######## block 1 ########
==> block_1/clock_map.png <==
Drawn at 2 px/µm.
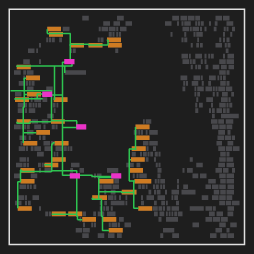

[src/rtl/fb_mem_arbiter.sv]
// fb_mem_arbiter: round-robin single-port frame buffer arbiter (scanout read vs pixel write)
module fb_mem_arbiter #(
  parameter int ADDR_W = 19,
  parameter int DATA_W = 24,
  parameter int QUANTUM = 8,
  parameter int MAX_OUTSTANDING = 4
) (
  input  logic              clk,
  input  logic              rst,
  input  logic              rd_req,
  input  logic [ADDR_W-1:0] rd_addr,
  input  logic              rd_urgent,
  output logic              rd_ack,
  output logic [DATA_W-1:0] rd_data,
  output logic              rd_valid,
  input  logic              wr_req,
  input  logic [ADDR_W-1:0] wr_addr,
  input  logic [DATA_W-1:0] wr_data,
  output logic              wr_ack,
  output logic              mem_req,
  output logic              mem_we,
  output logic [ADDR_W-1:0] mem_addr,
  output logic [DATA_W-1:0] mem_wdata,
  input  logic              mem_ack,
  input  logic [DATA_W-1:0] mem_rdata,
  input  logic              mem_rvalid,
  output logic              busy,
  output logic              rd_err
);
  localparam logic [1:0] IDLE = 2'd0, GRANT_RD = 2'd1, GRANT_WR = 2'd2;
  localparam int QW = $clog2(QUANTUM + 1);
  localparam int OW = $clog2(MAX_OUTSTANDING + 1);
  logic [1:0] st, arb, nxt;
  logic lg_wr;
  logic [QW-1:0] qcnt;
  logic [OW-1:0] outstanding;
  logic g_rd, g_wr, can_issue, accept, x_req, other_req, q_end, leave;
  assign g_rd = st == GRANT_RD;
  assign g_wr = st == GRANT_WR;
  assign can_issue = int'(outstanding) < MAX_OUTSTANDING;
  assign mem_req = g_rd ? rd_req && can_issue : g_wr && wr_req;
  assign mem_we = g_wr;
  assign mem_addr = g_rd ? rd_addr : g_wr ? wr_addr : '0;
  assign mem_wdata = g_wr ? wr_data : '0;
  assign accept = mem_req && mem_ack;
  assign rd_ack = g_rd && accept;
  assign wr_ack = g_wr && accept;
  assign busy = st != IDLE || outstanding != '0;
  assign arb = rd_req && (rd_urgent || !wr_req || lg_wr) ? GRANT_RD : wr_req ? GRANT_WR : IDLE;
  assign x_req = g_rd ? rd_req : wr_req;
  assign other_req = g_rd ? wr_req : rd_req;
  // >= rather than == so a saturated lone-requester quantum still yields once the other side asks
  assign q_end = int'(qcnt) + 1 >= QUANTUM;
  assign leave = st == IDLE || !x_req
              || (q_end && other_req && (accept || (g_rd && !can_issue)))
              || (g_wr && accept && rd_req && rd_urgent);
  assign nxt = leave ? arb : st;
  always_ff @(posedge clk) begin
    if (rst) begin
      st <= IDLE;
      lg_wr <= 1'b1;
      qcnt <= '0;
      outstanding <= '0;
      rd_err <= 1'b0;
      rd_valid <= 1'b0;
      rd_data <= '0;
    end else begin
      st <= nxt;
      if (leave && arb != IDLE) begin
        lg_wr <= arb == GRANT_WR;
        qcnt <= '0;
      end else if (accept && int'(qcnt) < QUANTUM) qcnt <= qcnt + 1'b1;
      outstanding <= outstanding + OW'(rd_ack) - OW'(mem_rvalid && outstanding != '0);
      rd_err <= rd_err | (mem_rvalid && outstanding == '0);
      rd_valid <= mem_rvalid;
      if (mem_rvalid) rd_data <= mem_rdata;
    end
  end
endmodule

[config.mk]
export PLATFORM = sky130hd
export DESIGN_NAME = fb_mem_arbiter
export DESIGN_NICKNAME = d
export VERILOG_FILES = /design/src/rtl/fb_mem_arbiter.sv
export SDC_FILE = /design/constraint.sdc
export NUM_CORES = 1
export LEC_CHECK = 0
export ABC_AREA = 1
export CAP_MARGIN = 20
export CELL_PAD_IN_SITES_DETAIL_PLACEMENT = 0
export CELL_PAD_IN_SITES_GLOBAL_PLACEMENT = 2
export CORE_MARGIN = 1.5
export CORE_UTILIZATION = 15
export CTS_BUF_LIST = sky130_fd_sc_hd__clkbuf_2 sky130_fd_sc_hd__clkbuf_4 sky130_fd_sc_hd__clkbuf_8
export DETAILED_ROUTE_END_ITERATION = 10
export PLACE_DENSITY = 0.82
export SETUP_SLACK_MARGIN = 0.5
export SYNTH_ARGS = -nofsm -noshare
export SYNTH_HDL_FRONTEND = slang
export SYNTH_SLANG_ARGS = --single-unit
[constraint.sdc]
create_clock -name clk -period 2.37 [get_ports clk]
set_input_delay 0.3555 -clock clk [delete_from_list [all_inputs] [get_ports clk]]
set_output_delay 0.3555 -clock clk [all_outputs]
set_load 0.02 [all_outputs]
######## block 2 ########
## src/rtl/tlb_op_ctrl_if.sv

```systemverilog
// TLB instruction controller bus: request/response handshake toward the
// pipeline plus the strobe/result signals exchanged with the TLB array.
interface tlb_op_ctrl_if #(
  parameter int unsigned TLBNUM = 16
);
  localparam int unsigned IW = (TLBNUM > 1) ? $clog2(TLBNUM) : 1;

  // request side
  logic          op_valid;
  logic [2:0]    op_code;
  logic [4:0]    inv_op;
  logic          op_ready;
  logic          op_done;
  logic          op_err;
  logic          res_e;
  logic [IW-1:0] res_index;
  logic          busy;

  // TLB array side
  logic          tlb_we;
  logic          tlb_fill_mode;
  logic [IW-1:0] tlb_f_index;
  logic          tlb_check_mode;
  logic [2:0]    tlb_clear_mem;
  logic          tlb_rs_e;
  logic [IW-1:0] tlb_s_index;

  // requester / TLB-model side
  modport master (
    output op_valid, op_code, inv_op, tlb_rs_e, tlb_s_index,
    input  op_ready, op_done, op_err, res_e, res_index, busy,
           tlb_we, tlb_fill_mode, tlb_f_index, tlb_check_mode, tlb_clear_mem
  );

  // controller side
  modport slave (
    input  op_valid, op_code, inv_op, tlb_rs_e, tlb_s_index,
    output op_ready, op_done, op_err, res_e, res_index, busy,
           tlb_we, tlb_fill_mode, tlb_f_index, tlb_check_mode, tlb_clear_mem
  );
endinterface

```

## src/rtl/tlb_op_ctrl.sv

```systemverilog
// TLB instruction controller: sequences SRCH/RD/WR/FILL/INV through a fixed
// IDLE -> EXEC -> DONE walk, driving one-cycle TLB strobes in EXEC and
// capturing search/read results at the end of EXEC.
module tlb_op_ctrl #(
  parameter int unsigned TLBNUM = 16
) (
  input  logic         clk,
  input  logic         rstn,
  tlb_op_ctrl_if.slave bus
);
  localparam int unsigned   IW        = (TLBNUM > 1) ? $clog2(TLBNUM) : 1;
  localparam logic [IW-1:0] FILL_LAST = IW'(TLBNUM - 1);

  typedef enum logic [1:0] {IDLE, EXEC, DONE} state_e;
  typedef enum logic [2:0] {
    OP_SRCH = 3'd0,
    OP_RD   = 3'd1,
    OP_WR   = 3'd2,
    OP_FILL = 3'd3,
    OP_INV  = 3'd4
  } op_e;

  state_e        state, state_nx;
  logic [2:0]    op_q;
  logic [4:0]    inv_q;
  logic [IW-1:0] fill_cnt;
  logic          res_e_q;
  logic [IW-1:0] res_idx_q;
  logic          err_q;

  logic          we_c;
  logic          fill_mode_c;
  logic          check_mode_c;
  logic [2:0]    clear_c;
  logic          exec_err_c;

  // State register
  always_ff @(posedge clk or negedge rstn) begin
    if (!rstn) state <= IDLE;
    else       state <= state_nx;
  end

  // Next state and EXEC-cycle TLB strobes
  always_comb begin
    state_nx     = state;
    we_c         = 1'b0;
    fill_mode_c  = 1'b0;
    check_mode_c = 1'b0;
    clear_c      = '0;
    exec_err_c   = 1'b0;
    unique case (state)
      IDLE: if (bus.op_valid) state_nx = EXEC;
      EXEC: begin
        state_nx = DONE;
        case (op_q)
          OP_SRCH: check_mode_c = 1'b1;
          OP_RD:   check_mode_c = 1'b0;
          OP_WR:   we_c = 1'b1;
          OP_FILL: begin
            we_c        = 1'b1;
            fill_mode_c = 1'b1;
          end
          OP_INV: begin
            // inv_op 0 and 1 both clear everything; 0 on the bus means idle
            if (inv_q <= 5'd6) clear_c = (inv_q[2:0] == 3'd0) ? 3'd1 : inv_q[2:0];
            else               exec_err_c = 1'b1;
          end
          default: exec_err_c = 1'b1;
        endcase
      end
      DONE:    state_nx = IDLE;
      default: state_nx = IDLE;
    endcase
  end

  // Request latch on accept
  always_ff @(posedge clk or negedge rstn) begin
    if (!rstn) begin
      op_q  <= '0;
      inv_q <= '0;
    end else if (state == IDLE && bus.op_valid) begin
      op_q  <= bus.op_code;
      inv_q <= bus.inv_op;
    end
  end

  // Result capture at the end of EXEC; error flag lives only during DONE
  always_ff @(posedge clk or negedge rstn) begin
    if (!rstn) begin
      res_e_q   <= 1'b0;
      res_idx_q <= '0;
      err_q     <= 1'b0;
    end else begin
      err_q <= (state == EXEC) && exec_err_c;
      if (state == EXEC && op_q == OP_SRCH) begin
        res_e_q   <= bus.tlb_rs_e;
        res_idx_q <= bus.tlb_s_index;
      end else if (state == EXEC && op_q == OP_RD) begin
        res_e_q <= bus.tlb_rs_e;
      end
    end
  end

  // Free-running fill counter used as a pseudo-random replacement index
  always_ff @(posedge clk or negedge rstn) begin
    if (!rstn)                      fill_cnt <= '0;
    else if (fill_cnt == FILL_LAST) fill_cnt <= '0;
    else                            fill_cnt <= fill_cnt + 1'b1;
  end

  assign bus.op_ready       = (state == IDLE);
  assign bus.busy           = (state != IDLE);
  assign bus.op_done        = (state == DONE);
  assign bus.op_err         = err_q;
  assign bus.res_e          = res_e_q;
  assign bus.res_index      = res_idx_q;
  assign bus.tlb_we         = we_c;
  assign bus.tlb_fill_mode  = fill_mode_c;
  assign bus.tlb_f_index    = fill_cnt;
  assign bus.tlb_check_mode = check_mode_c;
  assign bus.tlb_clear_mem  = clear_c;

endmodule

```

## src/flat_wrapper.sv

```systemverilog
// flat-port wrapper written by rule: the top's interface ports become plain ports
module tlb_op_ctrl_flat 
#(
  parameter int unsigned TLBNUM = 16
)
  (clk, rstn, bus_op_valid, bus_op_code, bus_inv_op, bus_tlb_rs_e, bus_tlb_s_index, bus_op_ready, bus_op_done, bus_op_err, bus_res_e, bus_res_index, bus_busy, bus_tlb_we, bus_tlb_fill_mode, bus_tlb_f_index, bus_tlb_check_mode, bus_tlb_clear_mem);
  tlb_op_ctrl_if #(.TLBNUM(TLBNUM)) bus_i ();
  input  logic clk;
  input  logic rstn;
  input wire logic [$bits(bus_i.op_valid)-1:0] bus_op_valid;
  input wire logic [$bits(bus_i.op_code)-1:0] bus_op_code;
  input wire logic [$bits(bus_i.inv_op)-1:0] bus_inv_op;
  input wire logic [$bits(bus_i.tlb_rs_e)-1:0] bus_tlb_rs_e;
  input wire logic [$bits(bus_i.tlb_s_index)-1:0] bus_tlb_s_index;
  output wire logic [$bits(bus_i.op_ready)-1:0] bus_op_ready;
  output wire logic [$bits(bus_i.op_done)-1:0] bus_op_done;
  output wire logic [$bits(bus_i.op_err)-1:0] bus_op_err;
  output wire logic [$bits(bus_i.res_e)-1:0] bus_res_e;
  output wire logic [$bits(bus_i.res_index)-1:0] bus_res_index;
  output wire logic [$bits(bus_i.busy)-1:0] bus_busy;
  output wire logic [$bits(bus_i.tlb_we)-1:0] bus_tlb_we;
  output wire logic [$bits(bus_i.tlb_fill_mode)-1:0] bus_tlb_fill_mode;
  output wire logic [$bits(bus_i.tlb_f_index)-1:0] bus_tlb_f_index;
  output wire logic [$bits(bus_i.tlb_check_mode)-1:0] bus_tlb_check_mode;
  output wire logic [$bits(bus_i.tlb_clear_mem)-1:0] bus_tlb_clear_mem;
  assign bus_i.op_valid = bus_op_valid;
  assign bus_i.op_code = bus_op_code;
  assign bus_i.inv_op = bus_inv_op;
  assign bus_i.tlb_rs_e = bus_tlb_rs_e;
  assign bus_i.tlb_s_index = bus_tlb_s_index;
  assign bus_op_ready = bus_i.op_ready;
  assign bus_op_done = bus_i.op_done;
  assign bus_op_err = bus_i.op_err;
  assign bus_res_e = bus_i.res_e;
  assign bus_res_index = bus_i.res_index;
  assign bus_busy = bus_i.busy;
  assign bus_tlb_we = bus_i.tlb_we;
  assign bus_tlb_fill_mode = bus_i.tlb_fill_mode;
  assign bus_tlb_f_index = bus_i.tlb_f_index;
  assign bus_tlb_check_mode = bus_i.tlb_check_mode;
  assign bus_tlb_clear_mem = bus_i.tlb_clear_mem;
  tlb_op_ctrl #(.TLBNUM(TLBNUM)) u_core (.clk(clk), .rstn(rstn), .bus(bus_i));
endmodule
```

## config.mk

```make
export PLATFORM = sky130hd
export DESIGN_NAME = tlb_op_ctrl_flat
export DESIGN_NICKNAME = d
export VERILOG_FILES = /design/src/rtl/tlb_op_ctrl_if.sv /design/src/rtl/tlb_op_ctrl.sv /design/src/flat_wrapper.sv
export SDC_FILE = /design/constraint.sdc
export NUM_CORES = 1
export LEC_CHECK = 0
export CAP_MARGIN = 20
export CORE_MARGIN = 1
export CORE_UTILIZATION = 42
export CTS_BUF_LIST = sky130_fd_sc_hd__clkbuf_16
export CTS_CLUSTER_DIAMETER = 80
export DETAILED_ROUTE_END_ITERATION = 7
export GPL_TIMING_DRIVEN = 0
export PLACE_DENSITY = 0.83
export RECOVER_POWER = 25
export SLEW_MARGIN = 20
export SYNTH_ARGS = -nofsm -noshare
export SYNTH_HDL_FRONTEND = slang
export SYNTH_SLANG_ARGS = --single-unit
```

## constraint.sdc

```tcl
create_clock -name clk -period 1.6 [get_ports clk]
set_clock_uncertainty 0.05 [all_clocks]
set_input_delay 0.32 -clock clk [delete_from_list [all_inputs] [get_ports clk]]
set_output_delay 0.32 -clock clk [all_outputs]
set_load 0.02 [all_outputs]
```

######## block 3 ########
===== src/rtl/multicycle_controller.sv =====
// multicycle_controller
//   Control unit for the multicycle ARM-subset processor. A main FSM steps each
//   instruction through fetch/decode/execute/memory/writeback. A decoder derives
//   ALUControl, ImmSrc and RegSrc. Condition logic keeps the NZCV flags and gates
//   every architectural write with the instruction's condition field.
//
// Ports
//   clk        system clock, rising edge
//   reset      synchronous, active-high
//   Instr      instruction register contents (only [31:12] are used)
//   ALUFlags   {N,Z,C,V} from the datapath ALU in the current cycle
//   PCWrite    PC register enable
//   MemWrite   memory write enable
//   RegWrite   register file write enable
//   IRWrite    instruction register enable
//   AdrSrc     0 = PC, 1 = ALUOut as memory address
//   RegSrc     [0] read R15 as Rn (branch), [1] read Rd as Rm (store)
//   ALUSrcA    00 = register A, 01 = PC
//   ALUSrcB    00 = WriteData, 01 = ExtImm, 10 = constant 4
//   ResultSrc  00 = ALUOut, 01 = Data register, 10 = ALUResult
//   ImmSrc     Instr[27:26]
//   ALUControl 00 add, 01 sub, 10 and, 11 orr
module multicycle_controller (
  input  logic        clk,
  input  logic        reset,
  input  logic [31:0] Instr,
  input  logic [3:0]  ALUFlags,
  output logic        PCWrite,
  output logic        MemWrite,
  output logic        RegWrite,
  output logic        IRWrite,
  output logic        AdrSrc,
  output logic [1:0]  RegSrc,
  output logic [1:0]  ALUSrcA,
  output logic [1:0]  ALUSrcB,
  output logic [1:0]  ResultSrc,
  output logic [1:0]  ImmSrc,
  output logic [1:0]  ALUControl
);

  typedef enum logic [3:0] {
    FETCH, DECODE, MEMADR, MEMREAD, MEMWB,
    MEMWRITE, EXECUTER, EXECUTEI, ALUWB, BRANCH
  } state_t;

  state_t     state_reg, state_next;
  logic [3:0] flags_reg, flags_next;   // {N,Z,C,V}
  logic       cond_ex_reg, cond_ex_next;

  // Instruction fields
  logic [3:0] cond;
  logic [1:0] op;
  logic [5:0] funct;
  logic [3:0] rd;
  logic [3:0] cmd;
  logic       s_bit, i_bit, l_bit;

  assign cond  = Instr[31:28];
  assign op    = Instr[27:26];
  assign funct = Instr[25:20];
  assign rd    = Instr[15:12];
  assign cmd   = funct[4:1];
  assign s_bit = funct[0];
  assign i_bit = funct[5];
  assign l_bit = funct[0];

  // Low instruction bits belong to the datapath only.
  logic unused_instr_bits;
  assign unused_instr_bits = ^Instr[11:0];

  // Decode-side outputs are purely combinational in every state.
  assign ImmSrc = op;
  assign RegSrc = {(op == 2'b01) & ~l_bit, (op == 2'b10)};

  // Condition check against the stored flags, not the live ALU flags.
  logic flag_n, flag_z, flag_c, flag_v;
  logic cond_met;
  assign {flag_n, flag_z, flag_c, flag_v} = flags_reg;

  always_comb begin
    cond_met = 1'b0;
    case (cond)
      4'b0000: cond_met = flag_z;
      4'b0001: cond_met = ~flag_z;
      4'b0010: cond_met = flag_c;
      4'b0011: cond_met = ~flag_c;
      4'b0100: cond_met = flag_n;
      4'b0101: cond_met = ~flag_n;
      4'b0110: cond_met = flag_v;
      4'b0111: cond_met = ~flag_v;
      4'b1000: cond_met = flag_c & ~flag_z;
      4'b1001: cond_met = ~flag_c | flag_z;
      4'b1010: cond_met = (flag_n == flag_v);
      4'b1011: cond_met = (flag_n != flag_v);
      4'b1100: cond_met = ~flag_z & (flag_n == flag_v);
      4'b1101: cond_met = flag_z | (flag_n != flag_v);
      4'b1110: cond_met = 1'b1;
      default: cond_met = 1'b0;   // 1111 never executes
    endcase
  end

  // ALU operation for data-processing commands; unknown commands add.
  logic [1:0] alu_decoded;
  always_comb begin
    alu_decoded = 2'b00;
    case (cmd)
      4'b0100: alu_decoded = 2'b00;
      4'b0010: alu_decoded = 2'b01;
      4'b0000: alu_decoded = 2'b10;
      4'b1100: alu_decoded = 2'b11;
      default: alu_decoded = 2'b00;
    endcase
  end

  // C and V only carry meaning for arithmetic commands.
  logic cmd_arith;
  assign cmd_arith = (cmd == 4'b0100) || (cmd == 4'b0010);

  always_ff @(posedge clk) begin
    if (reset) begin
      state_reg   <= FETCH;
      flags_reg   <= 4'b0000;
      cond_ex_reg <= 1'b0;
    end else begin
      state_reg   <= state_next;
      flags_reg   <= flags_next;
      cond_ex_reg <= cond_ex_next;
    end
  end

  always_comb begin
    state_next   = state_reg;
    flags_next   = flags_reg;
    cond_ex_next = cond_ex_reg;
    PCWrite      = 1'b0;
    MemWrite     = 1'b0;
    RegWrite     = 1'b0;
    IRWrite      = 1'b0;
    AdrSrc       = 1'b0;
    ALUSrcA      = 2'b00;
    ALUSrcB      = 2'b00;
    ResultSrc    = 2'b00;
    ALUControl   = 2'b00;

    case (state_reg)
      FETCH: begin
        ALUSrcA    = 2'b01;
        ALUSrcB    = 2'b10;
        ResultSrc  = 2'b10;
        IRWrite    = 1'b1;
        PCWrite    = 1'b1;
        state_next = DECODE;
      end
      DECODE: begin
        // PC+8 on ALUResult so R15 reads see the architectural value.
        ALUSrcA      = 2'b01;
        ALUSrcB      = 2'b10;
        ResultSrc    = 2'b10;
        cond_ex_next = cond_met;
        case (op)
          2'b00:   state_next = i_bit ? EXECUTEI : EXECUTER;
          2'b01:   state_next = MEMADR;
          2'b10:   state_next = BRANCH;
          default: state_next = FETCH;
        endcase
      end
      MEMADR: begin
        ALUSrcB    = 2'b01;
        state_next = l_bit ? MEMREAD : MEMWRITE;
      end
      MEMREAD: begin
        AdrSrc     = 1'b1;
        state_next = MEMWB;
      end
      MEMWB: begin
        ResultSrc  = 2'b01;
        RegWrite   = cond_ex_reg;
        state_next = FETCH;
      end
      MEMWRITE: begin
        AdrSrc     = 1'b1;
        MemWrite   = cond_ex_reg;
        state_next = FETCH;
      end
      EXECUTER, EXECUTEI: begin
        ALUSrcB    = (state_reg == EXECUTEI) ? 2'b01 : 2'b00;
        ALUControl = alu_decoded;
        if (s_bit && cond_ex_reg) begin
          flags_next[3:2] = ALUFlags[3:2];
          if (cmd_arith) flags_next[1:0] = ALUFlags[1:0];
        end
        state_next = ALUWB;
      end
      ALUWB: begin
        RegWrite   = cond_ex_reg;
        PCWrite    = cond_ex_reg & (rd == 4'd15);
        state_next = FETCH;
      end
      BRANCH: begin
        ALUSrcB    = 2'b01;
        ResultSrc  = 2'b10;
        PCWrite    = cond_ex_reg;
        state_next = FETCH;
      end
      default: state_next = FETCH;
    endcase

    // Nothing architectural may change while reset is asserted.
    if (reset) begin
      PCWrite  = 1'b0;
      MemWrite = 1'b0;
      RegWrite = 1'b0;
      IRWrite  = 1'b0;
    end
  end

endmodule

===== config.mk =====
export PLATFORM = sky130hd
export DESIGN_NAME = multicycle_controller
export DESIGN_NICKNAME = d
export VERILOG_FILES = /design/src/rtl/multicycle_controller.sv
export SDC_FILE = /design/constraint.sdc
export NUM_CORES = 1
export LEC_CHECK = 0
export CORE_MARGIN = 2
export CORE_UTILIZATION = 37
export CTS_CLUSTER_DIAMETER = 120
export DETAILED_ROUTE_END_ITERATION = 10
export GPL_TIMING_DRIVEN = 0
export PLACE_DENSITY = 0.83
export SYNTH_ARGS = -nofsm -noshare
export SYNTH_HDL_FRONTEND = slang
export SYNTH_SLANG_ARGS = --single-unit

===== constraint.sdc =====
create_clock -name clk -period 3.78 [get_ports clk]
set_input_delay 0.378 -clock clk [delete_from_list [all_inputs] [get_ports clk]]
set_output_delay 0.378 -clock clk [all_outputs]
set_load 0.03 [all_outputs]

######## block 4 ########
$ cat src/rtl/bit_align_pkg.sv
// Shared types and helpers for the multi-channel bit aligner: channel FSM states,
// shift saturation and width-generic rotate-left.
package bit_align_pkg;

  typedef enum logic [2:0] {
    ST_IDLE,
    ST_SEARCH,
    ST_VERIFY,
    ST_LOCKED,
    ST_FAIL
  } align_st_e;

  localparam int MAX_W = 32;

  // Rotate-left of the low w bits of d by s (s < w); bits above w return zero.
  function automatic logic [MAX_W-1:0] rot_l(input logic [MAX_W-1:0] d, input int s, input int w);
    logic [2*MAX_W-1:0] m;
    logic [2*MAX_W-1:0] dm;
    logic [2*MAX_W-1:0] r;
    m  = (64'd1 << w) - 64'd1;
    dm = {32'd0, d} & m;
    r  = ((dm << s) | (dm >> (w - s))) & m;
    return r[MAX_W-1:0];
  endfunction

  function automatic int sat_shift(input int v, input int w);
    return (v >= w) ? (w - 1) : v;
  endfunction

endpackage

$ cat src/rtl/bit_align_ch.sv
// One alignment channel: sweeps the rotation until TRAIN_PAT is seen MATCH_CNT times in a row.
// Optional BIT_ALIGN_LOCK_MON_EN drops lock after 2 consecutive bad words while LOCKED.
module bit_align_ch
  import bit_align_pkg::*;
#(
  parameter int              DATA_W    = 24,
  parameter logic [DATA_W-1:0] TRAIN_PAT = 24'hFFF000,
  parameter int              MATCH_CNT = 4,
  localparam int             SHIFT_W   = $clog2(DATA_W)
) (
  input  logic               clk,
  input  logic               data_rst,
  input  logic [DATA_W-1:0]  din,
  input  logic [SHIFT_W-1:0] extra_shift,
  input  logic               align_to_fclk,
  input  logic               align_start,
  output logic [SHIFT_W-1:0] shift_out,
  output logic [DATA_W-1:0]  dout,
  output logic               align_done,
  output logic               align_err
);

  align_st_e          state_q, state_d;
  logic [SHIFT_W-1:0] shift_q, shift_d;
  logic [7:0]         cnt_q, cnt_d;
  logic [DATA_W-1:0]  dout_q, dout_d;
  logic [MAX_W-1:0]   rot_full;
  logic [7:0]         cnt_nx;
  logic               hit;
  logic               last;
`ifdef BIT_ALIGN_LOCK_MON_EN
  logic               bad_q, bad_d;
`endif

  always_comb begin
    rot_full = rot_l(MAX_W'(din), int'(shift_q), DATA_W);
    dout_d   = rot_full[DATA_W-1:0];
    hit      = (dout_d == TRAIN_PAT);
    last     = (shift_q == SHIFT_W'(DATA_W - 1));
    cnt_nx   = (state_q == ST_SEARCH) ? 8'd1 : (cnt_q + 8'd1);

    state_d = state_q;
    shift_d = shift_q;
    cnt_d   = cnt_q;
`ifdef BIT_ALIGN_LOCK_MON_EN
    bad_d   = bad_q;
`endif

    // A start pulse overrides whatever the FSM would otherwise do this cycle.
    if (align_start) begin
      cnt_d = 8'd0;
`ifdef BIT_ALIGN_LOCK_MON_EN
      bad_d = 1'b0;
`endif
      if (align_to_fclk) begin
        shift_d = SHIFT_W'(sat_shift(int'(extra_shift), DATA_W));
        state_d = ST_LOCKED;
      end else begin
        shift_d = '0;
        state_d = ST_SEARCH;
      end
    end else begin
      case (state_q)
        ST_SEARCH, ST_VERIFY: begin
          if (hit) begin
            cnt_d   = cnt_nx;
            state_d = (cnt_nx >= 8'(MATCH_CNT)) ? ST_LOCKED : ST_VERIFY;
          end else begin
            cnt_d = 8'd0;
            if (last) begin
              shift_d = '0;
              state_d = ST_FAIL;
            end else begin
              shift_d = shift_q + 1'b1;
              state_d = ST_SEARCH;
            end
          end
        end
        ST_LOCKED: begin
`ifdef BIT_ALIGN_LOCK_MON_EN
          bad_d = ~hit;
          if (!hit && bad_q) state_d = ST_FAIL;
`endif
        end
        default: ;
      endcase
    end
  end

  always_ff @(posedge clk or posedge data_rst) begin
    if (data_rst) begin
      state_q <= ST_IDLE;
      shift_q <= '0;
      cnt_q   <= 8'd0;
      dout_q  <= '0;
    end else begin
      state_q <= state_d;
      shift_q <= shift_d;
      cnt_q   <= cnt_d;
      dout_q  <= dout_d;
    end
  end

`ifdef BIT_ALIGN_LOCK_MON_EN
  always_ff @(posedge clk or posedge data_rst) begin
    if (data_rst) bad_q <= 1'b0;
    else          bad_q <= bad_d;
  end
`endif

  assign shift_out  = shift_q;
  assign dout       = dout_q;
  assign align_done = (state_q == ST_LOCKED);
  assign align_err  = (state_q == ST_FAIL);

endmodule

$ cat src/rtl/bit_align_mc.sv
// Multi-channel bit aligner top: slices the packed buses into per-channel aligners
// and reduces their lock flags. Lock monitor option: BIT_ALIGN_LOCK_MON_EN.
module bit_align_mc #(
  parameter int                DATA_W    = 24,
  parameter int                CH_NUM    = 4,
  parameter logic [DATA_W-1:0] TRAIN_PAT = 24'hFFF000,
  parameter int                MATCH_CNT = 4,
  localparam int               SHIFT_W   = $clog2(DATA_W)
) (
  input  logic                        clk,
  input  logic                        data_rst,
  input  logic [CH_NUM*DATA_W-1:0]    din,
  input  logic [CH_NUM*SHIFT_W-1:0]   extra_shift,
  input  logic                        align_to_fclk,
  input  logic                        align_start,
  output logic [CH_NUM*SHIFT_W-1:0]   shift_out,
  output logic [CH_NUM*DATA_W-1:0]    dout,
  output logic [CH_NUM-1:0]           align_done,
  output logic                        align_done_all,
  output logic [CH_NUM-1:0]           align_err
);

  for (genvar g = 0; g < CH_NUM; g++) begin : g_ch
    bit_align_ch #(
      .DATA_W    (DATA_W),
      .TRAIN_PAT (TRAIN_PAT),
      .MATCH_CNT (MATCH_CNT)
    ) u_ch (
      .clk           (clk),
      .data_rst      (data_rst),
      .din           (din[g*DATA_W +: DATA_W]),
      .extra_shift   (extra_shift[g*SHIFT_W +: SHIFT_W]),
      .align_to_fclk (align_to_fclk),
      .align_start   (align_start),
      .shift_out     (shift_out[g*SHIFT_W +: SHIFT_W]),
      .dout          (dout[g*DATA_W +: DATA_W]),
      .align_done    (align_done[g]),
      .align_err     (align_err[g])
    );
  end

  assign align_done_all = &align_done;

endmodule

$ cat config.mk
export PLATFORM = sky130hd
export DESIGN_NAME = bit_align_mc
export DESIGN_NICKNAME = d
export VERILOG_FILES = /design/src/rtl/bit_align_pkg.sv /design/src/rtl/bit_align_ch.sv /design/src/rtl/bit_align_mc.sv
export SDC_FILE = /design/constraint.sdc
export NUM_CORES = 1
export LEC_CHECK = 0
export CAP_MARGIN = 10
export CORE_UTILIZATION = 50
export CTS_CLUSTER_SIZE = 25
export DETAILED_ROUTE_END_ITERATION = 12
export DONT_BUFFER_PORTS = 1
export GPL_TIMING_DRIVEN = 0
export PLACE_DENSITY = 0.75
export REMOVE_ABC_BUFFERS = 1
export SLEW_MARGIN = 10
export SYNTH_ARGS = -nofsm -noshare
export SYNTH_HDL_FRONTEND = slang
export SYNTH_SLANG_ARGS = --single-unit
$ cat constraint.sdc
create_clock -name clk -period 13.75 [get_ports clk]
set_input_delay 2.75 -clock clk [delete_from_list [all_inputs] [get_ports clk]]
set_output_delay 2.75 -clock clk [all_outputs]
set_load 0.03 [all_outputs]
==> block_2/clock_map.png <==
Drawn at 6 px/µm.
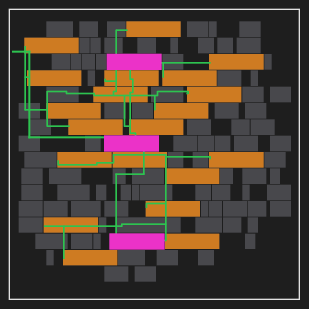
- cells driving clock nets: magenta (count 3)
- clock wires: green (length 235 µm)
- flip-flops: orange (count 20)
- routed clock nets: 4
clock group share of total power: 33.6%
power consumed by the clock network: 0.674 mW

==> block_2/met1.png <==
Drawn at 10 px/µm. Supply wires on this layer in gray.
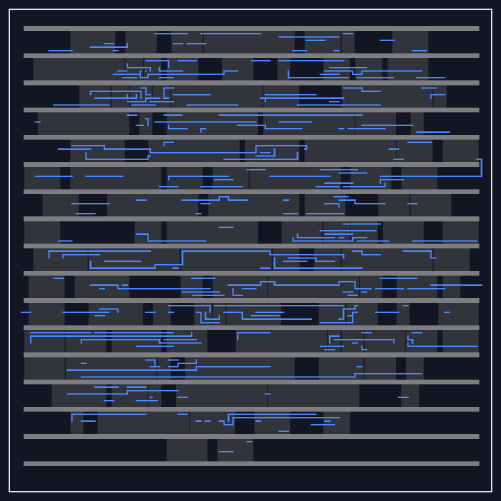
- longest straight run: 27.4 µm
- wire length on this layer: 799 µm
- main direction: horizontal
- share of all routed wire: 41%
met1 track utilization from global routing: 22.7%
routed wire length: 1930 µm
total number of vias: 666

==> summary.txt, block 2 <==
Implementation summary

The flow ran to the end, but the final reports show violations. The final reports fail on setup timing. The cell total in the yosys stat output is approximately 66. The TritonCTS clock tree is yes. The flop count is 20.

The power of the combinational group is around 0.6 mW. The CTS clock-pin slew for the worst setup and hold paths is about 50 ps. According to the hold report, the worst path is of the reg2reg type. The fraction of area in non-clock buffers is between 20% and 30%. The final worst slack is -317 ps.

The total area inside the core boundary comes to roughly 2000 µm². Per the synth stats, the flop cell with the highest instance count is sky130_fd_sc_hd__dfrtp_1. The final report lists the setup-violating endpoint count as 14. Post-CTS repair changed the size of around 49 cells. The initial antenna violation count is 0. The via count of the first global-routing pass is between 500 and 600. In this run, synthesis inferred 0 flip-flops with an integrated enable.

Leaving out fill and tap cells, the most frequent cell in the layout is sky130_fd_sc_hd__dfrtp_1. In the power breakdown, the biggest contributor is sequential cells. The total track usage is 17.2%. The synthesized-area fraction occupied by and/or/nand/nor cells is 13.7%.
[block 2: per-stage QoR]
| step | area [µm²] | total power [mW] | hold slack [ps] |
|---|---|---|---|
| after global routing | 1430 | 2.10 | 467 |
| after detailed placement | 1270 | 1.32 | 445 |
| after floorplan | 892 | 1.06 | -25.6 |
| after CTS | 1410 | 2.04 | 455 |
| after global placement | 1270 | 1.30 | 436 |
| final | 1430 | 2.01 | 455 |
[block 2: layer usage]
layer	wire, µm	GRT usage, %
met3	76	3.40
met4	14	10.0
met5	0	0
met2	1040	26.2
met1	798	22.7
==> block_4/met1.png <==
Drawn at 2 px/µm. Supply wires on this layer in gray.
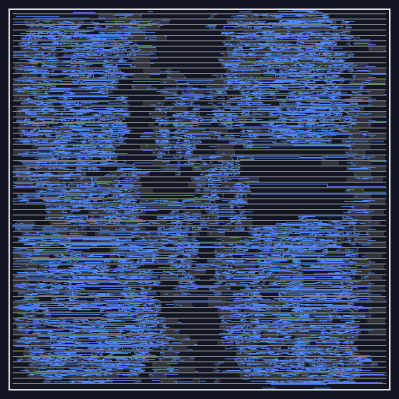
- wire length on this layer: 23.9 mm
- longest straight run: 68.1 µm
- nets with wire on the layer: 1832
- share of all routed wire: 41%
met1 track utilization from global routing: 44.3%
routed wire length: 58200 µm

==> block_4/met4.png <==
Drawn at 2 px/µm. Supply wires on this layer in gray.
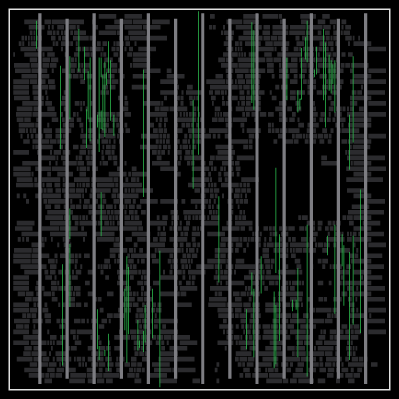
- nets with wire on the layer: 71
- main direction: vertical
- wire length on this layer: 2100 µm
total number of vias: 16668

==> summary.txt, block 4 <==
Implementation summary

Per the summary, power density relative to cell area is between 150 and 200 nW/µm². The smallest hold slack is around 550 ps. The worst slack at placement is ~6700 ps. The register with the most flip-flops in the layout has around 96 of them. The synthesized netlist devotes around 1.2% of its cell area to XOR and XNOR gates. In the synthesized netlist the dominant register cell turns out to be sky130_fd_sc_hd__dfrtp_1. The fraction of the core area occupied by cells at floorplan is about half.

In this run the cell area measured after placement is ~18000 µm². The via count of the first global-routing pass was ~16000. Per STA, the worst path is made up of clkinv_1 > ha_2 > mux2i_1 > o21ai_0 > mux2_2 > a221oi_1 > o31ai_1 > nor4_1 > nand4b_1 > nand4b_1 > o21ai_0 > mux2_2. In this run the clock root is driven by a sky130_fd_sc_hd__clkbuf_16. The flow ran to the end, and the final reports show no timing, DRC or antenna violations. The largest stage delay on the critical path is 1230 ps.

The relative area of clock buffers and inverters in the final design is under 10%. The final number of setup-violating endpoints is 0. The kind of critical path is reg2reg.
-- block 4: power breakdown --
| group | leakage, nW | total (mW) | switching, mW | internal [mW] |
|---|---|---|---|---|
| Sequential | 1.98 | 1.07 | 0.454 | 0.617 |
| Clock | 0.279 | 0.487 | 0.201 | 0.285 |
| Combinational | 4.91 | 1.80 | 1.06 | 0.743 |
-- block 4: cell families (layout without fill, tap and decap cells) --
family	count (synthesis)	after routing
fa+ha+maj	12	12
compound gates	562	562
mux	355	355
flops	160	160
xor+xnor	24	24
simple gates	625	625
buf+inv	231	103
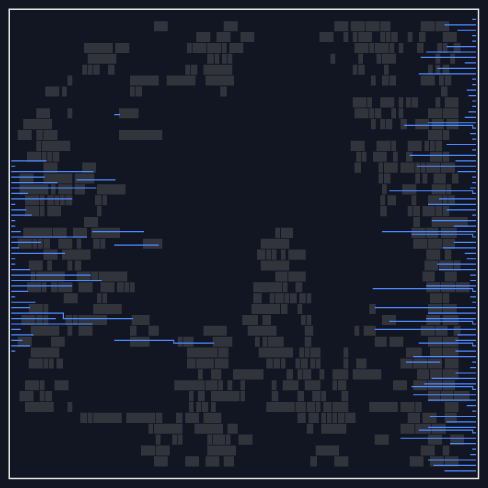
(block_1/met3.png)
Drawn at 4 px/µm.
- wire length on this layer: 1030 µm
- nets with wire on the layer: 122
- longest straight run: 25.1 µm

Notes on block_1/clock_map.png above:
- clock wires: green (length 564 µm)
- flip-flops: orange (count 36)
- cells driving clock nets: magenta (count 5)
- routed clock nets: 6

==> summary.txt, block 1 <==
Implementation summary

The global-route layer with the greatest usage is met2. Summed over all layers, the routed wires come to ~7800 µm. Setup repair after global routing could not meet its margin everywhere.

The placeable core region is between 10000 and 15000 µm². The transition time of the tightest slew-check pin is 794 ps. Yosys mapped the design onto 26 distinct sky130hd cell types. The dominant cell type by count on the critical path is sky130_fd_sc_hd__buf_4.

The layout overhead on the synthesized area is 99.4%. The amount of wire on met3 after detailed routing is 1030 µm. The met2 wirelength from detailed routing is 3780 µm. The proportion of synthesized chip area in sequential cells is approximately 37%. The net count of the mapped netlist is around 380.

The number of placed I/O pins is between 150 and 200. No sink is reached through more buffers than the 2 on the longest clock path. The count of port buffers added during placement is roughly 170. Counting only logic cells after layout, the most numerous master is sky130_fd_sc_hd__clkdlybuf4s50_1.

The number of pins with negative max-slew slack in the final report is 0. The largest stage delay on the critical path is between 300 and 400 ps. The total number of yosys warnings is 0.

The flow ran to the end, and the final reports show no timing, DRC or antenna violations. The share of synthesized area in the top cell type comes to 37.0%. Global routing consumed, on the met3 layer, under 10% of the routing resources.

In the synthesized netlist, the cells that appear most often are sky130_fd_sc_hd__nor2_1 (81), sky130_fd_sc_hd__inv_1 (40), sky130_fd_sc_hd__dfxtp_1 (36). The achievable clock frequency is approximately 0.55 GHz. The worst register-to-register path begins at outstanding[1].

Of the available clock period, the critical path in the final layout requires between 70 and 80%.
[block 1: flip-flops by register name (all words and copies together) (netlist names)]
name         count
st               2
rd_err           1
rd_data         24
outstanding      3
rd_valid         1
qcnt             4
lg_wr            1
[block 1: where the power goes]
| group | switching (mW) | total, mW | internal [mW] |
|---|---|---|---|
| clock | 0.237 | 0.548 | 0.311 |
| sequential | 0.0541 | 0.723 | 0.669 |
| combinational | 0.364 | 0.762 | 0.398 |
[block 1: worst paths after layout]
check                         to  slack [ps]
setup / recovery            busy         540
hold / removal             lg_wr         460
setup reg to reg  outstanding[2]         570
hold reg to reg            lg_wr         460
==> block_3/met1.png <==
Drawn at 10 px/µm. Supply wires on this layer in gray.
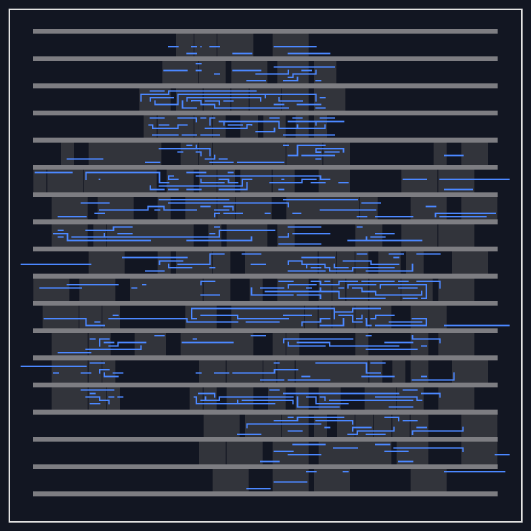
- nets with wire on the layer: 143
- longest straight run: 14.7 µm
- share of all routed wire: 43%
met1 track utilization from global routing: 21.0%
routed wire length: 2100 µm
total number of vias: 960

==> summary.txt, block 3 <==
Implementation summary

Static timing analysis puts the maximum clock frequency at a little under 0.4 GHz. The initial detailed-routing violation count is 10. The critical path maximum fanout is 10. Global routing used 1.75% of the available met3 tracks. Yosys stat counts between 100 and 150 cells in the synthesized netlist. The area of the mapped netlist is around 820 µm².

The worst slack at placement is ~1400 ps. The number of buffers between clock root and the deepest sink is 2. In the Yosys report, the sequential cells make up between 20 and 25% of the chip area. The routing usage on met2 is about 29%. Between clock sinks in the finished design, the worst skew comes to 6.42 ps. The count of cells along the worst hold path is 2.

Tap insertion was completed with 28 tapcells. From left edge to right edge, the die measures approximately 51 µm. The layout overhead on the synthesized area is 50.2%. The synthesis stat section lists a flop and latch total of 9. The run finished with clean final reports. The total number of yosys warnings is 0. Across the whole layout, storage elements account for roughly 180 µm². Multiplexer cells account for between 4 and 5% of the synthesized area. After synthesis, the largest family of logic cells by area is simple AND/OR/NAND/NOR gates. The first-pass GRT wire length is about 3400 µm.
## block 3: power breakdown
part	switching, mW	internal (mW)
clock	0.0347	0.0408
combinational	0.0671	0.0586
sequential	0.00397	0.0988
## block 3: critical path, cell delays in order (launching register included)
cell and delay [ps]:
sky130_fd_sc_hd__dfxtp_1 340, sky130_fd_sc_hd__clkbuf_1 220, sky130_fd_sc_hd__or3_1 480, sky130_fd_sc_hd__nor3_1 160, sky130_fd_sc_hd__clkdlybuf4s50_1 700
## block 3: metal layers
layer  wire length [µm]  vias to the layer above
met5                  0                        -
met4                 34                        0
met3                138                        4
met2               1020                       43
met1                905                      435
li1                   -                      478

######## block 5 ########
==> block_5/met2.png <==
Drawn at 3 px/µm.
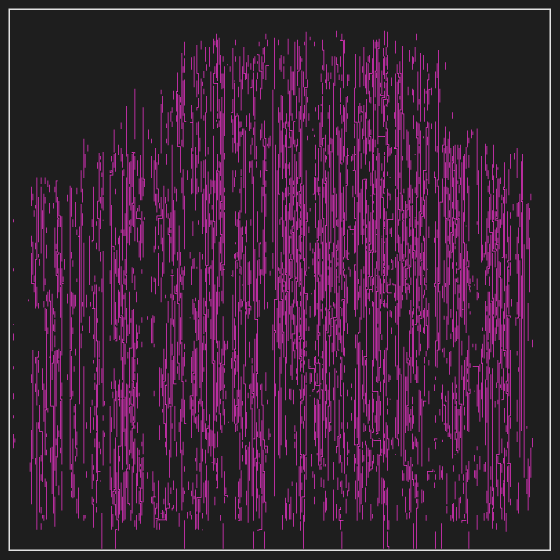

[src/rtl/sine_pkg.sv]
// Shared constants, arctangent table and FSM state type for the CORDIC sine engine.
package sine_pkg;

  localparam int unsigned IterDefault = 16;
  localparam int unsigned IwDefault   = 20;
  localparam int unsigned GuardBits   = 4;
  localparam int unsigned AtanEntries = 18;
  localparam int unsigned AtanIdxW    = $clog2(AtanEntries);

  // CORDIC gain compensation K = 0.6072529 scaled by 2^18
  localparam logic [19:0] KInit = 20'h26DD4;

  localparam logic [15:0] QuarterAngle = 16'h4000;
  localparam logic [15:0] HalfAngle    = 16'h8000;
  localparam logic [15:0] NegQuarter   = 16'hC000;

  // round(atan(2^-i) / 360 deg * 2^20)
  localparam logic [19:0] AtanLut [AtanEntries] = '{
    20'h20000, 20'h12E40, 20'h09FB4, 20'h05111, 20'h028B1, 20'h0145D,
    20'h00A2F, 20'h00518, 20'h0028C, 20'h00146, 20'h000A3, 20'h00051,
    20'h00029, 20'h00014, 20'h0000A, 20'h00005, 20'h00003, 20'h00001
  };

  typedef enum logic [1:0] {
    StIdle,
    StLoad,
    StRun,
    StDone
  } state_e;

endpackage

[src/rtl/sine_atan_rom.sv]
// Combinational arctangent lookup: iteration index to atan_i in 2^20-per-turn units.
module sine_atan_rom
  import sine_pkg::*;
#(
  parameter int unsigned IW   = IwDefault,
  parameter int unsigned IdxW = AtanIdxW
) (
  input  logic [IdxW-1:0] idx_i,
  output logic [IW-1:0]   atan_o
);

  always_comb begin
    atan_o = '0;
    if (32'(idx_i) < AtanEntries) begin
      atan_o = IW'(AtanLut[idx_i]);
    end
  end

endmodule

[src/rtl/sine.sv]
// Iterative CORDIC sine generator, one micro-rotation per clock.
// Define SINE_COS_EN to add a Cos_o output derived from the x register.
module sine
  import sine_pkg::*;
#(
  parameter int unsigned ITER = IterDefault,
  parameter int unsigned IW   = IwDefault
) (
  input  logic        Clk_i,
  input  logic        Rst_i,
  input  logic [15:0] Angle_i,
  input  logic        Start_i,
  output logic [15:0] Sine_o,
`ifdef SINE_COS_EN
  output logic [15:0] Cos_o,
`endif
  output logic        Done_o
);

  localparam int unsigned CntW = AtanIdxW;
  localparam logic signed [IW:0] RoundBias = (IW+1)'(1 << (GuardBits - 1));
  localparam logic signed [IW:0] SatHi     = (IW+1)'(16384);
  localparam logic signed [IW:0] SatLo     = -SatHi;

  state_e               state_q, state_d;
  logic [15:0]          angle_q, angle_d;
  logic [CntW-1:0]      cnt_q, cnt_d;
  logic signed [IW-1:0] x_q, x_d, y_q, y_d, z_q, z_d;
  logic [15:0]          sine_q, sine_d;
  logic                 done_q, done_d;
`ifdef SINE_COS_EN
  logic [15:0]          cos_q, cos_d;
  logic                 refl_q, refl_d;
`endif

  logic                 reflect;
  logic [15:0]          s_fold;
  logic signed [IW-1:0] x_sh, y_sh;
  logic [IW-1:0]        atan;

  sine_atan_rom #(
    .IW   (IW),
    .IdxW (CntW)
  ) u_atan_rom (
    .idx_i  (cnt_q),
    .atan_o (atan)
  );

  // Round-half-up of the guard bits, then clamp to +/-1.0 in Q2.14
  function automatic logic [15:0] round_sat(input logic signed [IW-1:0] v);
    logic signed [IW:0] r;
    r = $signed({v[IW-1], v}) + RoundBias;
    r = r >>> GuardBits;
    if (r > SatHi) return QuarterAngle;
    if (r < SatLo) return NegQuarter;
    return r[15:0];
  endfunction

  // Angles beyond +/-90 deg are mirrored about +/-90 deg; sin is unchanged.
  // 0x8000 - s covers both the positive and negative reflection modulo 2^16.
  always_comb begin
    reflect = ($signed(angle_q) > $signed(QuarterAngle)) ||
              ($signed(angle_q) < $signed(NegQuarter));
    s_fold  = reflect ? (HalfAngle - angle_q) : angle_q;
    x_sh    = x_q >>> cnt_q;
    y_sh    = y_q >>> cnt_q;
  end

  always_comb begin
    state_d = state_q;
    angle_d = angle_q;
    cnt_d   = cnt_q;
    x_d     = x_q;
    y_d     = y_q;
    z_d     = z_q;
    sine_d  = sine_q;
    done_d  = 1'b0;
`ifdef SINE_COS_EN
    cos_d   = cos_q;
    refl_d  = refl_q;
`endif
    unique case (state_q)
      StIdle: begin
        if (Start_i) begin
          angle_d = Angle_i;
          state_d = StLoad;
        end
      end
      StLoad: begin
        x_d     = IW'(KInit);
        y_d     = '0;
        z_d     = {{(IW-16){s_fold[15]}}, s_fold} <<< GuardBits;
        cnt_d   = '0;
`ifdef SINE_COS_EN
        refl_d  = reflect;
`endif
        state_d = StRun;
      end
      StRun: begin
        if (!z_q[IW-1]) begin
          x_d = x_q - y_sh;
          y_d = y_q + x_sh;
          z_d = z_q - $signed(atan);
        end else begin
          x_d = x_q + y_sh;
          y_d = y_q - x_sh;
          z_d = z_q + $signed(atan);
        end
        cnt_d = cnt_q + 1'b1;
        if (cnt_q == CntW'(ITER - 1)) begin
          state_d = StDone;
        end
      end
      StDone: begin
        sine_d  = round_sat(y_q);
`ifdef SINE_COS_EN
        // cos changes sign in the mirrored half-plane
        cos_d   = refl_q ? (16'h0 - round_sat(x_q)) : round_sat(x_q);
`endif
        done_d  = 1'b1;
        cnt_d   = '0;
        state_d = StIdle;
      end
      default: state_d = StIdle;
    endcase
  end

  always_ff @(posedge Clk_i) begin
    if (!Rst_i) begin
      state_q <= StIdle;
      angle_q <= '0;
      cnt_q   <= '0;
      x_q     <= '0;
      y_q     <= '0;
      z_q     <= '0;
      sine_q  <= '0;
      done_q  <= 1'b0;
`ifdef SINE_COS_EN
      cos_q   <= '0;
      refl_q  <= 1'b0;
`endif
    end else begin
      state_q <= state_d;
      angle_q <= angle_d;
      cnt_q   <= cnt_d;
      x_q     <= x_d;
      y_q     <= y_d;
      z_q     <= z_d;
      sine_q  <= sine_d;
      done_q  <= done_d;
`ifdef SINE_COS_EN
      cos_q   <= cos_d;
      refl_q  <= refl_d;
`endif
    end
  end

  assign Sine_o = sine_q;
  assign Done_o = done_q;
`ifdef SINE_COS_EN
  assign Cos_o  = cos_q;
`endif

endmodule

[config.mk]
export PLATFORM = sky130hd
export DESIGN_NAME = sine
export DESIGN_NICKNAME = d
export VERILOG_FILES = /design/src/rtl/sine_pkg.sv /design/src/rtl/sine_atan_rom.sv /design/src/rtl/sine.sv
export SDC_FILE = /design/constraint.sdc
export NUM_CORES = 1
export LEC_CHECK = 0
export CAP_MARGIN = 25
export CELL_PAD_IN_SITES_DETAIL_PLACEMENT = 1
export CELL_PAD_IN_SITES_GLOBAL_PLACEMENT = 2
export CORE_MARGIN = 5
export CORE_UTILIZATION = 38
export CTS_CLUSTER_SIZE = 24
export DETAILED_ROUTE_END_ITERATION = 16
export PLACE_DENSITY = 0.8
export SYNTH_ARGS = -nofsm -noshare
export SYNTH_HDL_FRONTEND = slang
export SYNTH_SLANG_ARGS = --single-unit
[constraint.sdc]
create_clock -name Clk_i -period 5.99 [get_ports Clk_i]
set_clock_uncertainty 0.1 [all_clocks]
set_input_delay 0.599 -clock Clk_i [delete_from_list [all_inputs] [get_ports Clk_i]]
set_output_delay 0.599 -clock Clk_i [all_outputs]
set_load 0.05 [all_outputs]
######## block 6 ########
File: config.mk
export PLATFORM = sky130hd
export DESIGN_NAME = eight_three_encoder
export DESIGN_NICKNAME = d
export VERILOG_FILES = /design/src/rtl/eight_three_encoder.sv
export SDC_FILE = /design/constraint.sdc
export NUM_CORES = 1
export LEC_CHECK = 0
export ABC_AREA = 0
export CAP_MARGIN = 20
export CORE_AREA = 10 10 47 49
export DETAILED_ROUTE_END_ITERATION = 7
export DIE_AREA = 0 0 57 59
export PLACE_DENSITY = 0.42
export REMOVE_ABC_BUFFERS = 1
export SLEW_MARGIN = 40
export SYNTH_ARGS = -nofsm -noshare
export SYNTH_HDL_FRONTEND = slang
export SYNTH_SLANG_ARGS = --single-unit
File: constraint.sdc
create_clock -name clk -period 1.3 [get_ports clk]
set_input_delay 0.39 -clock clk [delete_from_list [all_inputs] [get_ports clk]]
set_output_delay 0.39 -clock clk [all_outputs]
set_load 0.02 [all_outputs]
File: src/rtl/eight_three_encoder.sv
// Registered 8-to-3 priority encoder with enable.
// Bit 7 has highest priority; also flags any/multiple requests.
module eight_three_encoder (
    input  logic       clk,
    input  logic       rst,
    input  logic [7:0] In,
    input  logic       En,
    output logic [2:0] Out,
    output logic       Valid,
    output logic       Multi
);

    logic [2:0] out_q, out_d;
    logic       valid_q, valid_d;
    logic       multi_q, multi_d;

    logic [2:0] idx;
    logic       any_req;
    logic       multi_req;

    always_comb begin
        idx = 3'd0;
        // Ascending scan: the last hit wins, so bit 7 has top priority.
        for (int i = 0; i < 8; i++) begin
            if (In[i]) begin
                idx = 3'(i);
            end
        end
    end

    assign any_req   = |In;
    // Clearing the lowest set bit leaves something iff two or more were set.
    assign multi_req = |(In & (In - 8'd1));

    always_comb begin
        out_d   = 3'd0;
        valid_d = 1'b0;
        multi_d = 1'b0;
        if (En && any_req) begin
            out_d   = idx;
            valid_d = 1'b1;
            multi_d = multi_req;
        end
    end

    always_ff @(posedge clk) begin
        if (rst) begin
            out_q   <= 3'd0;
            valid_q <= 1'b0;
            multi_q <= 1'b0;
        end else begin
            out_q   <= out_d;
            valid_q <= valid_d;
            multi_q <= multi_d;
        end
    end

    assign Out   = out_q;
    assign Valid = valid_q;
    assign Multi = multi_q;

endmodule

######## block 7 ########
File: src/rtl/nm_sequencer.sv
// nm_sequencer -- move sequencer for the board-game engine.
// Runs one check scan per direction through the line validator, then one
// flip scan for every direction that reported a capturable line, and
// finishes with a move-valid / board-write / done pulse.
// Ports:
//   clock, reset (async active-low)      -- clocking
//   enable                               -- start a new move (ignored while busy)
//   s_done, dir_status_in                -- validator handshake and result
//   ld_data_p_o, ld_e_addr_o             -- datapath load strobes (LOAD state)
//   step_o, ld_o, start_vali, flip_o     -- validator control
//   dir_mask_o                           -- per-direction check results
//   busy_o, mv_valid_o, write_to_mem_o, done_o -- status back to the controller
module nm_sequencer #(
  parameter int BOARD_W  = 10,
  parameter int NUM_DIRS = 8,
  parameter int STEP_W   = 8
) (
  input  logic                       clock,
  input  logic                       reset,
  input  logic                       enable,
  input  logic                       s_done,
  input  logic                       dir_status_in,
  output logic                       ld_data_p_o,
  output logic                       ld_e_addr_o,
  output logic signed [STEP_W-1:0]   step_o,
  output logic                       ld_o,
  output logic                       start_vali,
  output logic                       flip_o,
  output logic [NUM_DIRS-1:0]        dir_mask_o,
  output logic                       busy_o,
  output logic                       mv_valid_o,
  output logic                       write_to_mem_o,
  output logic                       done_o
);

  localparam int DW = (NUM_DIRS > 1) ? $clog2(NUM_DIRS) : 1;

  typedef enum logic [2:0] {
    IDLE    = 3'd0,
    LOAD    = 3'd1,
    V_START = 3'd2,
    V_WAIT  = 3'd3,
    EVAL    = 3'd4,
    F_START = 3'd5,
    F_WAIT  = 3'd6,
    FINAL   = 3'd7
  } state_t;

  state_t              state_r;
  logic [DW-1:0]       d_r;
  logic [NUM_DIRS-1:0] mask_r;

  logic [DW:0]         next_lo_s;   // {found, index} of lowest set mask bit
  logic [DW:0]         next_hi_s;   // {found, index} of next set bit above d_r
  logic                d_last_s;

  // Direction index to signed address step on the padded board.
  function automatic logic signed [STEP_W-1:0] dir_step(input logic [DW-1:0] d);
    int v;
    v = 32'sd0;
    case (int'(d))
      32'sd0:  v = -BOARD_W;
      32'sd1:  v = BOARD_W;
      32'sd2:  v = -32'sd1;
      32'sd3:  v = 32'sd1;
      32'sd4:  v = -BOARD_W - 32'sd1;
      32'sd5:  v = -BOARD_W + 32'sd1;
      32'sd6:  v = BOARD_W - 32'sd1;
      32'sd7:  v = BOARD_W + 32'sd1;
      default: v = 32'sd0;
    endcase
    return STEP_W'(v);
  endfunction

  // Lowest set bit of mask at or above 'from'; MSB of result flags a hit.
  function automatic logic [DW:0] next_bit(input logic [NUM_DIRS-1:0] mask, input int from);
    logic [DW:0] r;
    r = '0;
    // Scan downwards so the lowest qualifying bit is the last one written.
    for (int i = NUM_DIRS - 1; i >= 0; i--) begin
      if (i >= from && mask[i]) begin
        r = {1'b1, DW'(i)};
      end
    end
    return r;
  endfunction

  assign next_lo_s = next_bit(mask_r, 32'sd0);
  assign next_hi_s = next_bit(mask_r, int'(d_r) + 32'sd1);
  assign d_last_s  = (d_r == DW'(NUM_DIRS - 1));

  // Sequencer state, direction index and captured direction mask.
  always_ff @(posedge clock or negedge reset) begin
    if (!reset) begin
      state_r <= IDLE;
      d_r     <= '0;
      mask_r  <= '0;
    end else begin
      case (state_r)
        IDLE: begin
          if (enable) state_r <= LOAD;
        end
        LOAD: begin
          mask_r  <= '0;
          d_r     <= '0;
          state_r <= V_START;
        end
        V_START: state_r <= V_WAIT;
        V_WAIT: begin
          if (s_done) begin
            mask_r[d_r] <= dir_status_in;
            if (d_last_s) begin
              state_r <= EVAL;
            end else begin
              d_r     <= d_r + DW'(1);
              state_r <= V_START;
            end
          end
        end
        EVAL: begin
          if (next_lo_s[DW]) begin
            d_r     <= next_lo_s[DW-1:0];
            state_r <= F_START;
          end else begin
            state_r <= FINAL;
          end
        end
        F_START: state_r <= F_WAIT;
        F_WAIT: begin
          if (s_done) begin
            if (next_hi_s[DW]) begin
              d_r     <= next_hi_s[DW-1:0];
              state_r <= F_START;
            end else begin
              state_r <= FINAL;
            end
          end
        end
        FINAL:   state_r <= IDLE;
        default: state_r <= IDLE;
      endcase
    end
  end

  // Moore output decode from the state, index and mask registers.
  always_comb begin
    ld_data_p_o    = 1'b0;
    ld_e_addr_o    = 1'b0;
    step_o         = '0;
    ld_o           = 1'b0;
    start_vali     = 1'b0;
    flip_o         = 1'b0;
    mv_valid_o     = 1'b0;
    write_to_mem_o = 1'b0;
    done_o         = 1'b0;
    busy_o         = (state_r != IDLE);
    dir_mask_o     = mask_r;
    case (state_r)
      LOAD: begin
        ld_data_p_o = 1'b1;
        ld_e_addr_o = 1'b1;
      end
      V_START: begin
        ld_o       = 1'b1;
        start_vali = 1'b1;
        step_o     = dir_step(d_r);
      end
      V_WAIT: step_o = dir_step(d_r);
      F_START: begin
        ld_o       = 1'b1;
        start_vali = 1'b1;
        flip_o     = 1'b1;
        step_o     = dir_step(d_r);
      end
      F_WAIT: begin
        flip_o = 1'b1;
        step_o = dir_step(d_r);
      end
      FINAL: begin
        done_o         = 1'b1;
        mv_valid_o     = |mask_r;
        write_to_mem_o = |mask_r;
      end
      default: begin
        done_o = 1'b0;
      end
    endcase
  end

endmodule

File: config.mk
export PLATFORM = sky130hd
export DESIGN_NAME = nm_sequencer
export DESIGN_NICKNAME = d
export VERILOG_FILES = /design/src/rtl/nm_sequencer.sv
export SDC_FILE = /design/constraint.sdc
export NUM_CORES = 1
export LEC_CHECK = 0
export CORE_UTILIZATION = 45
export DETAILED_ROUTE_END_ITERATION = 8
export GPL_ROUTABILITY_DRIVEN = 0
export PLACE_DENSITY = 0.76
export SLEW_MARGIN = 20
export SYNTH_ARGS = -nofsm -noshare
export SYNTH_HDL_FRONTEND = slang
export SYNTH_SLANG_ARGS = --single-unit
File: constraint.sdc
create_clock -name clock -period 2 [get_ports clock]
set_input_delay 0.2 -clock clock [delete_from_list [all_inputs] [get_ports clock]]
set_output_delay 0.2 -clock clock [all_outputs]
set_load 0.02 [all_outputs]
==> block_6/met3.png <==
Drawn at 10 px/µm.
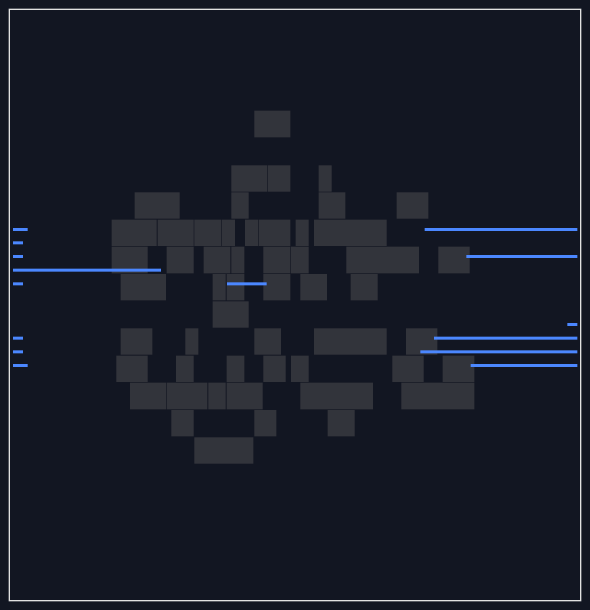
- wire length on this layer: 90.2 µm
- share of all routed wire: 11%

==> summary.txt, block 6 <==
Implementation summary

The power attributed to sequential cells is approximately 0.16 mW. The XOR/XNOR share of the synthesized area is 0%. The end point of the critical path is Multi.

The most area-hungry cell class in the final design is non-clock buffers. The buffers plus inverters on the worst setup path is 1. The pin closest to its max-slew limit shows a slew of 256 ps. After detailed routing, the number of remaining DRC violations is 0.

The wire-length estimate of the detail-placed layout is around 640 µm. The largest stage delay on the critical path is around 500 ps. Per the layout area report, the combinational gate area comes to roughly 140 µm². The final number of setup-violating endpoints is 0.

For this design, the sink count on the clock tree is 5. The capturing element type of the critical path is a register. The run finished with clean final reports. The total negative setup slack is 0 ps. After filler insertion, the fill cell instance count of the layout stands at between 150 and 200. The first global-routing pass estimated between 1000 and 1500 µm of wire.

The total area inside the core boundary comes to approximately 1400 µm². The startpoint of the worst setup timing path is In[0]. The number of different library cells in the post-synthesis netlist is 16. The area fraction of the largest cell type after synthesis is 42.8%.

Total power normalized to cell area comes to 919 nW/µm². The leakage power figure is around 0.25 nW. The floorplan die width is around 57 µm. The routing usage on met3 is ~3.2%. The number of routed nets with antenna violations is 0. The area recorded from the Yosys report for this design is 234 µm².

met1 track demand over resource after global routing is 5.12%.
## block 6: flip-flops by register name (all words and copies together) (netlist names)
signal  flops
Out         3
Multi       1
Valid       1
## block 6: repair_timing
action	in CTS	in global routing
resized	7	5
setup buffers	0	0
endpoints found under the hold margin	0	0
pin swaps	0	2
setup endpoints to repair	6	2
## block 6: layer usage
| metal | share of wire [%] | wire (µm) | vias to the layer above |
|---|---|---|---|
| met1 | 47 | 372 | 127 |
| met5 | 0 | 0 | - |
| li1 | - | - | 154 |
| met2 | 42 | 333 | 16 |
| met4 | 0 | 0 | 0 |
| met3 | 11 | 90 | 0 |
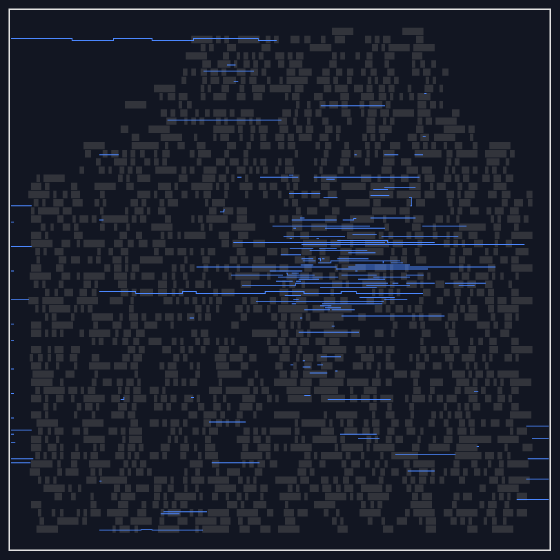
(block_5/met3.png)
Drawn at 3 px/µm.
- share of all routed wire: 4.2%
- main direction: horizontal
- wire length on this layer: 1600 µm

About block_5/met2.png:
- wire length on this layer: 18800 µm
- main direction: vertical
- longest straight run: 77.7 µm
- share of all routed wire: 49%
- nets with wire on the layer: 1309

==> summary.txt, block 5 <==
Implementation summary

The flow ran to the end, and the final reports show no timing, DRC or antenna violations. The number of buffers between clock root and the deepest sink is 2. The detailed placer reported the number of placed instances as approximately 1800.

The critical path data required time is 6130 ps. The type of the most critical hold path is reg2reg. The routed via count divided by cell count is 5.95.

For reference, the final report shows the hold violation count at 0. The most common cell in the synthesized netlist is sky130_fd_sc_hd__nand2_1. The critical path in the final layout is reported with a setup slack of around 410 ps. Clock tree synthesis inserted a total of 9 buffers. Summed over all instances, the cell type with the most area after synthesis is sky130_fd_sc_hd__dfxtp_1. Measured against the total synthesized area, the mux share comes to between 10% and 20%. The total of cells resized after clock tree synthesis is 0. The critical path startpoint category is a register.

The synthesis report gives the async set-or-reset register share as 0%. The multi-input logic area is roughly 8400 µm². The synthesis stat section lists a flop and latch total of approximately 100. The leakage power figure is roughly 4.8 nW. Per report_power, the clock group accounts for between 8 and 9% of the total.

On met1, the global router reports a usage of approximately 29%. The final report gives the standard cell area, fillers excluded, as 12100 µm². STA lists the startpoint of the worst hold path as Sine_o[9].

The fraction of area in non-clock buffers is under 10%.
==> block 5: power groups by stage <==
stage | registers (mW) | clock network (mW) | logic [mW]
final | 1.02 | 0.642 | 5.71
after global routing | 1.04 | 0.692 | 6.36
after CTS | 1.03 | 0.672 | 5.70
after detailed placement | 1.04 | 0 | 5.65
after global placement | 1.03 | 0 | 5.57
after floorplan | 0.901 | 0 | 4.49
==> block 5: sequential cells by signal, summed over array words and instances, names as in the netlist <==
signal / count
x_q: 20
y_q: 20
z_q: 20
Sine_o: 16
angle_q: 16
cnt_q: 5
state_q: 2
Done_o: 1
==> block_7/met3.png <==
Drawn at 10 px/µm.
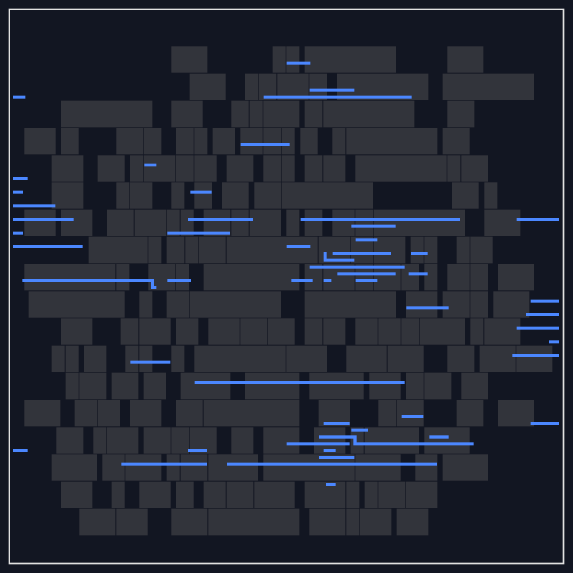
- share of all routed wire: 6.2%
- longest straight run: 20.7 µm
- nets with wire on the layer: 45
- main direction: horizontal
met3 track utilization from global routing: 3.51%
routed wire length: 3970 µm
total number of vias: 1406

==> block_7/clock_map.png <==
Drawn at 4 px/µm.
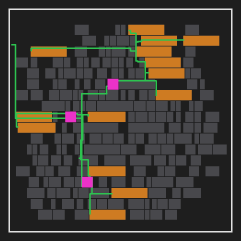
- flip-flops: orange (count 14)
- clock wires: green (length 200 µm)
- cells driving clock nets: magenta (count 3)
- routed clock nets: 4

==> summary.txt, block 7 <==
Implementation summary

The flow ran to the end, but the final reports show violations. The checks that failed: setup timing. In the final report, the number of endpoints failing setup comes to 3. For reference, the critical path cell chain is ha_4 > ha_4 > and4bb_1 > o221ai_2 > a221oi_2 > nor3_2 > mux2_1. Once synthesis finished, the tally of register bits stood at 14.

The final worst slack is -97.1 ps. Relative to the synthesized area, the layout overhead comes to 40.9%. The TritonCTS clock tree is yes. The count of library flops with an enable pin is 0. After synthesis, the largest family of logic cells by area is AND-OR/OR-AND gates. The floorplan step defined a die boundary enclosing approximately 3100 µm². The cell count along the critical path is 7. For this sky-water flow run, the detailed-routed wirelength per cell is reported as between 15 and 20 µm. The timing report shows the most common cell along the critical path to be sky130_fd_sc_hd__ha_4. The worst setup path is captured at a register. The worst slack at placement is -90.4 ps. The primary flip-flop cell chosen by synthesis mapping is sky130_fd_sc_hd__dfrtp_1.

The initial antenna violation count came to 0. The total clock sinks is 14. Counting along the longest clock path gives a buffer depth of 2.
[block 7: per-layer routing]
layer | track usage [%] | up-vias
met5 | 0 | -
met4 | 11.4 | 0
met3 | 3.51 | 13
met2 | 43.4 | 81
met1 | 29.8 | 657
li1 | - | 655
[block 7: where the power goes]
group | internal, mW | leakage [nW] | switching [mW] | total (mW)
combinational | 1.16 | 0.587 | 1.50 | 2.66
sequential | 0.399 | 0.177 | 0.173 | 0.572
clock | 0.111 | 0.0210 | 0.103 | 0.214
[block 7: flip-flops by register name, indices dropped and copies added (netlist names)]
| signal | count |
|---|---|
| dir_mask_o | 8 |
| d_r | 3 |
| state_r | 3 |

==> layout pictures side by side <==
M1 wires.
(a)
Drawn at 8 px/µm. Supply wires on this layer in gray.
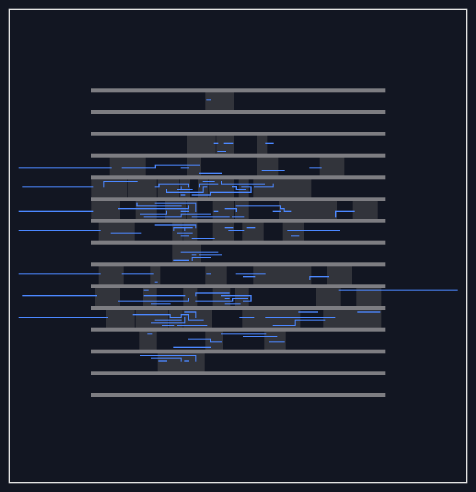
(b)
Drawn at 8 px/µm. Supply wires on this layer in gray.
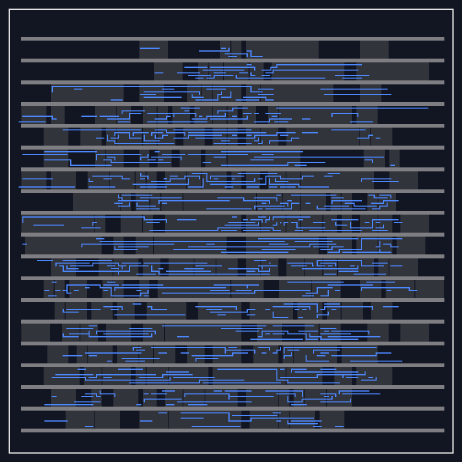
(c)
Drawn at 3 px/µm. Supply wires on this layer in gray.
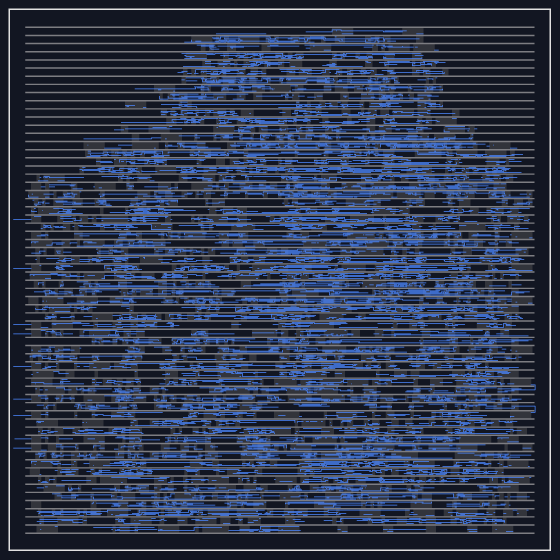
(c): block 5
(b): block 7
(a): block 6
The one with the largest die is (c).

Key to (b):
- share of all routed wire: 41%
- wire length on this layer: 1620 µm
- longest straight run: 24.8 µm
- main direction: horizontal


######## block 8 ########
==> block_8/final_congestion.png <==
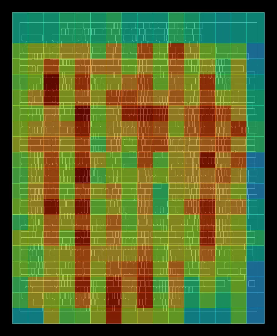

$ cat src/rtl/core_run_ctrl.sv
// Run/debug sequencer for the single-cycle MIPS core: host-driven imem load, run/halt/step,
// one breakpoint and halt-instruction detection. Define WATCHDOG_EN to add a RUN-cycle watchdog.
module core_run_ctrl #(
  parameter int          AW         = 8,
  parameter int          CNT_W      = 32,
  parameter logic [31:0] HALT_INSTR = 32'h0000000C
`ifdef WATCHDOG_EN
  , parameter int        WDT_CYCLES = 1024
`endif
) (
  input  logic             clk,
  input  logic             reset,
  input  logic             cmd_valid,
  output logic             cmd_ready,
  input  logic [2:0]       cmd_op,
  input  logic [31:0]      cmd_data,
  input  logic [31:0]      core_pc,
  input  logic [31:0]      core_instr,
  output logic             core_reset,
  output logic             core_clk_en,
  output logic             imem_we,
  output logic [AW-1:0]    imem_addr,
  output logic [31:0]      imem_wdata,
  output logic [2:0]       state,
  output logic [2:0]       halt_cause,
  output logic [CNT_W-1:0] cycle_count,
  output logic             cmd_err
);

  typedef enum logic [2:0] {
    ST_IDLE = 3'd0,
    ST_LOAD = 3'd1,
    ST_RUN  = 3'd2,
    ST_STEP = 3'd3,
    ST_HALT = 3'd4
  } state_t;

  localparam logic [2:0] OP_NOP        = 3'd0;
  localparam logic [2:0] OP_LOAD_BEGIN = 3'd1;
  localparam logic [2:0] OP_LOAD_WORD  = 3'd2;
  localparam logic [2:0] OP_RUN        = 3'd3;
  localparam logic [2:0] OP_STEP       = 3'd4;
  localparam logic [2:0] OP_HALT       = 3'd5;
  localparam logic [2:0] OP_SET_BP     = 3'd6;
  localparam logic [2:0] OP_RESET_CORE = 3'd7;

  localparam logic [2:0] CAUSE_NONE  = 3'd0;
  localparam logic [2:0] CAUSE_USER  = 3'd1;
  localparam logic [2:0] CAUSE_INSTR = 3'd2;
  localparam logic [2:0] CAUSE_BP    = 3'd3;
  localparam logic [2:0] CAUSE_WDT   = 3'd4;

  state_t           state_q, state_d;
  logic [AW-1:0]    ptr_q, ptr_d;
  logic             imem_we_q, imem_we_d;
  logic [AW-1:0]    imem_addr_q, imem_addr_d;
  logic [31:0]      imem_wdata_q, imem_wdata_d;
  logic             core_reset_q, core_reset_d;
  logic [2:0]       halt_cause_q, halt_cause_d;
  logic [CNT_W-1:0] cycle_count_q, cycle_count_d;
  logic             cmd_err_q, cmd_err_d;
  logic             cmd_ready_q, cmd_ready_d;
  logic             bp_valid_q, bp_valid_d;
  logic [31:0]      bp_addr_q, bp_addr_d;
  logic             bp_skip_q, bp_skip_d;

  logic       in_run;
  logic       instr_stop;
  logic       bp_stop;
  logic       stop;
  logic       wdt_hit;
  logic       accept;
  logic [2:0] stop_cause;

  always_comb begin
    in_run      = (state_q == ST_RUN);
    instr_stop  = (core_instr == HALT_INSTR);
    // bp_skip lets a resume from HALT execute the instruction sitting on the breakpoint.
    bp_stop     = bp_valid_q && (core_pc == bp_addr_q) && !bp_skip_q;
    stop        = in_run && (instr_stop || bp_stop);
    stop_cause  = instr_stop ? CAUSE_INSTR : CAUSE_BP;
    core_clk_en = (in_run && !stop && !wdt_hit) || (state_q == ST_STEP);
    accept      = cmd_valid && cmd_ready_q;
  end

  always_comb begin
    state_d       = state_q;
    ptr_d         = ptr_q;
    imem_we_d     = 1'b0;
    imem_addr_d   = imem_addr_q;
    imem_wdata_d  = imem_wdata_q;
    core_reset_d  = core_reset_q;
    halt_cause_d  = halt_cause_q;
    cycle_count_d = cycle_count_q;
    cmd_err_d     = 1'b0;
    bp_valid_d    = bp_valid_q;
    bp_addr_d     = bp_addr_q;
    bp_skip_d     = 1'b0;

    if (core_clk_en && (cycle_count_q != {CNT_W{1'b1}})) begin
      cycle_count_d = cycle_count_q + CNT_W'(1);
    end

    if (state_q == ST_STEP) begin
      state_d = ST_HALT;
    end

    if (stop) begin
      state_d      = ST_HALT;
      halt_cause_d = stop_cause;
    end else if (wdt_hit) begin
      state_d      = ST_HALT;
      halt_cause_d = CAUSE_WDT;
    end

    if (accept) begin
      case (cmd_op)
        OP_NOP: begin
        end
        OP_LOAD_BEGIN: begin
          if (state_q inside {ST_IDLE, ST_LOAD, ST_HALT}) begin
            ptr_d        = cmd_data[AW+1:2];
            state_d      = ST_LOAD;
            core_reset_d = 1'b1;
          end else begin
            cmd_err_d = 1'b1;
          end
        end
        OP_LOAD_WORD: begin
          if (state_q == ST_LOAD) begin
            imem_we_d    = 1'b1;
            imem_addr_d  = ptr_q;
            imem_wdata_d = cmd_data;
            ptr_d        = ptr_q + AW'(1);
          end else begin
            cmd_err_d = 1'b1;
          end
        end
        OP_RUN: begin
          if (state_q inside {ST_IDLE, ST_LOAD}) begin
            core_reset_d  = 1'b0;
            cycle_count_d = '0;
            halt_cause_d  = CAUSE_NONE;
            state_d       = ST_RUN;
          end else if (state_q == ST_HALT) begin
            halt_cause_d = CAUSE_NONE;
            state_d      = ST_RUN;
            bp_skip_d    = 1'b1;
          end else begin
            cmd_err_d = 1'b1;
          end
        end
        OP_STEP: begin
          if (state_q == ST_HALT) begin
            state_d = ST_STEP;
          end else begin
            cmd_err_d = 1'b1;
          end
        end
        OP_HALT: begin
          if (!in_run) begin
            cmd_err_d = 1'b1;
          end else if (!stop && !wdt_hit) begin
            state_d      = ST_HALT;
            halt_cause_d = CAUSE_USER;
          end
        end
        OP_SET_BP: begin
          if (cmd_data == 32'hFFFF_FFFF) begin
            bp_valid_d = 1'b0;
          end else begin
            bp_addr_d  = cmd_data;
            bp_valid_d = 1'b1;
          end
        end
        OP_RESET_CORE: begin
          state_d       = ST_IDLE;
          core_reset_d  = 1'b1;
          cycle_count_d = '0;
          halt_cause_d  = CAUSE_NONE;
        end
      endcase
    end

    cmd_ready_d = (state_d != ST_STEP);
  end

  always_ff @(posedge clk or negedge reset) begin
    if (!reset) begin
      state_q       <= ST_IDLE;
      ptr_q         <= '0;
      imem_we_q     <= 1'b0;
      imem_addr_q   <= '0;
      imem_wdata_q  <= '0;
      core_reset_q  <= 1'b1;
      halt_cause_q  <= CAUSE_NONE;
      cycle_count_q <= '0;
      cmd_err_q     <= 1'b0;
      cmd_ready_q   <= 1'b0;
      bp_valid_q    <= 1'b0;
      bp_addr_q     <= '0;
      bp_skip_q     <= 1'b0;
    end else begin
      state_q       <= state_d;
      ptr_q         <= ptr_d;
      imem_we_q     <= imem_we_d;
      imem_addr_q   <= imem_addr_d;
      imem_wdata_q  <= imem_wdata_d;
      core_reset_q  <= core_reset_d;
      halt_cause_q  <= halt_cause_d;
      cycle_count_q <= cycle_count_d;
      cmd_err_q     <= cmd_err_d;
      cmd_ready_q   <= cmd_ready_d;
      bp_valid_q    <= bp_valid_d;
      bp_addr_q     <= bp_addr_d;
      bp_skip_q     <= bp_skip_d;
    end
  end

`ifdef WATCHDOG_EN
  localparam int WDT_W = $clog2(WDT_CYCLES + 1);

  logic [WDT_W-1:0] wdt_q, wdt_d;

  always_comb begin
    wdt_hit = in_run && (wdt_q == WDT_W'(WDT_CYCLES));
  end

  // Cleared on every entry to RUN, including a resume from HALT.
  always_comb begin
    wdt_d = wdt_q;
    if (in_run && core_clk_en) begin
      wdt_d = wdt_q + WDT_W'(1);
    end
    if ((state_d == ST_RUN) && !in_run) begin
      wdt_d = '0;
    end
  end

  always_ff @(posedge clk or negedge reset) begin
    if (!reset) begin
      wdt_q <= '0;
    end else begin
      wdt_q <= wdt_d;
    end
  end
`else
  always_comb begin
    wdt_hit = 1'b0;
  end
`endif

  assign cmd_ready   = cmd_ready_q;
  assign core_reset  = core_reset_q;
  assign imem_we     = imem_we_q;
  assign imem_addr   = imem_addr_q;
  assign imem_wdata  = imem_wdata_q;
  assign state       = state_q;
  assign halt_cause  = halt_cause_q;
  assign cycle_count = cycle_count_q;
  assign cmd_err     = cmd_err_q;

endmodule

$ cat config.mk
export PLATFORM = sky130hd
export DESIGN_NAME = core_run_ctrl
export DESIGN_NICKNAME = d
export VERILOG_FILES = /design/src/rtl/core_run_ctrl.sv
export SDC_FILE = /design/constraint.sdc
export NUM_CORES = 1
export LEC_CHECK = 0
export ABC_AREA = 1
export CAP_MARGIN = 10
export CORE_ASPECT_RATIO = 1.25
export CORE_MARGIN = 3
export CORE_UTILIZATION = 49
export DETAILED_ROUTE_END_ITERATION = 12
export HOLD_SLACK_MARGIN = 0.1
export PLACE_DENSITY = 0.82
export REMOVE_ABC_BUFFERS = 1
export SYNTH_ARGS = -nofsm -noshare
export SYNTH_HDL_FRONTEND = slang
export SYNTH_SLANG_ARGS = --single-unit
$ cat constraint.sdc
create_clock -name clk -period 2.4 [get_ports clk]
set_input_delay 0.48 -clock clk [delete_from_list [all_inputs] [get_ports clk]]
set_output_delay 0.48 -clock clk [all_outputs]
set_load 0.01 [all_outputs]
######## block 9 ########
## src/rtl/traffic_ctrl_nway_if.sv

```systemverilog
// Lamp/demand bundle for traffic_ctrl_nway; master drives controls and demand,
// slave (the controller) drives the lamp outputs.
interface traffic_ctrl_nway_if #(
    parameter int NUM_DIR = 2
);
    localparam int IDX_W = (NUM_DIR > 1) ? $clog2(NUM_DIR) : 1;

    logic               TEST;
    logic               CLR;
    logic [NUM_DIR-1:0] REQ;
    logic [NUM_DIR-1:0] RED;
    logic [NUM_DIR-1:0] YLW;
    logic [NUM_DIR-1:0] GRN;
    logic [IDX_W-1:0]   PHASE_DIR;

    modport master (
        output TEST, CLR, REQ,
        input  RED, YLW, GRN, PHASE_DIR
    );

    modport slave (
        input  TEST, CLR, REQ,
        output RED, YLW, GRN, PHASE_DIR
    );
endinterface

```

## src/rtl/traffic_ctrl_nway.sv

```systemverilog
// Sensor-actuated N-way traffic controller: round-robin service, min/max green
// with gap-out, fixed yellow and all-red clearance, single-cycle TEST mode.
module traffic_ctrl_nway #(
    parameter int NUM_DIR     = 2,
    parameter int CNT_W       = 8,
    parameter int GRN_MIN     = 16,
    parameter int GRN_MAX     = 48,
    parameter int YLW_TIME    = 4,
    parameter int ALLRED_TIME = 2
) (
    input logic                blif_clk_net,
    input logic                blif_reset_net,
    traffic_ctrl_nway_if.slave bus
);
    localparam int IDX_W = (NUM_DIR > 1) ? $clog2(NUM_DIR) : 1;

    localparam logic [CNT_W-1:0] GMIN_LAST = CNT_W'(GRN_MIN - 1);
    localparam logic [CNT_W-1:0] GMAX_LAST = CNT_W'(GRN_MAX - 1);
    localparam logic [CNT_W-1:0] YLW_LAST  = CNT_W'(YLW_TIME - 1);
    localparam logic [CNT_W-1:0] AR_LAST   = CNT_W'(ALLRED_TIME - 1);

    typedef enum logic [1:0] {
        S_ALLRED,
        S_GREEN,
        S_YELLOW
    } state_t;

    state_t             r_state;
    logic [IDX_W-1:0]   r_cur;
    logic [CNT_W-1:0]   r_timer;

    state_t             w_state_nxt;
    logic [IDX_W-1:0]   w_cur_nxt;
    logic [CNT_W-1:0]   w_min_last;
    logic [CNT_W-1:0]   w_max_last;
    logic [CNT_W-1:0]   w_ylw_last;
    logic [CNT_W-1:0]   w_ar_last;
    logic [NUM_DIR-1:0] w_onehot;
    logic               w_other;
    logic               w_rr_found;
    logic [IDX_W-1:0]   w_rr_idx;

    // Comparisons use >= so that a TEST change mid-phase exits immediately
    // when the timer is already past the new limit.
    always_comb begin
        w_min_last = bus.TEST ? '0 : GMIN_LAST;
        w_max_last = bus.TEST ? '0 : GMAX_LAST;
        w_ylw_last = bus.TEST ? '0 : YLW_LAST;
        w_ar_last  = bus.TEST ? '0 : AR_LAST;
    end

    always_comb begin
        w_onehot = {{(NUM_DIR-1){1'b0}}, 1'b1} << r_cur;
        w_other  = |(bus.REQ & ~w_onehot);
    end

    // Scan cur+1 .. cur+NUM_DIR-1; with no demand, simply advance by one.
    always_comb begin
        w_rr_found = 1'b0;
        w_rr_idx   = IDX_W'((32'(r_cur) + 32'd1) % 32'(NUM_DIR));
        for (int unsigned k = 1; k < NUM_DIR; k++) begin
            if (!w_rr_found && bus.REQ[IDX_W'((32'(r_cur) + k) % 32'(NUM_DIR))]) begin
                w_rr_found = 1'b1;
                w_rr_idx   = IDX_W'((32'(r_cur) + k) % 32'(NUM_DIR));
            end
        end
    end

    always_comb begin
        w_state_nxt = r_state;
        w_cur_nxt   = r_cur;
        unique case (r_state)
            S_ALLRED: begin
                if (r_timer >= w_ar_last) begin
                    w_state_nxt = S_GREEN;
                    w_cur_nxt   = w_rr_idx;
                end
            end
            S_GREEN: begin
                if (w_other && ((r_timer >= w_min_last && !bus.REQ[r_cur]) ||
                                (r_timer >= w_max_last))) begin
                    w_state_nxt = S_YELLOW;
                end
            end
            S_YELLOW: begin
                if (r_timer >= w_ylw_last) begin
                    w_state_nxt = S_ALLRED;
                end
            end
            default: w_state_nxt = S_ALLRED;
        endcase
    end

    always_ff @(posedge blif_clk_net) begin
        if (blif_reset_net) begin
            r_state <= S_ALLRED;
            r_timer <= '0;
            r_cur   <= IDX_W'(NUM_DIR - 1);
        end else if (bus.CLR) begin
            r_state <= S_ALLRED;
            r_timer <= '0;
        end else begin
            r_state <= w_state_nxt;
            r_cur   <= w_cur_nxt;
            if (w_state_nxt != r_state) begin
                r_timer <= '0;
            end else if (!(r_state == S_GREEN && r_timer >= w_max_last)) begin
                r_timer <= r_timer + 1'b1;
            end
        end
    end

    always_comb begin
        bus.RED       = '1;
        bus.YLW       = '0;
        bus.GRN       = '0;
        bus.PHASE_DIR = r_cur;
        unique case (r_state)
            S_GREEN: begin
                bus.RED = ~w_onehot;
                bus.GRN = w_onehot;
            end
            S_YELLOW: begin
                bus.RED = ~w_onehot;
                bus.YLW = w_onehot;
            end
            default: ;
        endcase
    end
endmodule

```

## src/flat_wrapper.sv

```systemverilog
// flat-port wrapper written by rule: the top's interface ports become plain ports
module traffic_ctrl_nway_flat 
#(
    parameter int NUM_DIR     = 2,
    parameter int CNT_W       = 8,
    parameter int GRN_MIN     = 16,
    parameter int GRN_MAX     = 48,
    parameter int YLW_TIME    = 4,
    parameter int ALLRED_TIME = 2
)
  (blif_clk_net, blif_reset_net, bus_TEST, bus_CLR, bus_REQ, bus_RED, bus_YLW, bus_GRN, bus_PHASE_DIR);
  traffic_ctrl_nway_if #(.NUM_DIR(NUM_DIR)) bus_i ();
  input logic blif_clk_net;
  input logic blif_reset_net;
  input wire logic [$bits(bus_i.TEST)-1:0] bus_TEST;
  input wire logic [$bits(bus_i.CLR)-1:0] bus_CLR;
  input wire logic [$bits(bus_i.REQ)-1:0] bus_REQ;
  output wire logic [$bits(bus_i.RED)-1:0] bus_RED;
  output wire logic [$bits(bus_i.YLW)-1:0] bus_YLW;
  output wire logic [$bits(bus_i.GRN)-1:0] bus_GRN;
  output wire logic [$bits(bus_i.PHASE_DIR)-1:0] bus_PHASE_DIR;
  assign bus_i.TEST = bus_TEST;
  assign bus_i.CLR = bus_CLR;
  assign bus_i.REQ = bus_REQ;
  assign bus_RED = bus_i.RED;
  assign bus_YLW = bus_i.YLW;
  assign bus_GRN = bus_i.GRN;
  assign bus_PHASE_DIR = bus_i.PHASE_DIR;
  traffic_ctrl_nway #(.NUM_DIR(NUM_DIR), .CNT_W(CNT_W), .GRN_MIN(GRN_MIN), .GRN_MAX(GRN_MAX), .YLW_TIME(YLW_TIME), .ALLRED_TIME(ALLRED_TIME)) u_core (.blif_clk_net(blif_clk_net), .blif_reset_net(blif_reset_net), .bus(bus_i));
endmodule
```

## config.mk

```make
export PLATFORM = sky130hd
export DESIGN_NAME = traffic_ctrl_nway_flat
export DESIGN_NICKNAME = d
export VERILOG_FILES = /design/src/rtl/traffic_ctrl_nway_if.sv /design/src/rtl/traffic_ctrl_nway.sv /design/src/flat_wrapper.sv
export SDC_FILE = /design/constraint.sdc
export NUM_CORES = 1
export LEC_CHECK = 0
export CORE_UTILIZATION = 51
export CTS_CLUSTER_DIAMETER = 100
export DETAILED_ROUTE_END_ITERATION = 10
export PLACE_DENSITY = 0.88
export SLEW_MARGIN = 20
export SYNTH_ARGS = -nofsm -noshare
export SYNTH_HDL_FRONTEND = slang
export SYNTH_SLANG_ARGS = --single-unit
```

## constraint.sdc

```tcl
create_clock -name blif_clk_net -period 3.3 [get_ports blif_clk_net]
set_input_delay 0.33 -clock blif_clk_net [delete_from_list [all_inputs] [get_ports blif_clk_net]]
set_output_delay 0.33 -clock blif_clk_net [all_outputs]
set_load 0.02 [all_outputs]
```

######## block 10 ########
<file path="src/rtl/multicycle_control_fsm.sv">
// Main control FSM of the multicycle datapath: sequences strobes and ALU ops per instruction.
// Latency: R/I/SW 4 cycles, LW 5, BEQ/BNE/J/illegal 3; each mem_ready=0 cycle in a memory state adds one.
// Backpressure: FETCH, MEM_READ and MEM_WRITE hold (strobes steady) until mem_ready.
module multicycle_control_fsm #(
    parameter bit USE_MEM_READY = 1'b1,
    parameter int STATE_W       = 4
) (
    input  logic               clk,
    input  logic               reset_n,
    input  logic [5:0]         opcode,
    input  logic [5:0]         funct,
    input  logic               zero,
    input  logic               mem_ready,
    output logic               pc_en,
    output logic               i_or_d,
    output logic               mem_read,
    output logic               mem_write,
    output logic               ir_write,
    output logic               reg_dst,
    output logic               mem_to_reg,
    output logic               reg_write,
    output logic               alu_src_a,
    output logic [1:0]         alu_src_b,
    output logic [1:0]         pc_source,
    output logic [2:0]         opalu,
    output logic [5:0]         alu_funct,
    output logic               illegal_op,
    output logic               instr_done,
    output logic [STATE_W-1:0] state_dbg
);

    typedef enum logic [STATE_W-1:0] {
        FETCH     = STATE_W'(0),
        DECODE    = STATE_W'(1),
        MEM_ADDR  = STATE_W'(2),
        MEM_READ  = STATE_W'(3),
        MEM_WB    = STATE_W'(4),
        MEM_WRITE = STATE_W'(5),
        R_EXEC    = STATE_W'(6),
        R_WB      = STATE_W'(7),
        BRANCH    = STATE_W'(8),
        JUMP      = STATE_W'(9),
        I_EXEC    = STATE_W'(10),
        I_WB      = STATE_W'(11),
        ILLEGAL   = STATE_W'(12)
    } state_t;

    localparam logic [5:0] OP_RTYPE = 6'b000000;
    localparam logic [5:0] OP_LW    = 6'b100011;
    localparam logic [5:0] OP_SW    = 6'b101011;
    localparam logic [5:0] OP_BEQ   = 6'b000100;
    localparam logic [5:0] OP_BNE   = 6'b000101;
    localparam logic [5:0] OP_J     = 6'b000010;
    localparam logic [5:0] OP_ADDI  = 6'b001000;
    localparam logic [5:0] OP_ANDI  = 6'b001100;
    localparam logic [5:0] OP_XORI  = 6'b001110;
    localparam logic [5:0] OP_SLTI  = 6'b001010;

    state_t state_q;
    state_t state_d;
    logic   mrdy;

    assign mrdy      = USE_MEM_READY ? mem_ready : 1'b1;
    assign state_dbg = state_q;

    always_ff @(posedge clk) begin
        if (!reset_n) begin
            state_q <= FETCH;
        end else begin
            state_q <= state_d;
        end
    end

    always_comb begin
        state_d    = FETCH;
        pc_en      = 1'b0;
        i_or_d     = 1'b0;
        mem_read   = 1'b0;
        mem_write  = 1'b0;
        ir_write   = 1'b0;
        reg_dst    = 1'b0;
        mem_to_reg = 1'b0;
        reg_write  = 1'b0;
        alu_src_a  = 1'b0;
        alu_src_b  = 2'b00;
        pc_source  = 2'b00;
        opalu      = 3'b000;
        alu_funct  = funct;
        illegal_op = 1'b0;
        instr_done = 1'b0;

        case (state_q)
            FETCH: begin
                mem_read  = 1'b1;
                alu_src_b = 2'b01;
                ir_write  = mrdy;
                pc_en     = mrdy;
                state_d   = mrdy ? DECODE : FETCH;
            end
            DECODE: begin
                // Precompute the branch target into ALUOut while decoding.
                alu_src_b = 2'b11;
                case (opcode)
                    OP_RTYPE:                         state_d = R_EXEC;
                    OP_LW, OP_SW:                     state_d = MEM_ADDR;
                    OP_BEQ, OP_BNE:                   state_d = BRANCH;
                    OP_J:                             state_d = JUMP;
                    OP_ADDI, OP_ANDI, OP_XORI, OP_SLTI: state_d = I_EXEC;
                    default:                          state_d = ILLEGAL;
                endcase
            end
            MEM_ADDR: begin
                alu_src_a = 1'b1;
                alu_src_b = 2'b10;
                state_d   = (opcode == OP_LW) ? MEM_READ : MEM_WRITE;
            end
            MEM_READ: begin
                mem_read = 1'b1;
                i_or_d   = 1'b1;
                state_d  = mrdy ? MEM_WB : MEM_READ;
            end
            MEM_WB: begin
                reg_write  = 1'b1;
                mem_to_reg = 1'b1;
                instr_done = 1'b1;
            end
            MEM_WRITE: begin
                mem_write  = 1'b1;
                i_or_d     = 1'b1;
                instr_done = mrdy;
                state_d    = mrdy ? FETCH : MEM_WRITE;
            end
            R_EXEC: begin
                alu_src_a = 1'b1;
                opalu     = 3'b010;
                state_d   = R_WB;
            end
            R_WB: begin
                reg_write  = 1'b1;
                reg_dst    = 1'b1;
                instr_done = 1'b1;
            end
            BRANCH: begin
                alu_src_a  = 1'b1;
                opalu      = 3'b001;
                pc_source  = 2'b01;
                pc_en      = (opcode == OP_BNE) ? !zero : zero;
                instr_done = 1'b1;
            end
            JUMP: begin
                pc_source  = 2'b10;
                pc_en      = 1'b1;
                instr_done = 1'b1;
            end
            I_EXEC: begin
                alu_src_a = 1'b1;
                alu_src_b = 2'b10;
                // Logical/compare immediates let the ALU decoder see the opcode.
                if (opcode == OP_ANDI || opcode == OP_XORI || opcode == OP_SLTI) begin
                    opalu     = 3'b011;
                    alu_funct = opcode;
                end
                state_d = I_WB;
            end
            I_WB: begin
                reg_write  = 1'b1;
                instr_done = 1'b1;
            end
            ILLEGAL: begin
                illegal_op = 1'b1;
                instr_done = 1'b1;
            end
            default: state_d = FETCH;
        endcase

        // While reset is held, present the idle FETCH-like values with every strobe off.
        if (!reset_n) begin
            pc_en      = 1'b0;
            i_or_d     = 1'b0;
            mem_read   = 1'b0;
            mem_write  = 1'b0;
            ir_write   = 1'b0;
            reg_dst    = 1'b0;
            mem_to_reg = 1'b0;
            reg_write  = 1'b0;
            alu_src_a  = 1'b0;
            alu_src_b  = 2'b01;
            pc_source  = 2'b00;
            opalu      = 3'b000;
            alu_funct  = funct;
            illegal_op = 1'b0;
            instr_done = 1'b0;
        end
    end

endmodule

</file>
<file path="config.mk">
export PLATFORM = sky130hd
export DESIGN_NAME = multicycle_control_fsm
export DESIGN_NICKNAME = d
export VERILOG_FILES = /design/src/rtl/multicycle_control_fsm.sv
export SDC_FILE = /design/constraint.sdc
export NUM_CORES = 1
export LEC_CHECK = 0
export ABC_CLOCK_PERIOD_IN_PS = 2100
export CAP_MARGIN = 20
export CORE_MARGIN = 2
export CORE_UTILIZATION = 30
export CTS_CLUSTER_DIAMETER = 120
export DETAILED_ROUTE_END_ITERATION = 10
export GPL_ROUTABILITY_DRIVEN = 0
export PLACE_DENSITY = 0.64
export SYNTH_ARGS = -nofsm -noshare
export SYNTH_HDL_FRONTEND = slang
export SYNTH_SLANG_ARGS = --single-unit
</file>
<file path="constraint.sdc">
create_clock -name clk -period 2.1 [get_ports clk]
set_input_delay 0.21 -clock clk [delete_from_list [all_inputs] [get_ports clk]]
set_output_delay 0.21 -clock clk [all_outputs]
set_load 0.005 [all_outputs]
</file>
==> block_10/met1.png <==
Drawn at 10 px/µm. Supply wires on this layer in gray.
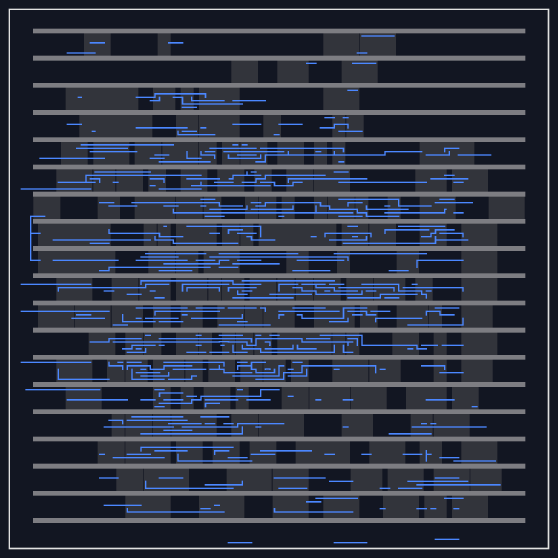
- share of all routed wire: 43%
- main direction: horizontal
- wire length on this layer: 1190 µm
total number of vias: 1060
met1 track utilization from global routing: 25.9%
routed wire length: 2750 µm

==> block_10/clock_map.png <==
Drawn at 4 px/µm.
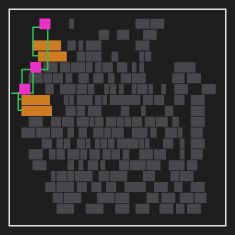
- clock wires: green (length 54.6 µm)
- flip-flops: orange (count 4)
- cells driving clock nets: magenta (count 3)
- routed clock nets: 4
setup skew after layout: 1.94 ps
insertion delay at the late pin of the worst-skew pair: 230 ps

==> summary.txt, block 10 <==
Implementation summary

The dominant logic cell type in the layout is sky130_fd_sc_hd__clkdlybuf4s50_1. The cell family contributing the most delay on the critical path is buffers and inverters. Switching power as a fraction of the total was reported as approximately a third. The fraction of area in non-clock buffers is 44.8%. The area fraction in compound gates is between 20 and 30%. The origin of the critical flop-to-flop path is state_dbg[2]. The share of the synthesized area in the top cell type is 10.8%. The run finished with clean final reports. The area of the mapped netlist is about 740 µm². All stages included, the depth of the critical timing path comes to 5. The per-cell routed wire length is 13.7 µm.

The worst setup path is of the reg2out kind. The power attributed to sequential cells is 0.0955 mW. In this run the VDD rail shows a maximum IR drop of 0.354 mV. The total of cells resized after clock tree synthesis is 9. The number of combinational gates with multiple inputs is about 96. In the synthesized netlist, mux cells make up slightly above 4% of the area. By instance count after routing, the leading logic cell types are sky130_fd_sc_hd__clkdlybuf4s50_1 (30), sky130_fd_sc_hd__buf_4 (17), sky130_fd_sc_hd__nor2_1 (14). The DRC violations left is 0. The leakage power figure is between 0.6 and 0.7 nW.

The total clock sinks is 4. The horizontal die dimension reported for this design is 53.8 µm. The number of non-clock buffers in the layout is 65. In the detailed route, the total length drawn on met3 is 135 µm. Counting distinct cell types in the post-synthesis netlist gives between 40 and 50. The cell at the slowest stage of the critical path is sky130_fd_sc_hd__clkdlybuf4s50_1.
[block 10: Yosys cell counts, types with 3 or more instances]
cell type                 instances
sky130_fd_sc_hd__nor2_1          16
sky130_fd_sc_hd__a21oi_1         10
sky130_fd_sc_hd__nand2_1          8
sky130_fd_sc_hd__o21ai_0          6
sky130_fd_sc_hd__buf_2            5
sky130_fd_sc_hd__nor3_1           5
sky130_fd_sc_hd__and2_1           4
sky130_fd_sc_hd__dfxtp_1          4
sky130_fd_sc_hd__and4_1           3
sky130_fd_sc_hd__nor2b_1          3
sky130_fd_sc_hd__nor3b_1          3
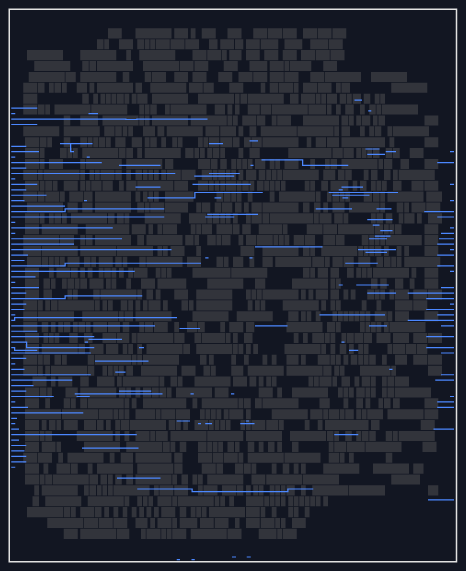
(block_8/met3.png)
Drawn at 4 px/µm.
- main direction: horizontal
- wire length on this layer: 1360 µm
- share of all routed wire: 7.1%
- nets with wire on the layer: 143
- longest straight run: 40.7 µm

About block_8/final_congestion.png:
most used routing layer in global routing: met2
met3 track utilization from global routing: 7.95%
met1 track utilization from global routing: 27.3%
global-route track usage on met2: 44.6%

==> summary.txt, block 8 <==
Implementation summary

The capturing element type of the critical path is an output port. In the final layout, flip-flops and latches occupy just over 3000 µm². The worst max-slew margin expressed relative to the limit is roughly three fifths. The count of library flops with an enable pin is 0. Before placement the cells fill 50.8% of the core.

The type of the most critical hold path is in2async. The final timing report derives a shortest allowable period of approximately 2400 ps. The finished layout holds approximately 1300 standard cells, fillers aside. The arrival time reported for the critical path endpoint is approximately 1900 ps. The cell count along the critical path is 12.

The final worst slack is approximately 35 ps. The final timing summary puts the cycle share of the worst path at between 90 and 100%. The number of routed nets with antenna violations is 0. The clock network power is 2.89 mW. The per-cell routed wire length is 14.5 µm. The count of endpoints failing hold in the final timing report is 0.

The routed design uses approximately 10000 µm of met2 wire. The total number of yosys warnings is 0. The initial antenna violation count was 0.

Per the synthesis report, the XOR/XNOR share of the synthesized area is 2.83%. For reference, the placement row count at floorplan is around 47. The combinational share of power is 31.2%. The dominant logic cell type in the layout is sky130_fd_sc_hd__nand2_1. The count of mapped cells out of synthesis is slightly above 900.

The total negative setup slack is 0 ps. The power report puts the net switching power at around 2.6 mW. The placement-stage cell area is 9050 µm². By instance count after routing, the leading logic cell types are sky130_fd_sc_hd__nand2_1 (255), sky130_fd_sc_hd__clkdlybuf4s50_1 (173), sky130_fd_sc_hd__inv_1 (145). At the pin with the least slew margin, the transition time is between 500 and 600 ps. The run finished with clean final reports.
==> block 8: registers in the layout (all words and copies together), names as in the netlist <==
signal       count
bp_addr_q       32
cycle_count     32
imem_wdata      32
imem_addr        8
ptr_q            8
halt_cause       3
state            3
bp_skip_q        1
bp_valid_q       1
cmd_err          1
cmd_ready        1
core_reset       1
imem_we          1
==> block 8: final cells by class <==
cell class                      count  share of cell area (%)
Tap cell                          171                    2.18
Clock buffer                       20                    4.55
Multi-Input combinational cell    613                    31.5
Clock inverter                     11                    2.21
Sequential cell                   124                    31.6
Timing Repair Buffer              221                    22.1
Inverter                          152                    5.84
==> block_9/final_congestion.png <==
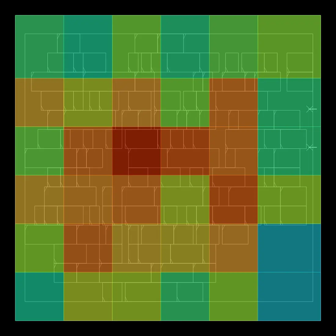
most used routing layer in global routing: met2
fin util: 66.6%
met1 track utilization from global routing: 29.9%
global-route track usage on met2: 43.6%
met3 track utilization from global routing: 4.58%

==> summary.txt, block 9 <==
Implementation summary

The routability congestion estimate is ~0.85. The placement-stage cell area is ~1000 µm². The cell type that accounts for the most area after synthesis is sky130_fd_sc_hd__dfxtp_1.

The flow ran to the end, but the final reports show violations. The final reports fail on DRC. The net count of the mapped netlist is between 100 and 150.

The placed cell count is about 130. The achievable clock frequency is 0.394 GHz. The clock network power is 0.0990 mW. Across all checked pins, the minimum headroom to the slew limit is a little under three quarters. The dominant logic cell type in the layout is sky130_fd_sc_hd__clkdlybuf4s50_1. The cell total in the yosys stat output is roughly 100. After synthesis, the share of flip-flops with an asynchronous set or reset is 0%.

The warning tally printed by Yosys for this design is 0. The initial detailed-routing violation count is 16. The height of the die is 43.4 µm. Per the detail_route report, DRC violations left total 4. The maximum number of pins on one net before global-route repair is 13. The amount of wire on met3 after detailed routing is between 80 and 90 µm.

Per the cell usage report, the commonest logic cells after layout are sky130_fd_sc_hd__clkdlybuf4s50_1 (12), sky130_fd_sc_hd__dfxtp_1 (11), sky130_fd_sc_hd__nor2_1 (10), sky130_fd_sc_hd__ha_1 (10), sky130_fd_sc_hd__nand2_1 (9).
block 9: final cells by class:
cell class	instances	area, µm²
Fill cell	124	520
Multi-Input combinational cell	86	629
Timing Repair Buffer	12	120
Inverter	6	22.5
Sequential cell	11	220
Clock buffer	4	26.3
Tap cell	16	20.0
block 9: registers in the layout, indices dropped and copies added (netlist names):
signal                flops
u_core.r_timer            8
u_core.bus.PHASE_DIR      1
u_core.r_state            2
block 9: worst min-delay path, cell delays in order (launching register included):
cell                      delay, ps
sky130_fd_sc_hd__dfxtp_1        370
sky130_fd_sc_hd__nand3_1        100
sky130_fd_sc_hd__a21oi_1         60

######## block 11 ########
**src/rtl/shift_pkg.sv**
```systemverilog
// Shared constants and the command record for the rotate command stage.
package shift_pkg;

    localparam int DATA_W  = 32;
    localparam int AMT_W   = 5;
    localparam int ENTRY_W = DATA_W + AMT_W + 1;

    localparam logic DIR_RIGHT = 1'b0;
    localparam logic DIR_LEFT  = 1'b1;

    // One queued rotate command; packed so a FIFO slot is exactly ENTRY_W bits.
    typedef struct packed {
        logic [DATA_W-1:0] a;
        logic [AMT_W-1:0]  amt;
        logic              lr;
    } shift_cmd_t;

    // Builds a command record from its three fields.
    function automatic shift_cmd_t make_cmd(input logic [DATA_W-1:0] a,
                                            input logic [AMT_W-1:0]  amt,
                                            input logic              lr);
        shift_cmd_t c;
        c.a   = a;
        c.amt = amt;
        c.lr  = lr;
        return c;
    endfunction

endpackage

```
**src/rtl/multifunction_shifter_32.sv**
```systemverilog
// Combinational 32-bit rotator: lr = 0 rotates right, lr = 1 rotates left.
// amt is naturally modulo 32 by its width; amt = 0 passes a through.
import shift_pkg::*;

module multifunction_shifter_32 (
    input  logic [DATA_W-1:0] a,
    input  logic [AMT_W-1:0]  amt,
    input  logic              lr,
    output logic [DATA_W-1:0] y
);

    logic [2*DATA_W-1:0] dbl;
    logic [2*DATA_W-1:0] shr;
    logic [2*DATA_W-1:0] shl;

    // Rotate by shifting a doubled copy: the low half of a right shift and the
    // high half of a left shift are the rotated words, with no amt = 0 special case.
    always_comb begin
        dbl = {a, a};
        shr = dbl >> amt;
        shl = dbl << amt;
        y   = (lr == DIR_LEFT) ? shl[2*DATA_W-1:DATA_W] : shr[DATA_W-1:0];
    end

endmodule

```
**src/rtl/shift_cmd_fifo.sv**
```systemverilog
// Synchronous command FIFO with head-of-queue read (rd_data shows the oldest
// entry whenever not empty). Pointers wrap modulo DEPTH; count is AW+1 bits.
import shift_pkg::*;

module shift_cmd_fifo #(
    parameter int DEPTH = 4,
    parameter int AW    = 2
) (
    input  logic          clk,
    input  logic          reset,
    input  logic          push,
    input  shift_cmd_t    wr_data,
    input  logic          pop,
    output shift_cmd_t    rd_data,
    output logic          full,
    output logic          empty,
    output logic [AW:0]   count
);

    shift_cmd_t    mem [DEPTH];
    logic [AW-1:0] wr_ptr;
    logic [AW-1:0] rd_ptr;
    logic          do_push;
    logic          do_pop;

    assign full    = (count == (AW+1)'(DEPTH));
    assign empty   = (count == '0);
    assign do_push = push & ~full;
    assign do_pop  = pop & ~empty;
    assign rd_data = mem[rd_ptr];

    // Storage is not reset: a slot is only ever read after it has been written.
    always_ff @(posedge clk) begin
        if (do_push) begin
            mem[wr_ptr] <= wr_data;
        end
    end

    // Pointer and occupancy bookkeeping; simultaneous push/pop leaves count unchanged.
    always_ff @(posedge clk or posedge reset) begin
        if (reset) begin
            wr_ptr <= '0;
            rd_ptr <= '0;
            count  <= '0;
        end else begin
            if (do_push) wr_ptr <= wr_ptr + 1'b1;
            if (do_pop)  rd_ptr <= rd_ptr + 1'b1;
            case ({do_push, do_pop})
                2'b10:   count <= count + 1'b1;
                2'b01:   count <= count - 1'b1;
                default: count <= count;
            endcase
        end
    end

endmodule

```
**src/rtl/shift_cmd_stage.sv**
```systemverilog
// Registered command front-end around the 32-bit rotator: commands queue in a
// small FIFO, one per cycle goes through the rotator, and the result lands in
// an output register with its own valid/ready.
// Optional: define SHIFT_CMD_STATS_EN to add the done_count result counter.
import shift_pkg::*;

module shift_cmd_stage #(
    parameter int DEPTH = 4,
    parameter int AW    = 2
) (
    input  logic              clk,
    input  logic              reset,
    input  logic              in_valid,
    output logic              in_ready,
    input  logic [DATA_W-1:0] in_a,
    input  logic [AMT_W-1:0]  in_amt,
    input  logic              in_lr,
    output logic              out_valid,
    input  logic              out_ready,
    output logic [DATA_W-1:0] out_y,
    output logic              out_lr,
`ifdef SHIFT_CMD_STATS_EN
    output logic [AMT_W-1:0]  out_amt,
    output logic [15:0]       done_count
`else
    output logic [AMT_W-1:0]  out_amt
`endif
);

    shift_cmd_t        in_cmd;
    shift_cmd_t        head;
    logic              fifo_full;
    logic              fifo_empty;
    logic [AW:0]       fifo_count;
    logic              push;
    logic              pop;
    logic [DATA_W-1:0] rot_y;

    // Occupancy is kept on the FIFO for debug visibility; the stage itself only
    // needs full/empty.
    logic unused_fifo_count;
    assign unused_fifo_count = ^fifo_count;

    assign in_cmd   = make_cmd(in_a, in_amt, in_lr);
    // Readiness depends only on FIFO state, never on out_ready.
    assign in_ready = ~fifo_full;
    assign push     = in_valid & in_ready;
    // Advance the head whenever the output register is free or being drained.
    assign pop      = ~fifo_empty & (~out_valid | out_ready);

    shift_cmd_fifo #(
        .DEPTH (DEPTH),
        .AW    (AW)
    ) u_fifo (
        .clk     (clk),
        .reset   (reset),
        .push    (push),
        .wr_data (in_cmd),
        .pop     (pop),
        .rd_data (head),
        .full    (fifo_full),
        .empty   (fifo_empty),
        .count   (fifo_count)
    );

    multifunction_shifter_32 u_rot (
        .a   (head.a),
        .amt (head.amt),
        .lr  (head.lr),
        .y   (rot_y)
    );

    // Output register: load on pop, clear valid on a drain with nothing behind
    // it, otherwise hold (covers the stalled case). out_y keeps its last value.
    always_ff @(posedge clk or posedge reset) begin
        if (reset) begin
            out_valid <= 1'b0;
            out_y     <= '0;
            out_amt   <= '0;
            out_lr    <= 1'b0;
        end else if (pop) begin
            out_valid <= 1'b1;
            out_y     <= rot_y;
            out_amt   <= head.amt;
            out_lr    <= head.lr;
        end else if (out_ready) begin
            out_valid <= 1'b0;
        end
    end

`ifdef SHIFT_CMD_STATS_EN
    // Count delivered results; wraps naturally at 16 bits.
    always_ff @(posedge clk or posedge reset) begin
        if (reset) begin
            done_count <= '0;
        end else if (out_valid & out_ready) begin
            done_count <= done_count + 16'd1;
        end
    end
`endif

endmodule

```
**config.mk**
```make
export PLATFORM = sky130hd
export DESIGN_NAME = shift_cmd_stage
export DESIGN_NICKNAME = d
export VERILOG_FILES = /design/src/rtl/shift_pkg.sv /design/src/rtl/multifunction_shifter_32.sv /design/src/rtl/shift_cmd_fifo.sv /design/src/rtl/shift_cmd_stage.sv
export SDC_FILE = /design/constraint.sdc
export NUM_CORES = 1
export LEC_CHECK = 0
export CORE_UTILIZATION = 50
export DETAILED_ROUTE_END_ITERATION = 8
export PLACE_DENSITY_LB_ADDON = 0.1
export SKIP_CTS_REPAIR_TIMING = 1
export SLEW_MARGIN = 20
export SYNTH_ARGS = -nofsm -noshare
export SYNTH_HDL_FRONTEND = slang
export SYNTH_SLANG_ARGS = --single-unit
```
**constraint.sdc**
```tcl
create_clock -name clk -period 6.1 [get_ports clk]
set_input_delay 1.22 -clock clk [delete_from_list [all_inputs] [get_ports clk]]
set_output_delay 1.22 -clock clk [all_outputs]
set_load 0.01 [all_outputs]
```
######## block 12 ########
**config.mk**
```make
export PLATFORM = sky130hd
export DESIGN_NAME = tm_arbiter
export DESIGN_NICKNAME = d
export VERILOG_FILES = /design/src/rtl/tm_arbiter.sv
export SDC_FILE = /design/constraint.sdc
export NUM_CORES = 1
export LEC_CHECK = 0
export CORE_MARGIN = 3
export CORE_UTILIZATION = 40
export CTS_CLUSTER_DIAMETER = 60
export DETAILED_ROUTE_END_ITERATION = 10
export PLACE_DENSITY_LB_ADDON = 0.2
export SLEW_MARGIN = 10
export SYNTH_ARGS = -nofsm -noshare
export SYNTH_HDL_FRONTEND = slang
export SYNTH_SLANG_ARGS = --single-unit
```
**constraint.sdc**
```tcl
create_clock -name clk -period 3.9 [get_ports clk]
set_clock_uncertainty 0.1 [all_clocks]
set_input_delay 1.17 -clock clk [delete_from_list [all_inputs] [get_ports clk]]
set_output_delay 1.17 -clock clk [all_outputs]
set_load 0.005 [all_outputs]
```
**src/rtl/tm_arbiter.sv**
```systemverilog
// Arbitrates the single-port test memory between the 6502 core and a DMA/debug loader.
// Grants are combinational (zero latency); DMA read data returns one cycle after its grant; CPU stalls via cpu_rdy during forced bursts.
module tm_arbiter #(
    parameter int MAX_WAIT = 8,
    parameter int BURST    = 4
) (
    input  logic        clk,
    input  logic        rst_n,
    input  logic        cpu_req,
    input  logic [15:0] cpu_addr,
    input  logic        cpu_rW,
    input  logic [7:0]  cpu_wdata,
    output logic [7:0]  cpu_rdata,
    output logic        cpu_rdy,
    input  logic        dma_req,
    input  logic [15:0] dma_addr,
    input  logic        dma_rW,
    input  logic [7:0]  dma_wdata,
    output logic        dma_gnt,
    output logic [7:0]  dma_rdata,
    output logic        dma_rvalid,
    output logic [15:0] tm_address,
    output logic        tm_rW,
    output logic [7:0]  tm_indata,
    input  logic [7:0]  tm_data
);

    typedef enum logic {CPU_MODE, DMA_MODE} state_e;

    localparam logic [7:0] WAIT_LAST  = 8'(MAX_WAIT - 1);
    localparam logic [7:0] BURST_LAST = 8'(BURST - 1);

    state_e      state_q, state_d;
    logic [7:0]  wait_cnt_q, wait_cnt_d;
    logic [7:0]  burst_cnt_q, burst_cnt_d;
    logic [7:0]  dma_rdata_q;
    logic        dma_rvalid_q;
    logic        cpu_gnt;

    // Gating on rst_n keeps the memory from seeing a write while reset is held.
    always_comb begin
        cpu_gnt = 1'b0;
        dma_gnt = 1'b0;
        cpu_rdy = 1'b0;
        if (rst_n) begin
            if (state_q == CPU_MODE) begin
                cpu_rdy = 1'b1;
                cpu_gnt = cpu_req;
                dma_gnt = !cpu_req && dma_req;
            end else begin
                dma_gnt = dma_req;
            end
        end
    end

    always_comb begin
        tm_address = cpu_addr;
        tm_rW      = 1'b1;
        tm_indata  = cpu_wdata;
        if (dma_gnt) begin
            tm_address = dma_addr;
            tm_rW      = dma_rW;
            tm_indata  = dma_wdata;
        end else if (cpu_gnt) begin
            tm_rW      = cpu_rW;
        end
    end

    assign cpu_rdata  = tm_data;
    assign dma_rdata  = dma_rdata_q;
    assign dma_rvalid = dma_rvalid_q;

    always_comb begin
        state_d     = state_q;
        burst_cnt_d = burst_cnt_q;
        if (!dma_req || dma_gnt) begin
            wait_cnt_d = 8'd0;
        end else if (wait_cnt_q == 8'hFF) begin
            wait_cnt_d = wait_cnt_q;
        end else begin
            wait_cnt_d = wait_cnt_q + 8'd1;
        end
        case (state_q)
            CPU_MODE: begin
                if (dma_req && !dma_gnt && wait_cnt_q == WAIT_LAST) begin
                    state_d     = DMA_MODE;
                    burst_cnt_d = 8'd0;
                end
            end
            DMA_MODE: begin
                if (dma_gnt) begin
                    burst_cnt_d = burst_cnt_q + 8'd1;
                end
                // Leaving clears the burst count so the next entry starts fresh.
                if (!dma_req || (dma_gnt && burst_cnt_q == BURST_LAST)) begin
                    state_d     = CPU_MODE;
                    burst_cnt_d = 8'd0;
                end
            end
            default: state_d = CPU_MODE;
        endcase
    end

    always_ff @(posedge clk or negedge rst_n) begin
        if (!rst_n) begin
            state_q      <= CPU_MODE;
            wait_cnt_q   <= 8'd0;
            burst_cnt_q  <= 8'd0;
            dma_rdata_q  <= 8'h00;
            dma_rvalid_q <= 1'b0;
        end else begin
            state_q      <= state_d;
            wait_cnt_q   <= wait_cnt_d;
            burst_cnt_q  <= burst_cnt_d;
            dma_rvalid_q <= dma_gnt && dma_rW;
            if (dma_gnt && dma_rW) begin
                dma_rdata_q <= tm_data;
            end
        end
    end

endmodule

```

==> layout pictures side by side <==
M2 wires.
shot_01.png
Drawn at 6 px/µm.
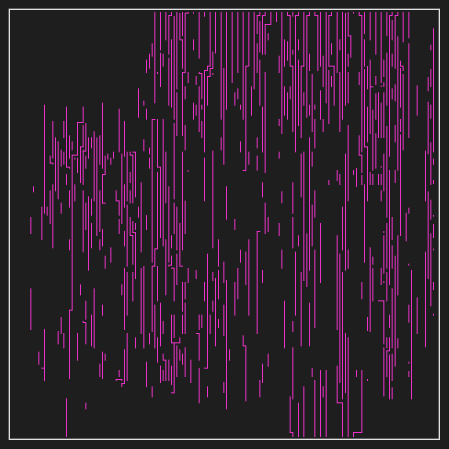
shot_02.png
Drawn at 3 px/µm.
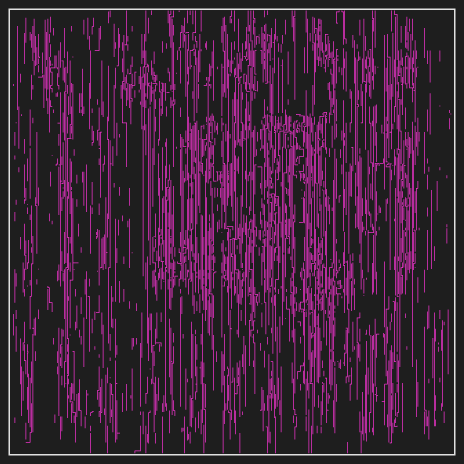
Block 11 is shot_02.png.
Block 12 is shot_01.png.

==> block_12/clock_map.png <==
Drawn at 4 px/µm.
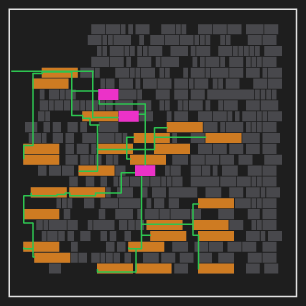
- cells driving clock nets: magenta (count 3)
- flip-flops: orange (count 26)
- clock wires: green (length 337 µm)
- routed clock nets: 4

==> block_12/final_congestion.png <==
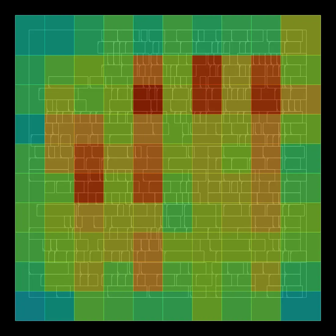
met3 track utilization from global routing: 3.09%
most used routing layer in global routing: met2
fin util: 73.5%

==> summary.txt, block 12 <==
Implementation summary

The worst register-to-register path has a setup slack of around 2100 ps. The final period demand of the worst path is a little under 4000 ps. The cell type that accounts for the most area after synthesis is sky130_fd_sc_hd__dfrtp_1. The async set-reset flop share out of synthesis is 100%. CTS reports a maximum clock tree buffer depth of 2. The synthesis report lists the most area-consuming cells as sky130_fd_sc_hd__dfrtp_1 (38%), sky130_fd_sc_hd__nand2_1 (18%), sky130_fd_sc_hd__mux2_1 (5.3%). The per-cell routed wire length is around 15 µm.

The largest stage delay on the critical path is slightly below 500 ps. In this run the worst path has a maximum fanout of 13. The total iterations of the first detailed-routing run is 4.

The total track usage is 21.8%. The run finished with clean final reports. The buffer_ports step reported a buffer count of 105. Buffers added to address setup during post-CTS repair amount to 2. The number of max-cap violations is 0.
==> block 12: kinds of logic (layout without fill, tap and decap cells) <==
family | count (synthesis) | count (layout) | synth area share [%]
and+or+nand+nor | 121 | 121 | 32.4
adders and majority gates | 2 | 2 | 1.46
buffers and inverters | 22 | 132 | 6.94
muxes | 9 | 9 | 5.84
AOI/OAI and AO/OA | 37 | 37 | 15.4
DFF | 26 | 26 | 38.0
==> block 12: state kept, by name, summed over array words and instances (netlist names) <==
signal / cells
burst_cnt_q: 8
dma_rdata: 8
wait_cnt_q: 8
dma_rvalid: 1
state_q: 1
==> block_11/met3.png <==
Drawn at 4 px/µm.
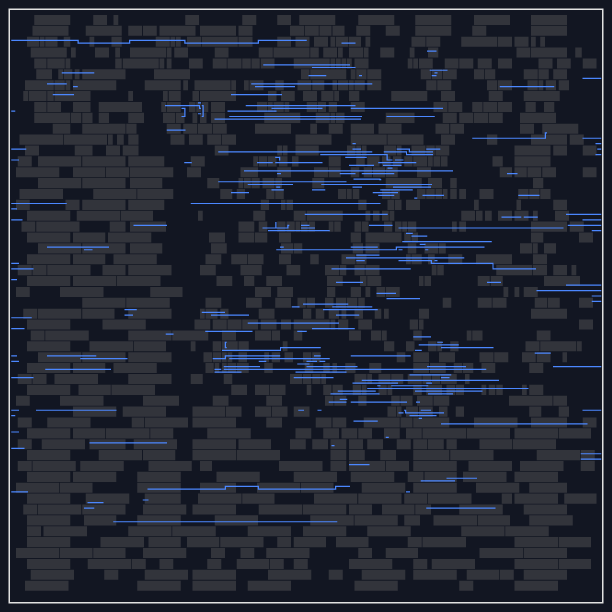
- share of all routed wire: 6.9%
- main direction: horizontal

==> summary.txt, block 11 <==
Implementation summary

The critical path startpoint category is a register. After detailed routing, the number of vias per cell comes to about 6.6. Per the detail_route report, DRC violations left total 0.

Yosys attributes the largest share of cell area to sky130_fd_sc_hd__edfxtp_1 (43%), sky130_fd_sc_hd__dfrtp_1 (11%), sky130_fd_sc_hd__mux4_2 (7.8%). The critical path is of the reg2reg type. The mux contribution to synthesized area is a little over a fifth. By instance count after routing, the leading logic cell types are sky130_fd_sc_hd__edfxtp_1 (152), sky130_fd_sc_hd__clkdlybuf4s50_1 (81), sky130_fd_sc_hd__o22ai_1 (79). The origin of the critical flop-to-flop path is u_fifo.rd_ptr[1].

The flow ran to the end, and the final reports show no timing, DRC or antenna violations. The count of cells along the worst hold path is 2.

The number of pins with negative max-slew slack in the final report is 0. The number of non-clock buffers in the layout is roughly 94. The height of the die is 148 µm.

Setup repair after global routing left no endpoint under its margin. At the worst endpoint, the required time is approximately 6500 ps. The setup slack on the worst flop-to-flop path is roughly 2100 ps. The iteration count recorded for the first detailed-route pass is 5. The relative area of clock buffers and inverters in the final design is about 5.3%. The number of multi-input combinational cells in the layout is ~530. Per the layout area report, the combinational fraction of cell area is roughly 37%. The layout overhead on the synthesized area is 14.4%.
==> block 11: tightest hold or removal path, cell delays in order, from the launching register on <==
cell,delay (ps)
sky130_fd_sc_hd__dfrtp_1,350
sky130_fd_sc_hd__nand2_1,50
sky130_fd_sc_hd__nand2_1,60
==> block 11: state kept, by name, indices dropped and copies added, names as in the netlist <==
| signal | flops |
|---|---|
| u_fifo.rd_ptr | 2 |
| u_fifo.wr_ptr | 2 |
| out_lr | 1 |
| u_fifo.count | 3 |
| out_amt | 5 |
| u_fifo.mem | 152 |
| out_y | 32 |
| out_valid | 1 |


==> layout pictures side by side <==
M1 wires.
image #1
Drawn at 3 px/µm. Supply wires on this layer in gray.
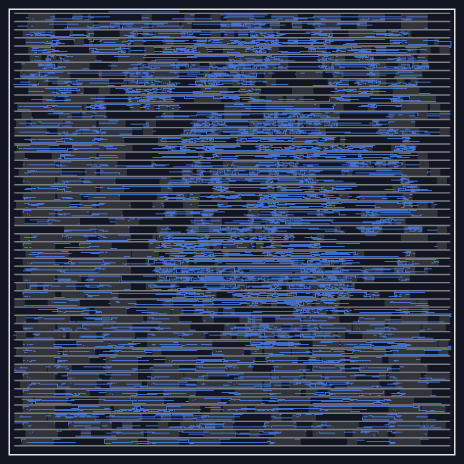
image #2
Drawn at 3 px/µm. Supply wires on this layer in gray.
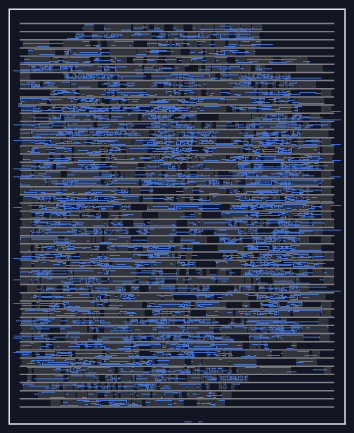
image #3
Drawn at 6 px/µm. Supply wires on this layer in gray.
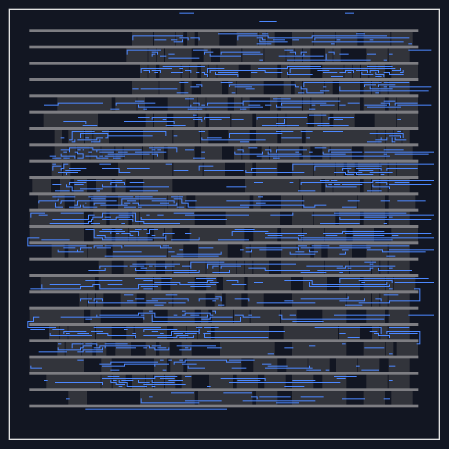
image #4
Drawn at 12 px/µm. Supply wires on this layer in gray.
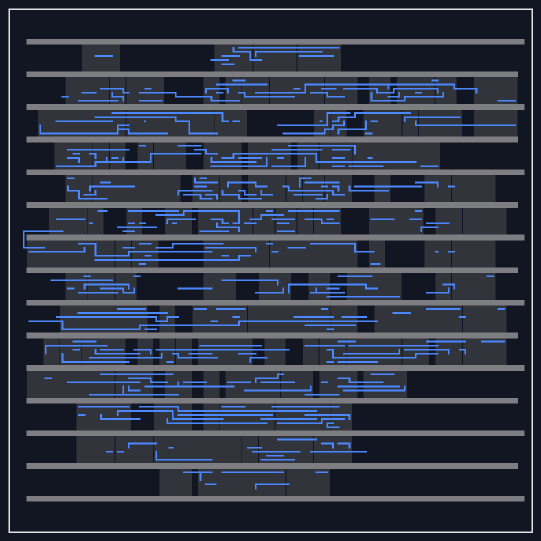
image #5
Drawn at 4 px/µm. Supply wires on this layer in gray.
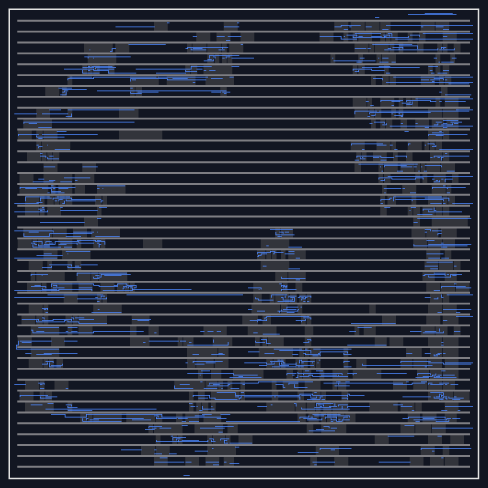
| from | picture |
|---|---|
| block 1 | image #5 |
| block 8 | image #2 |
| block 12 | image #3 |
| block 9 | image #4 |
| block 11 | image #1 |
The one with the largest die is image #1.
The one with the smallest die is image #4.

Key to image #2:
- share of all routed wire: 38%
- wire length on this layer: 7240 µm
- longest straight run: 26.2 µm
- main direction: horizontal


==> screenshots <==
The metal 3 layer.
panel A
Drawn at 12 px/µm.
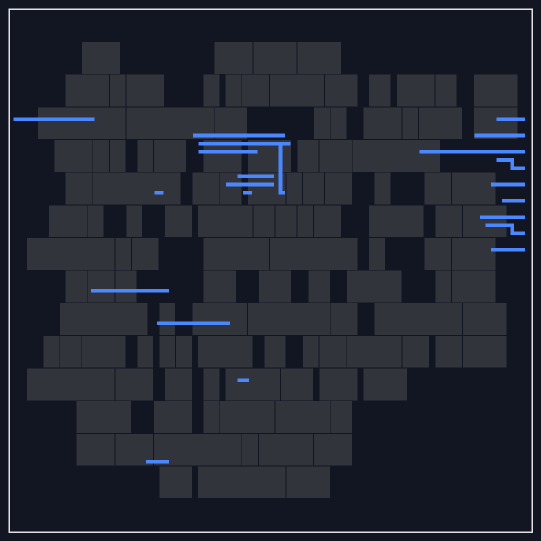
panel B
Drawn at 3 px/µm.
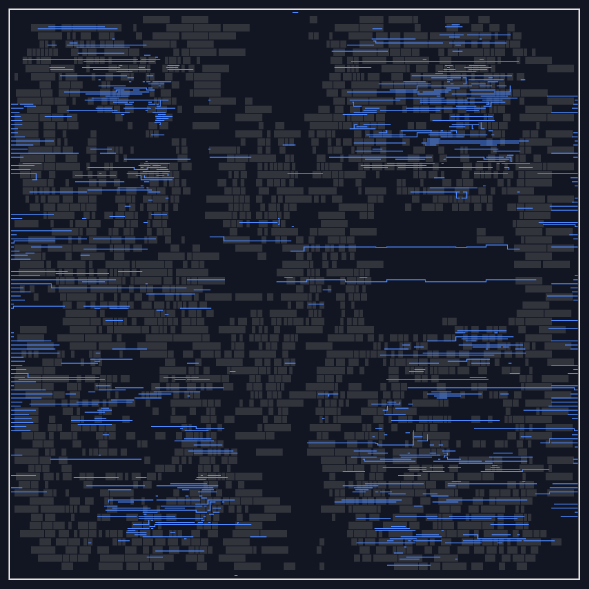
panel C
Drawn at 12 px/µm.
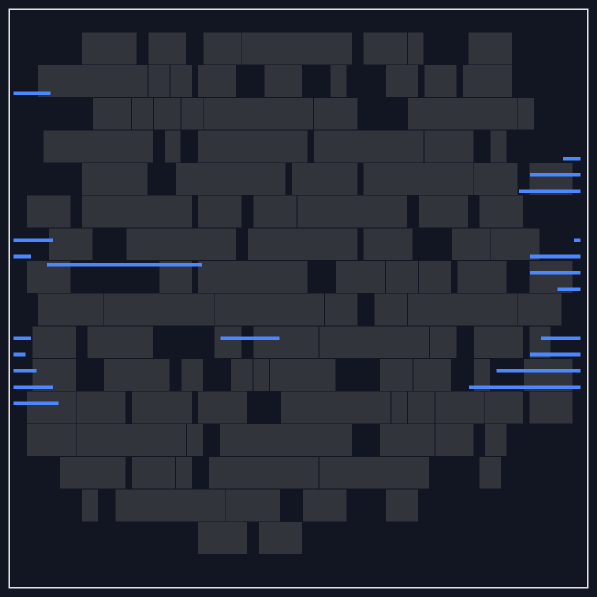
panel D
Drawn at 12 px/µm.
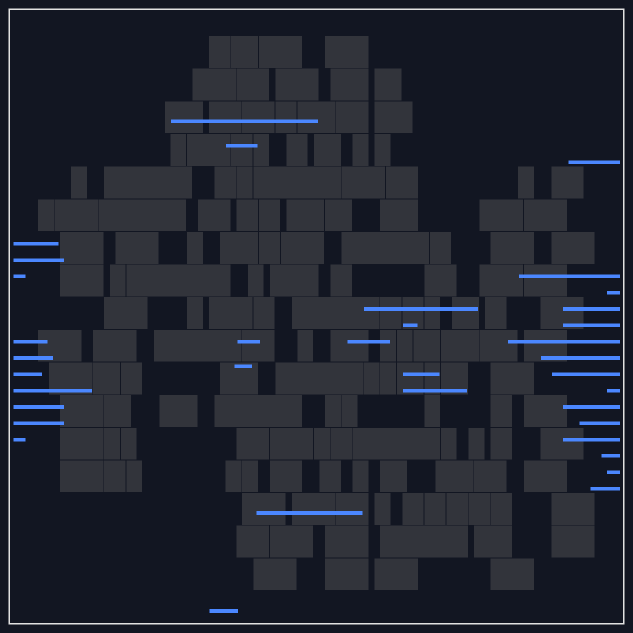
panel E
Drawn at 8 px/µm.
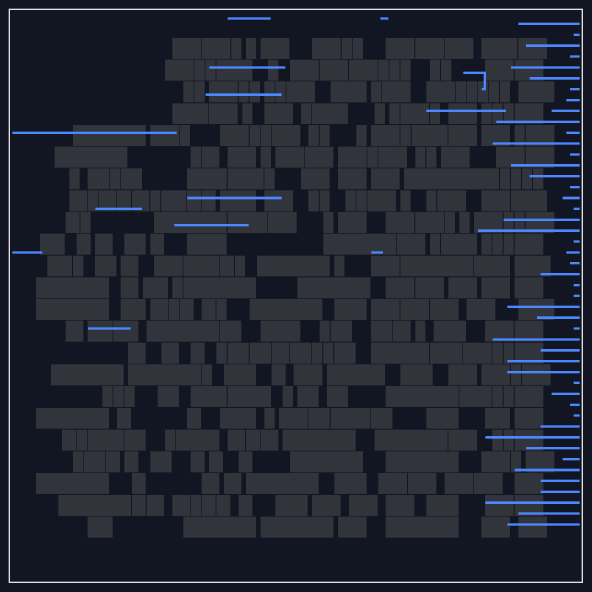
panel F
Drawn at 12 px/µm.
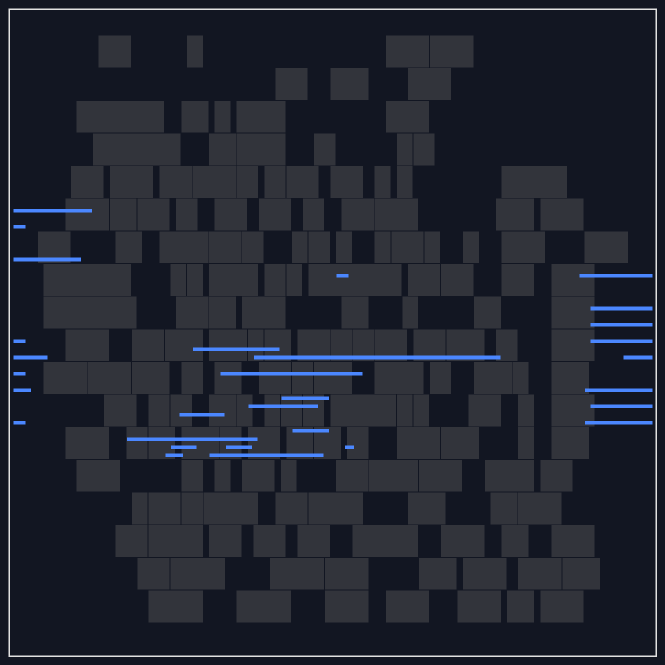
Of these, largest die: panel B
Of these, smallest die: panel A
block 10 -> panel F
block 9 -> panel A
block 2 -> panel C
block 3 -> panel D
block 4 -> panel B
block 12 -> panel E

No activity file was given, so power comes from the tool's default toggle rates.
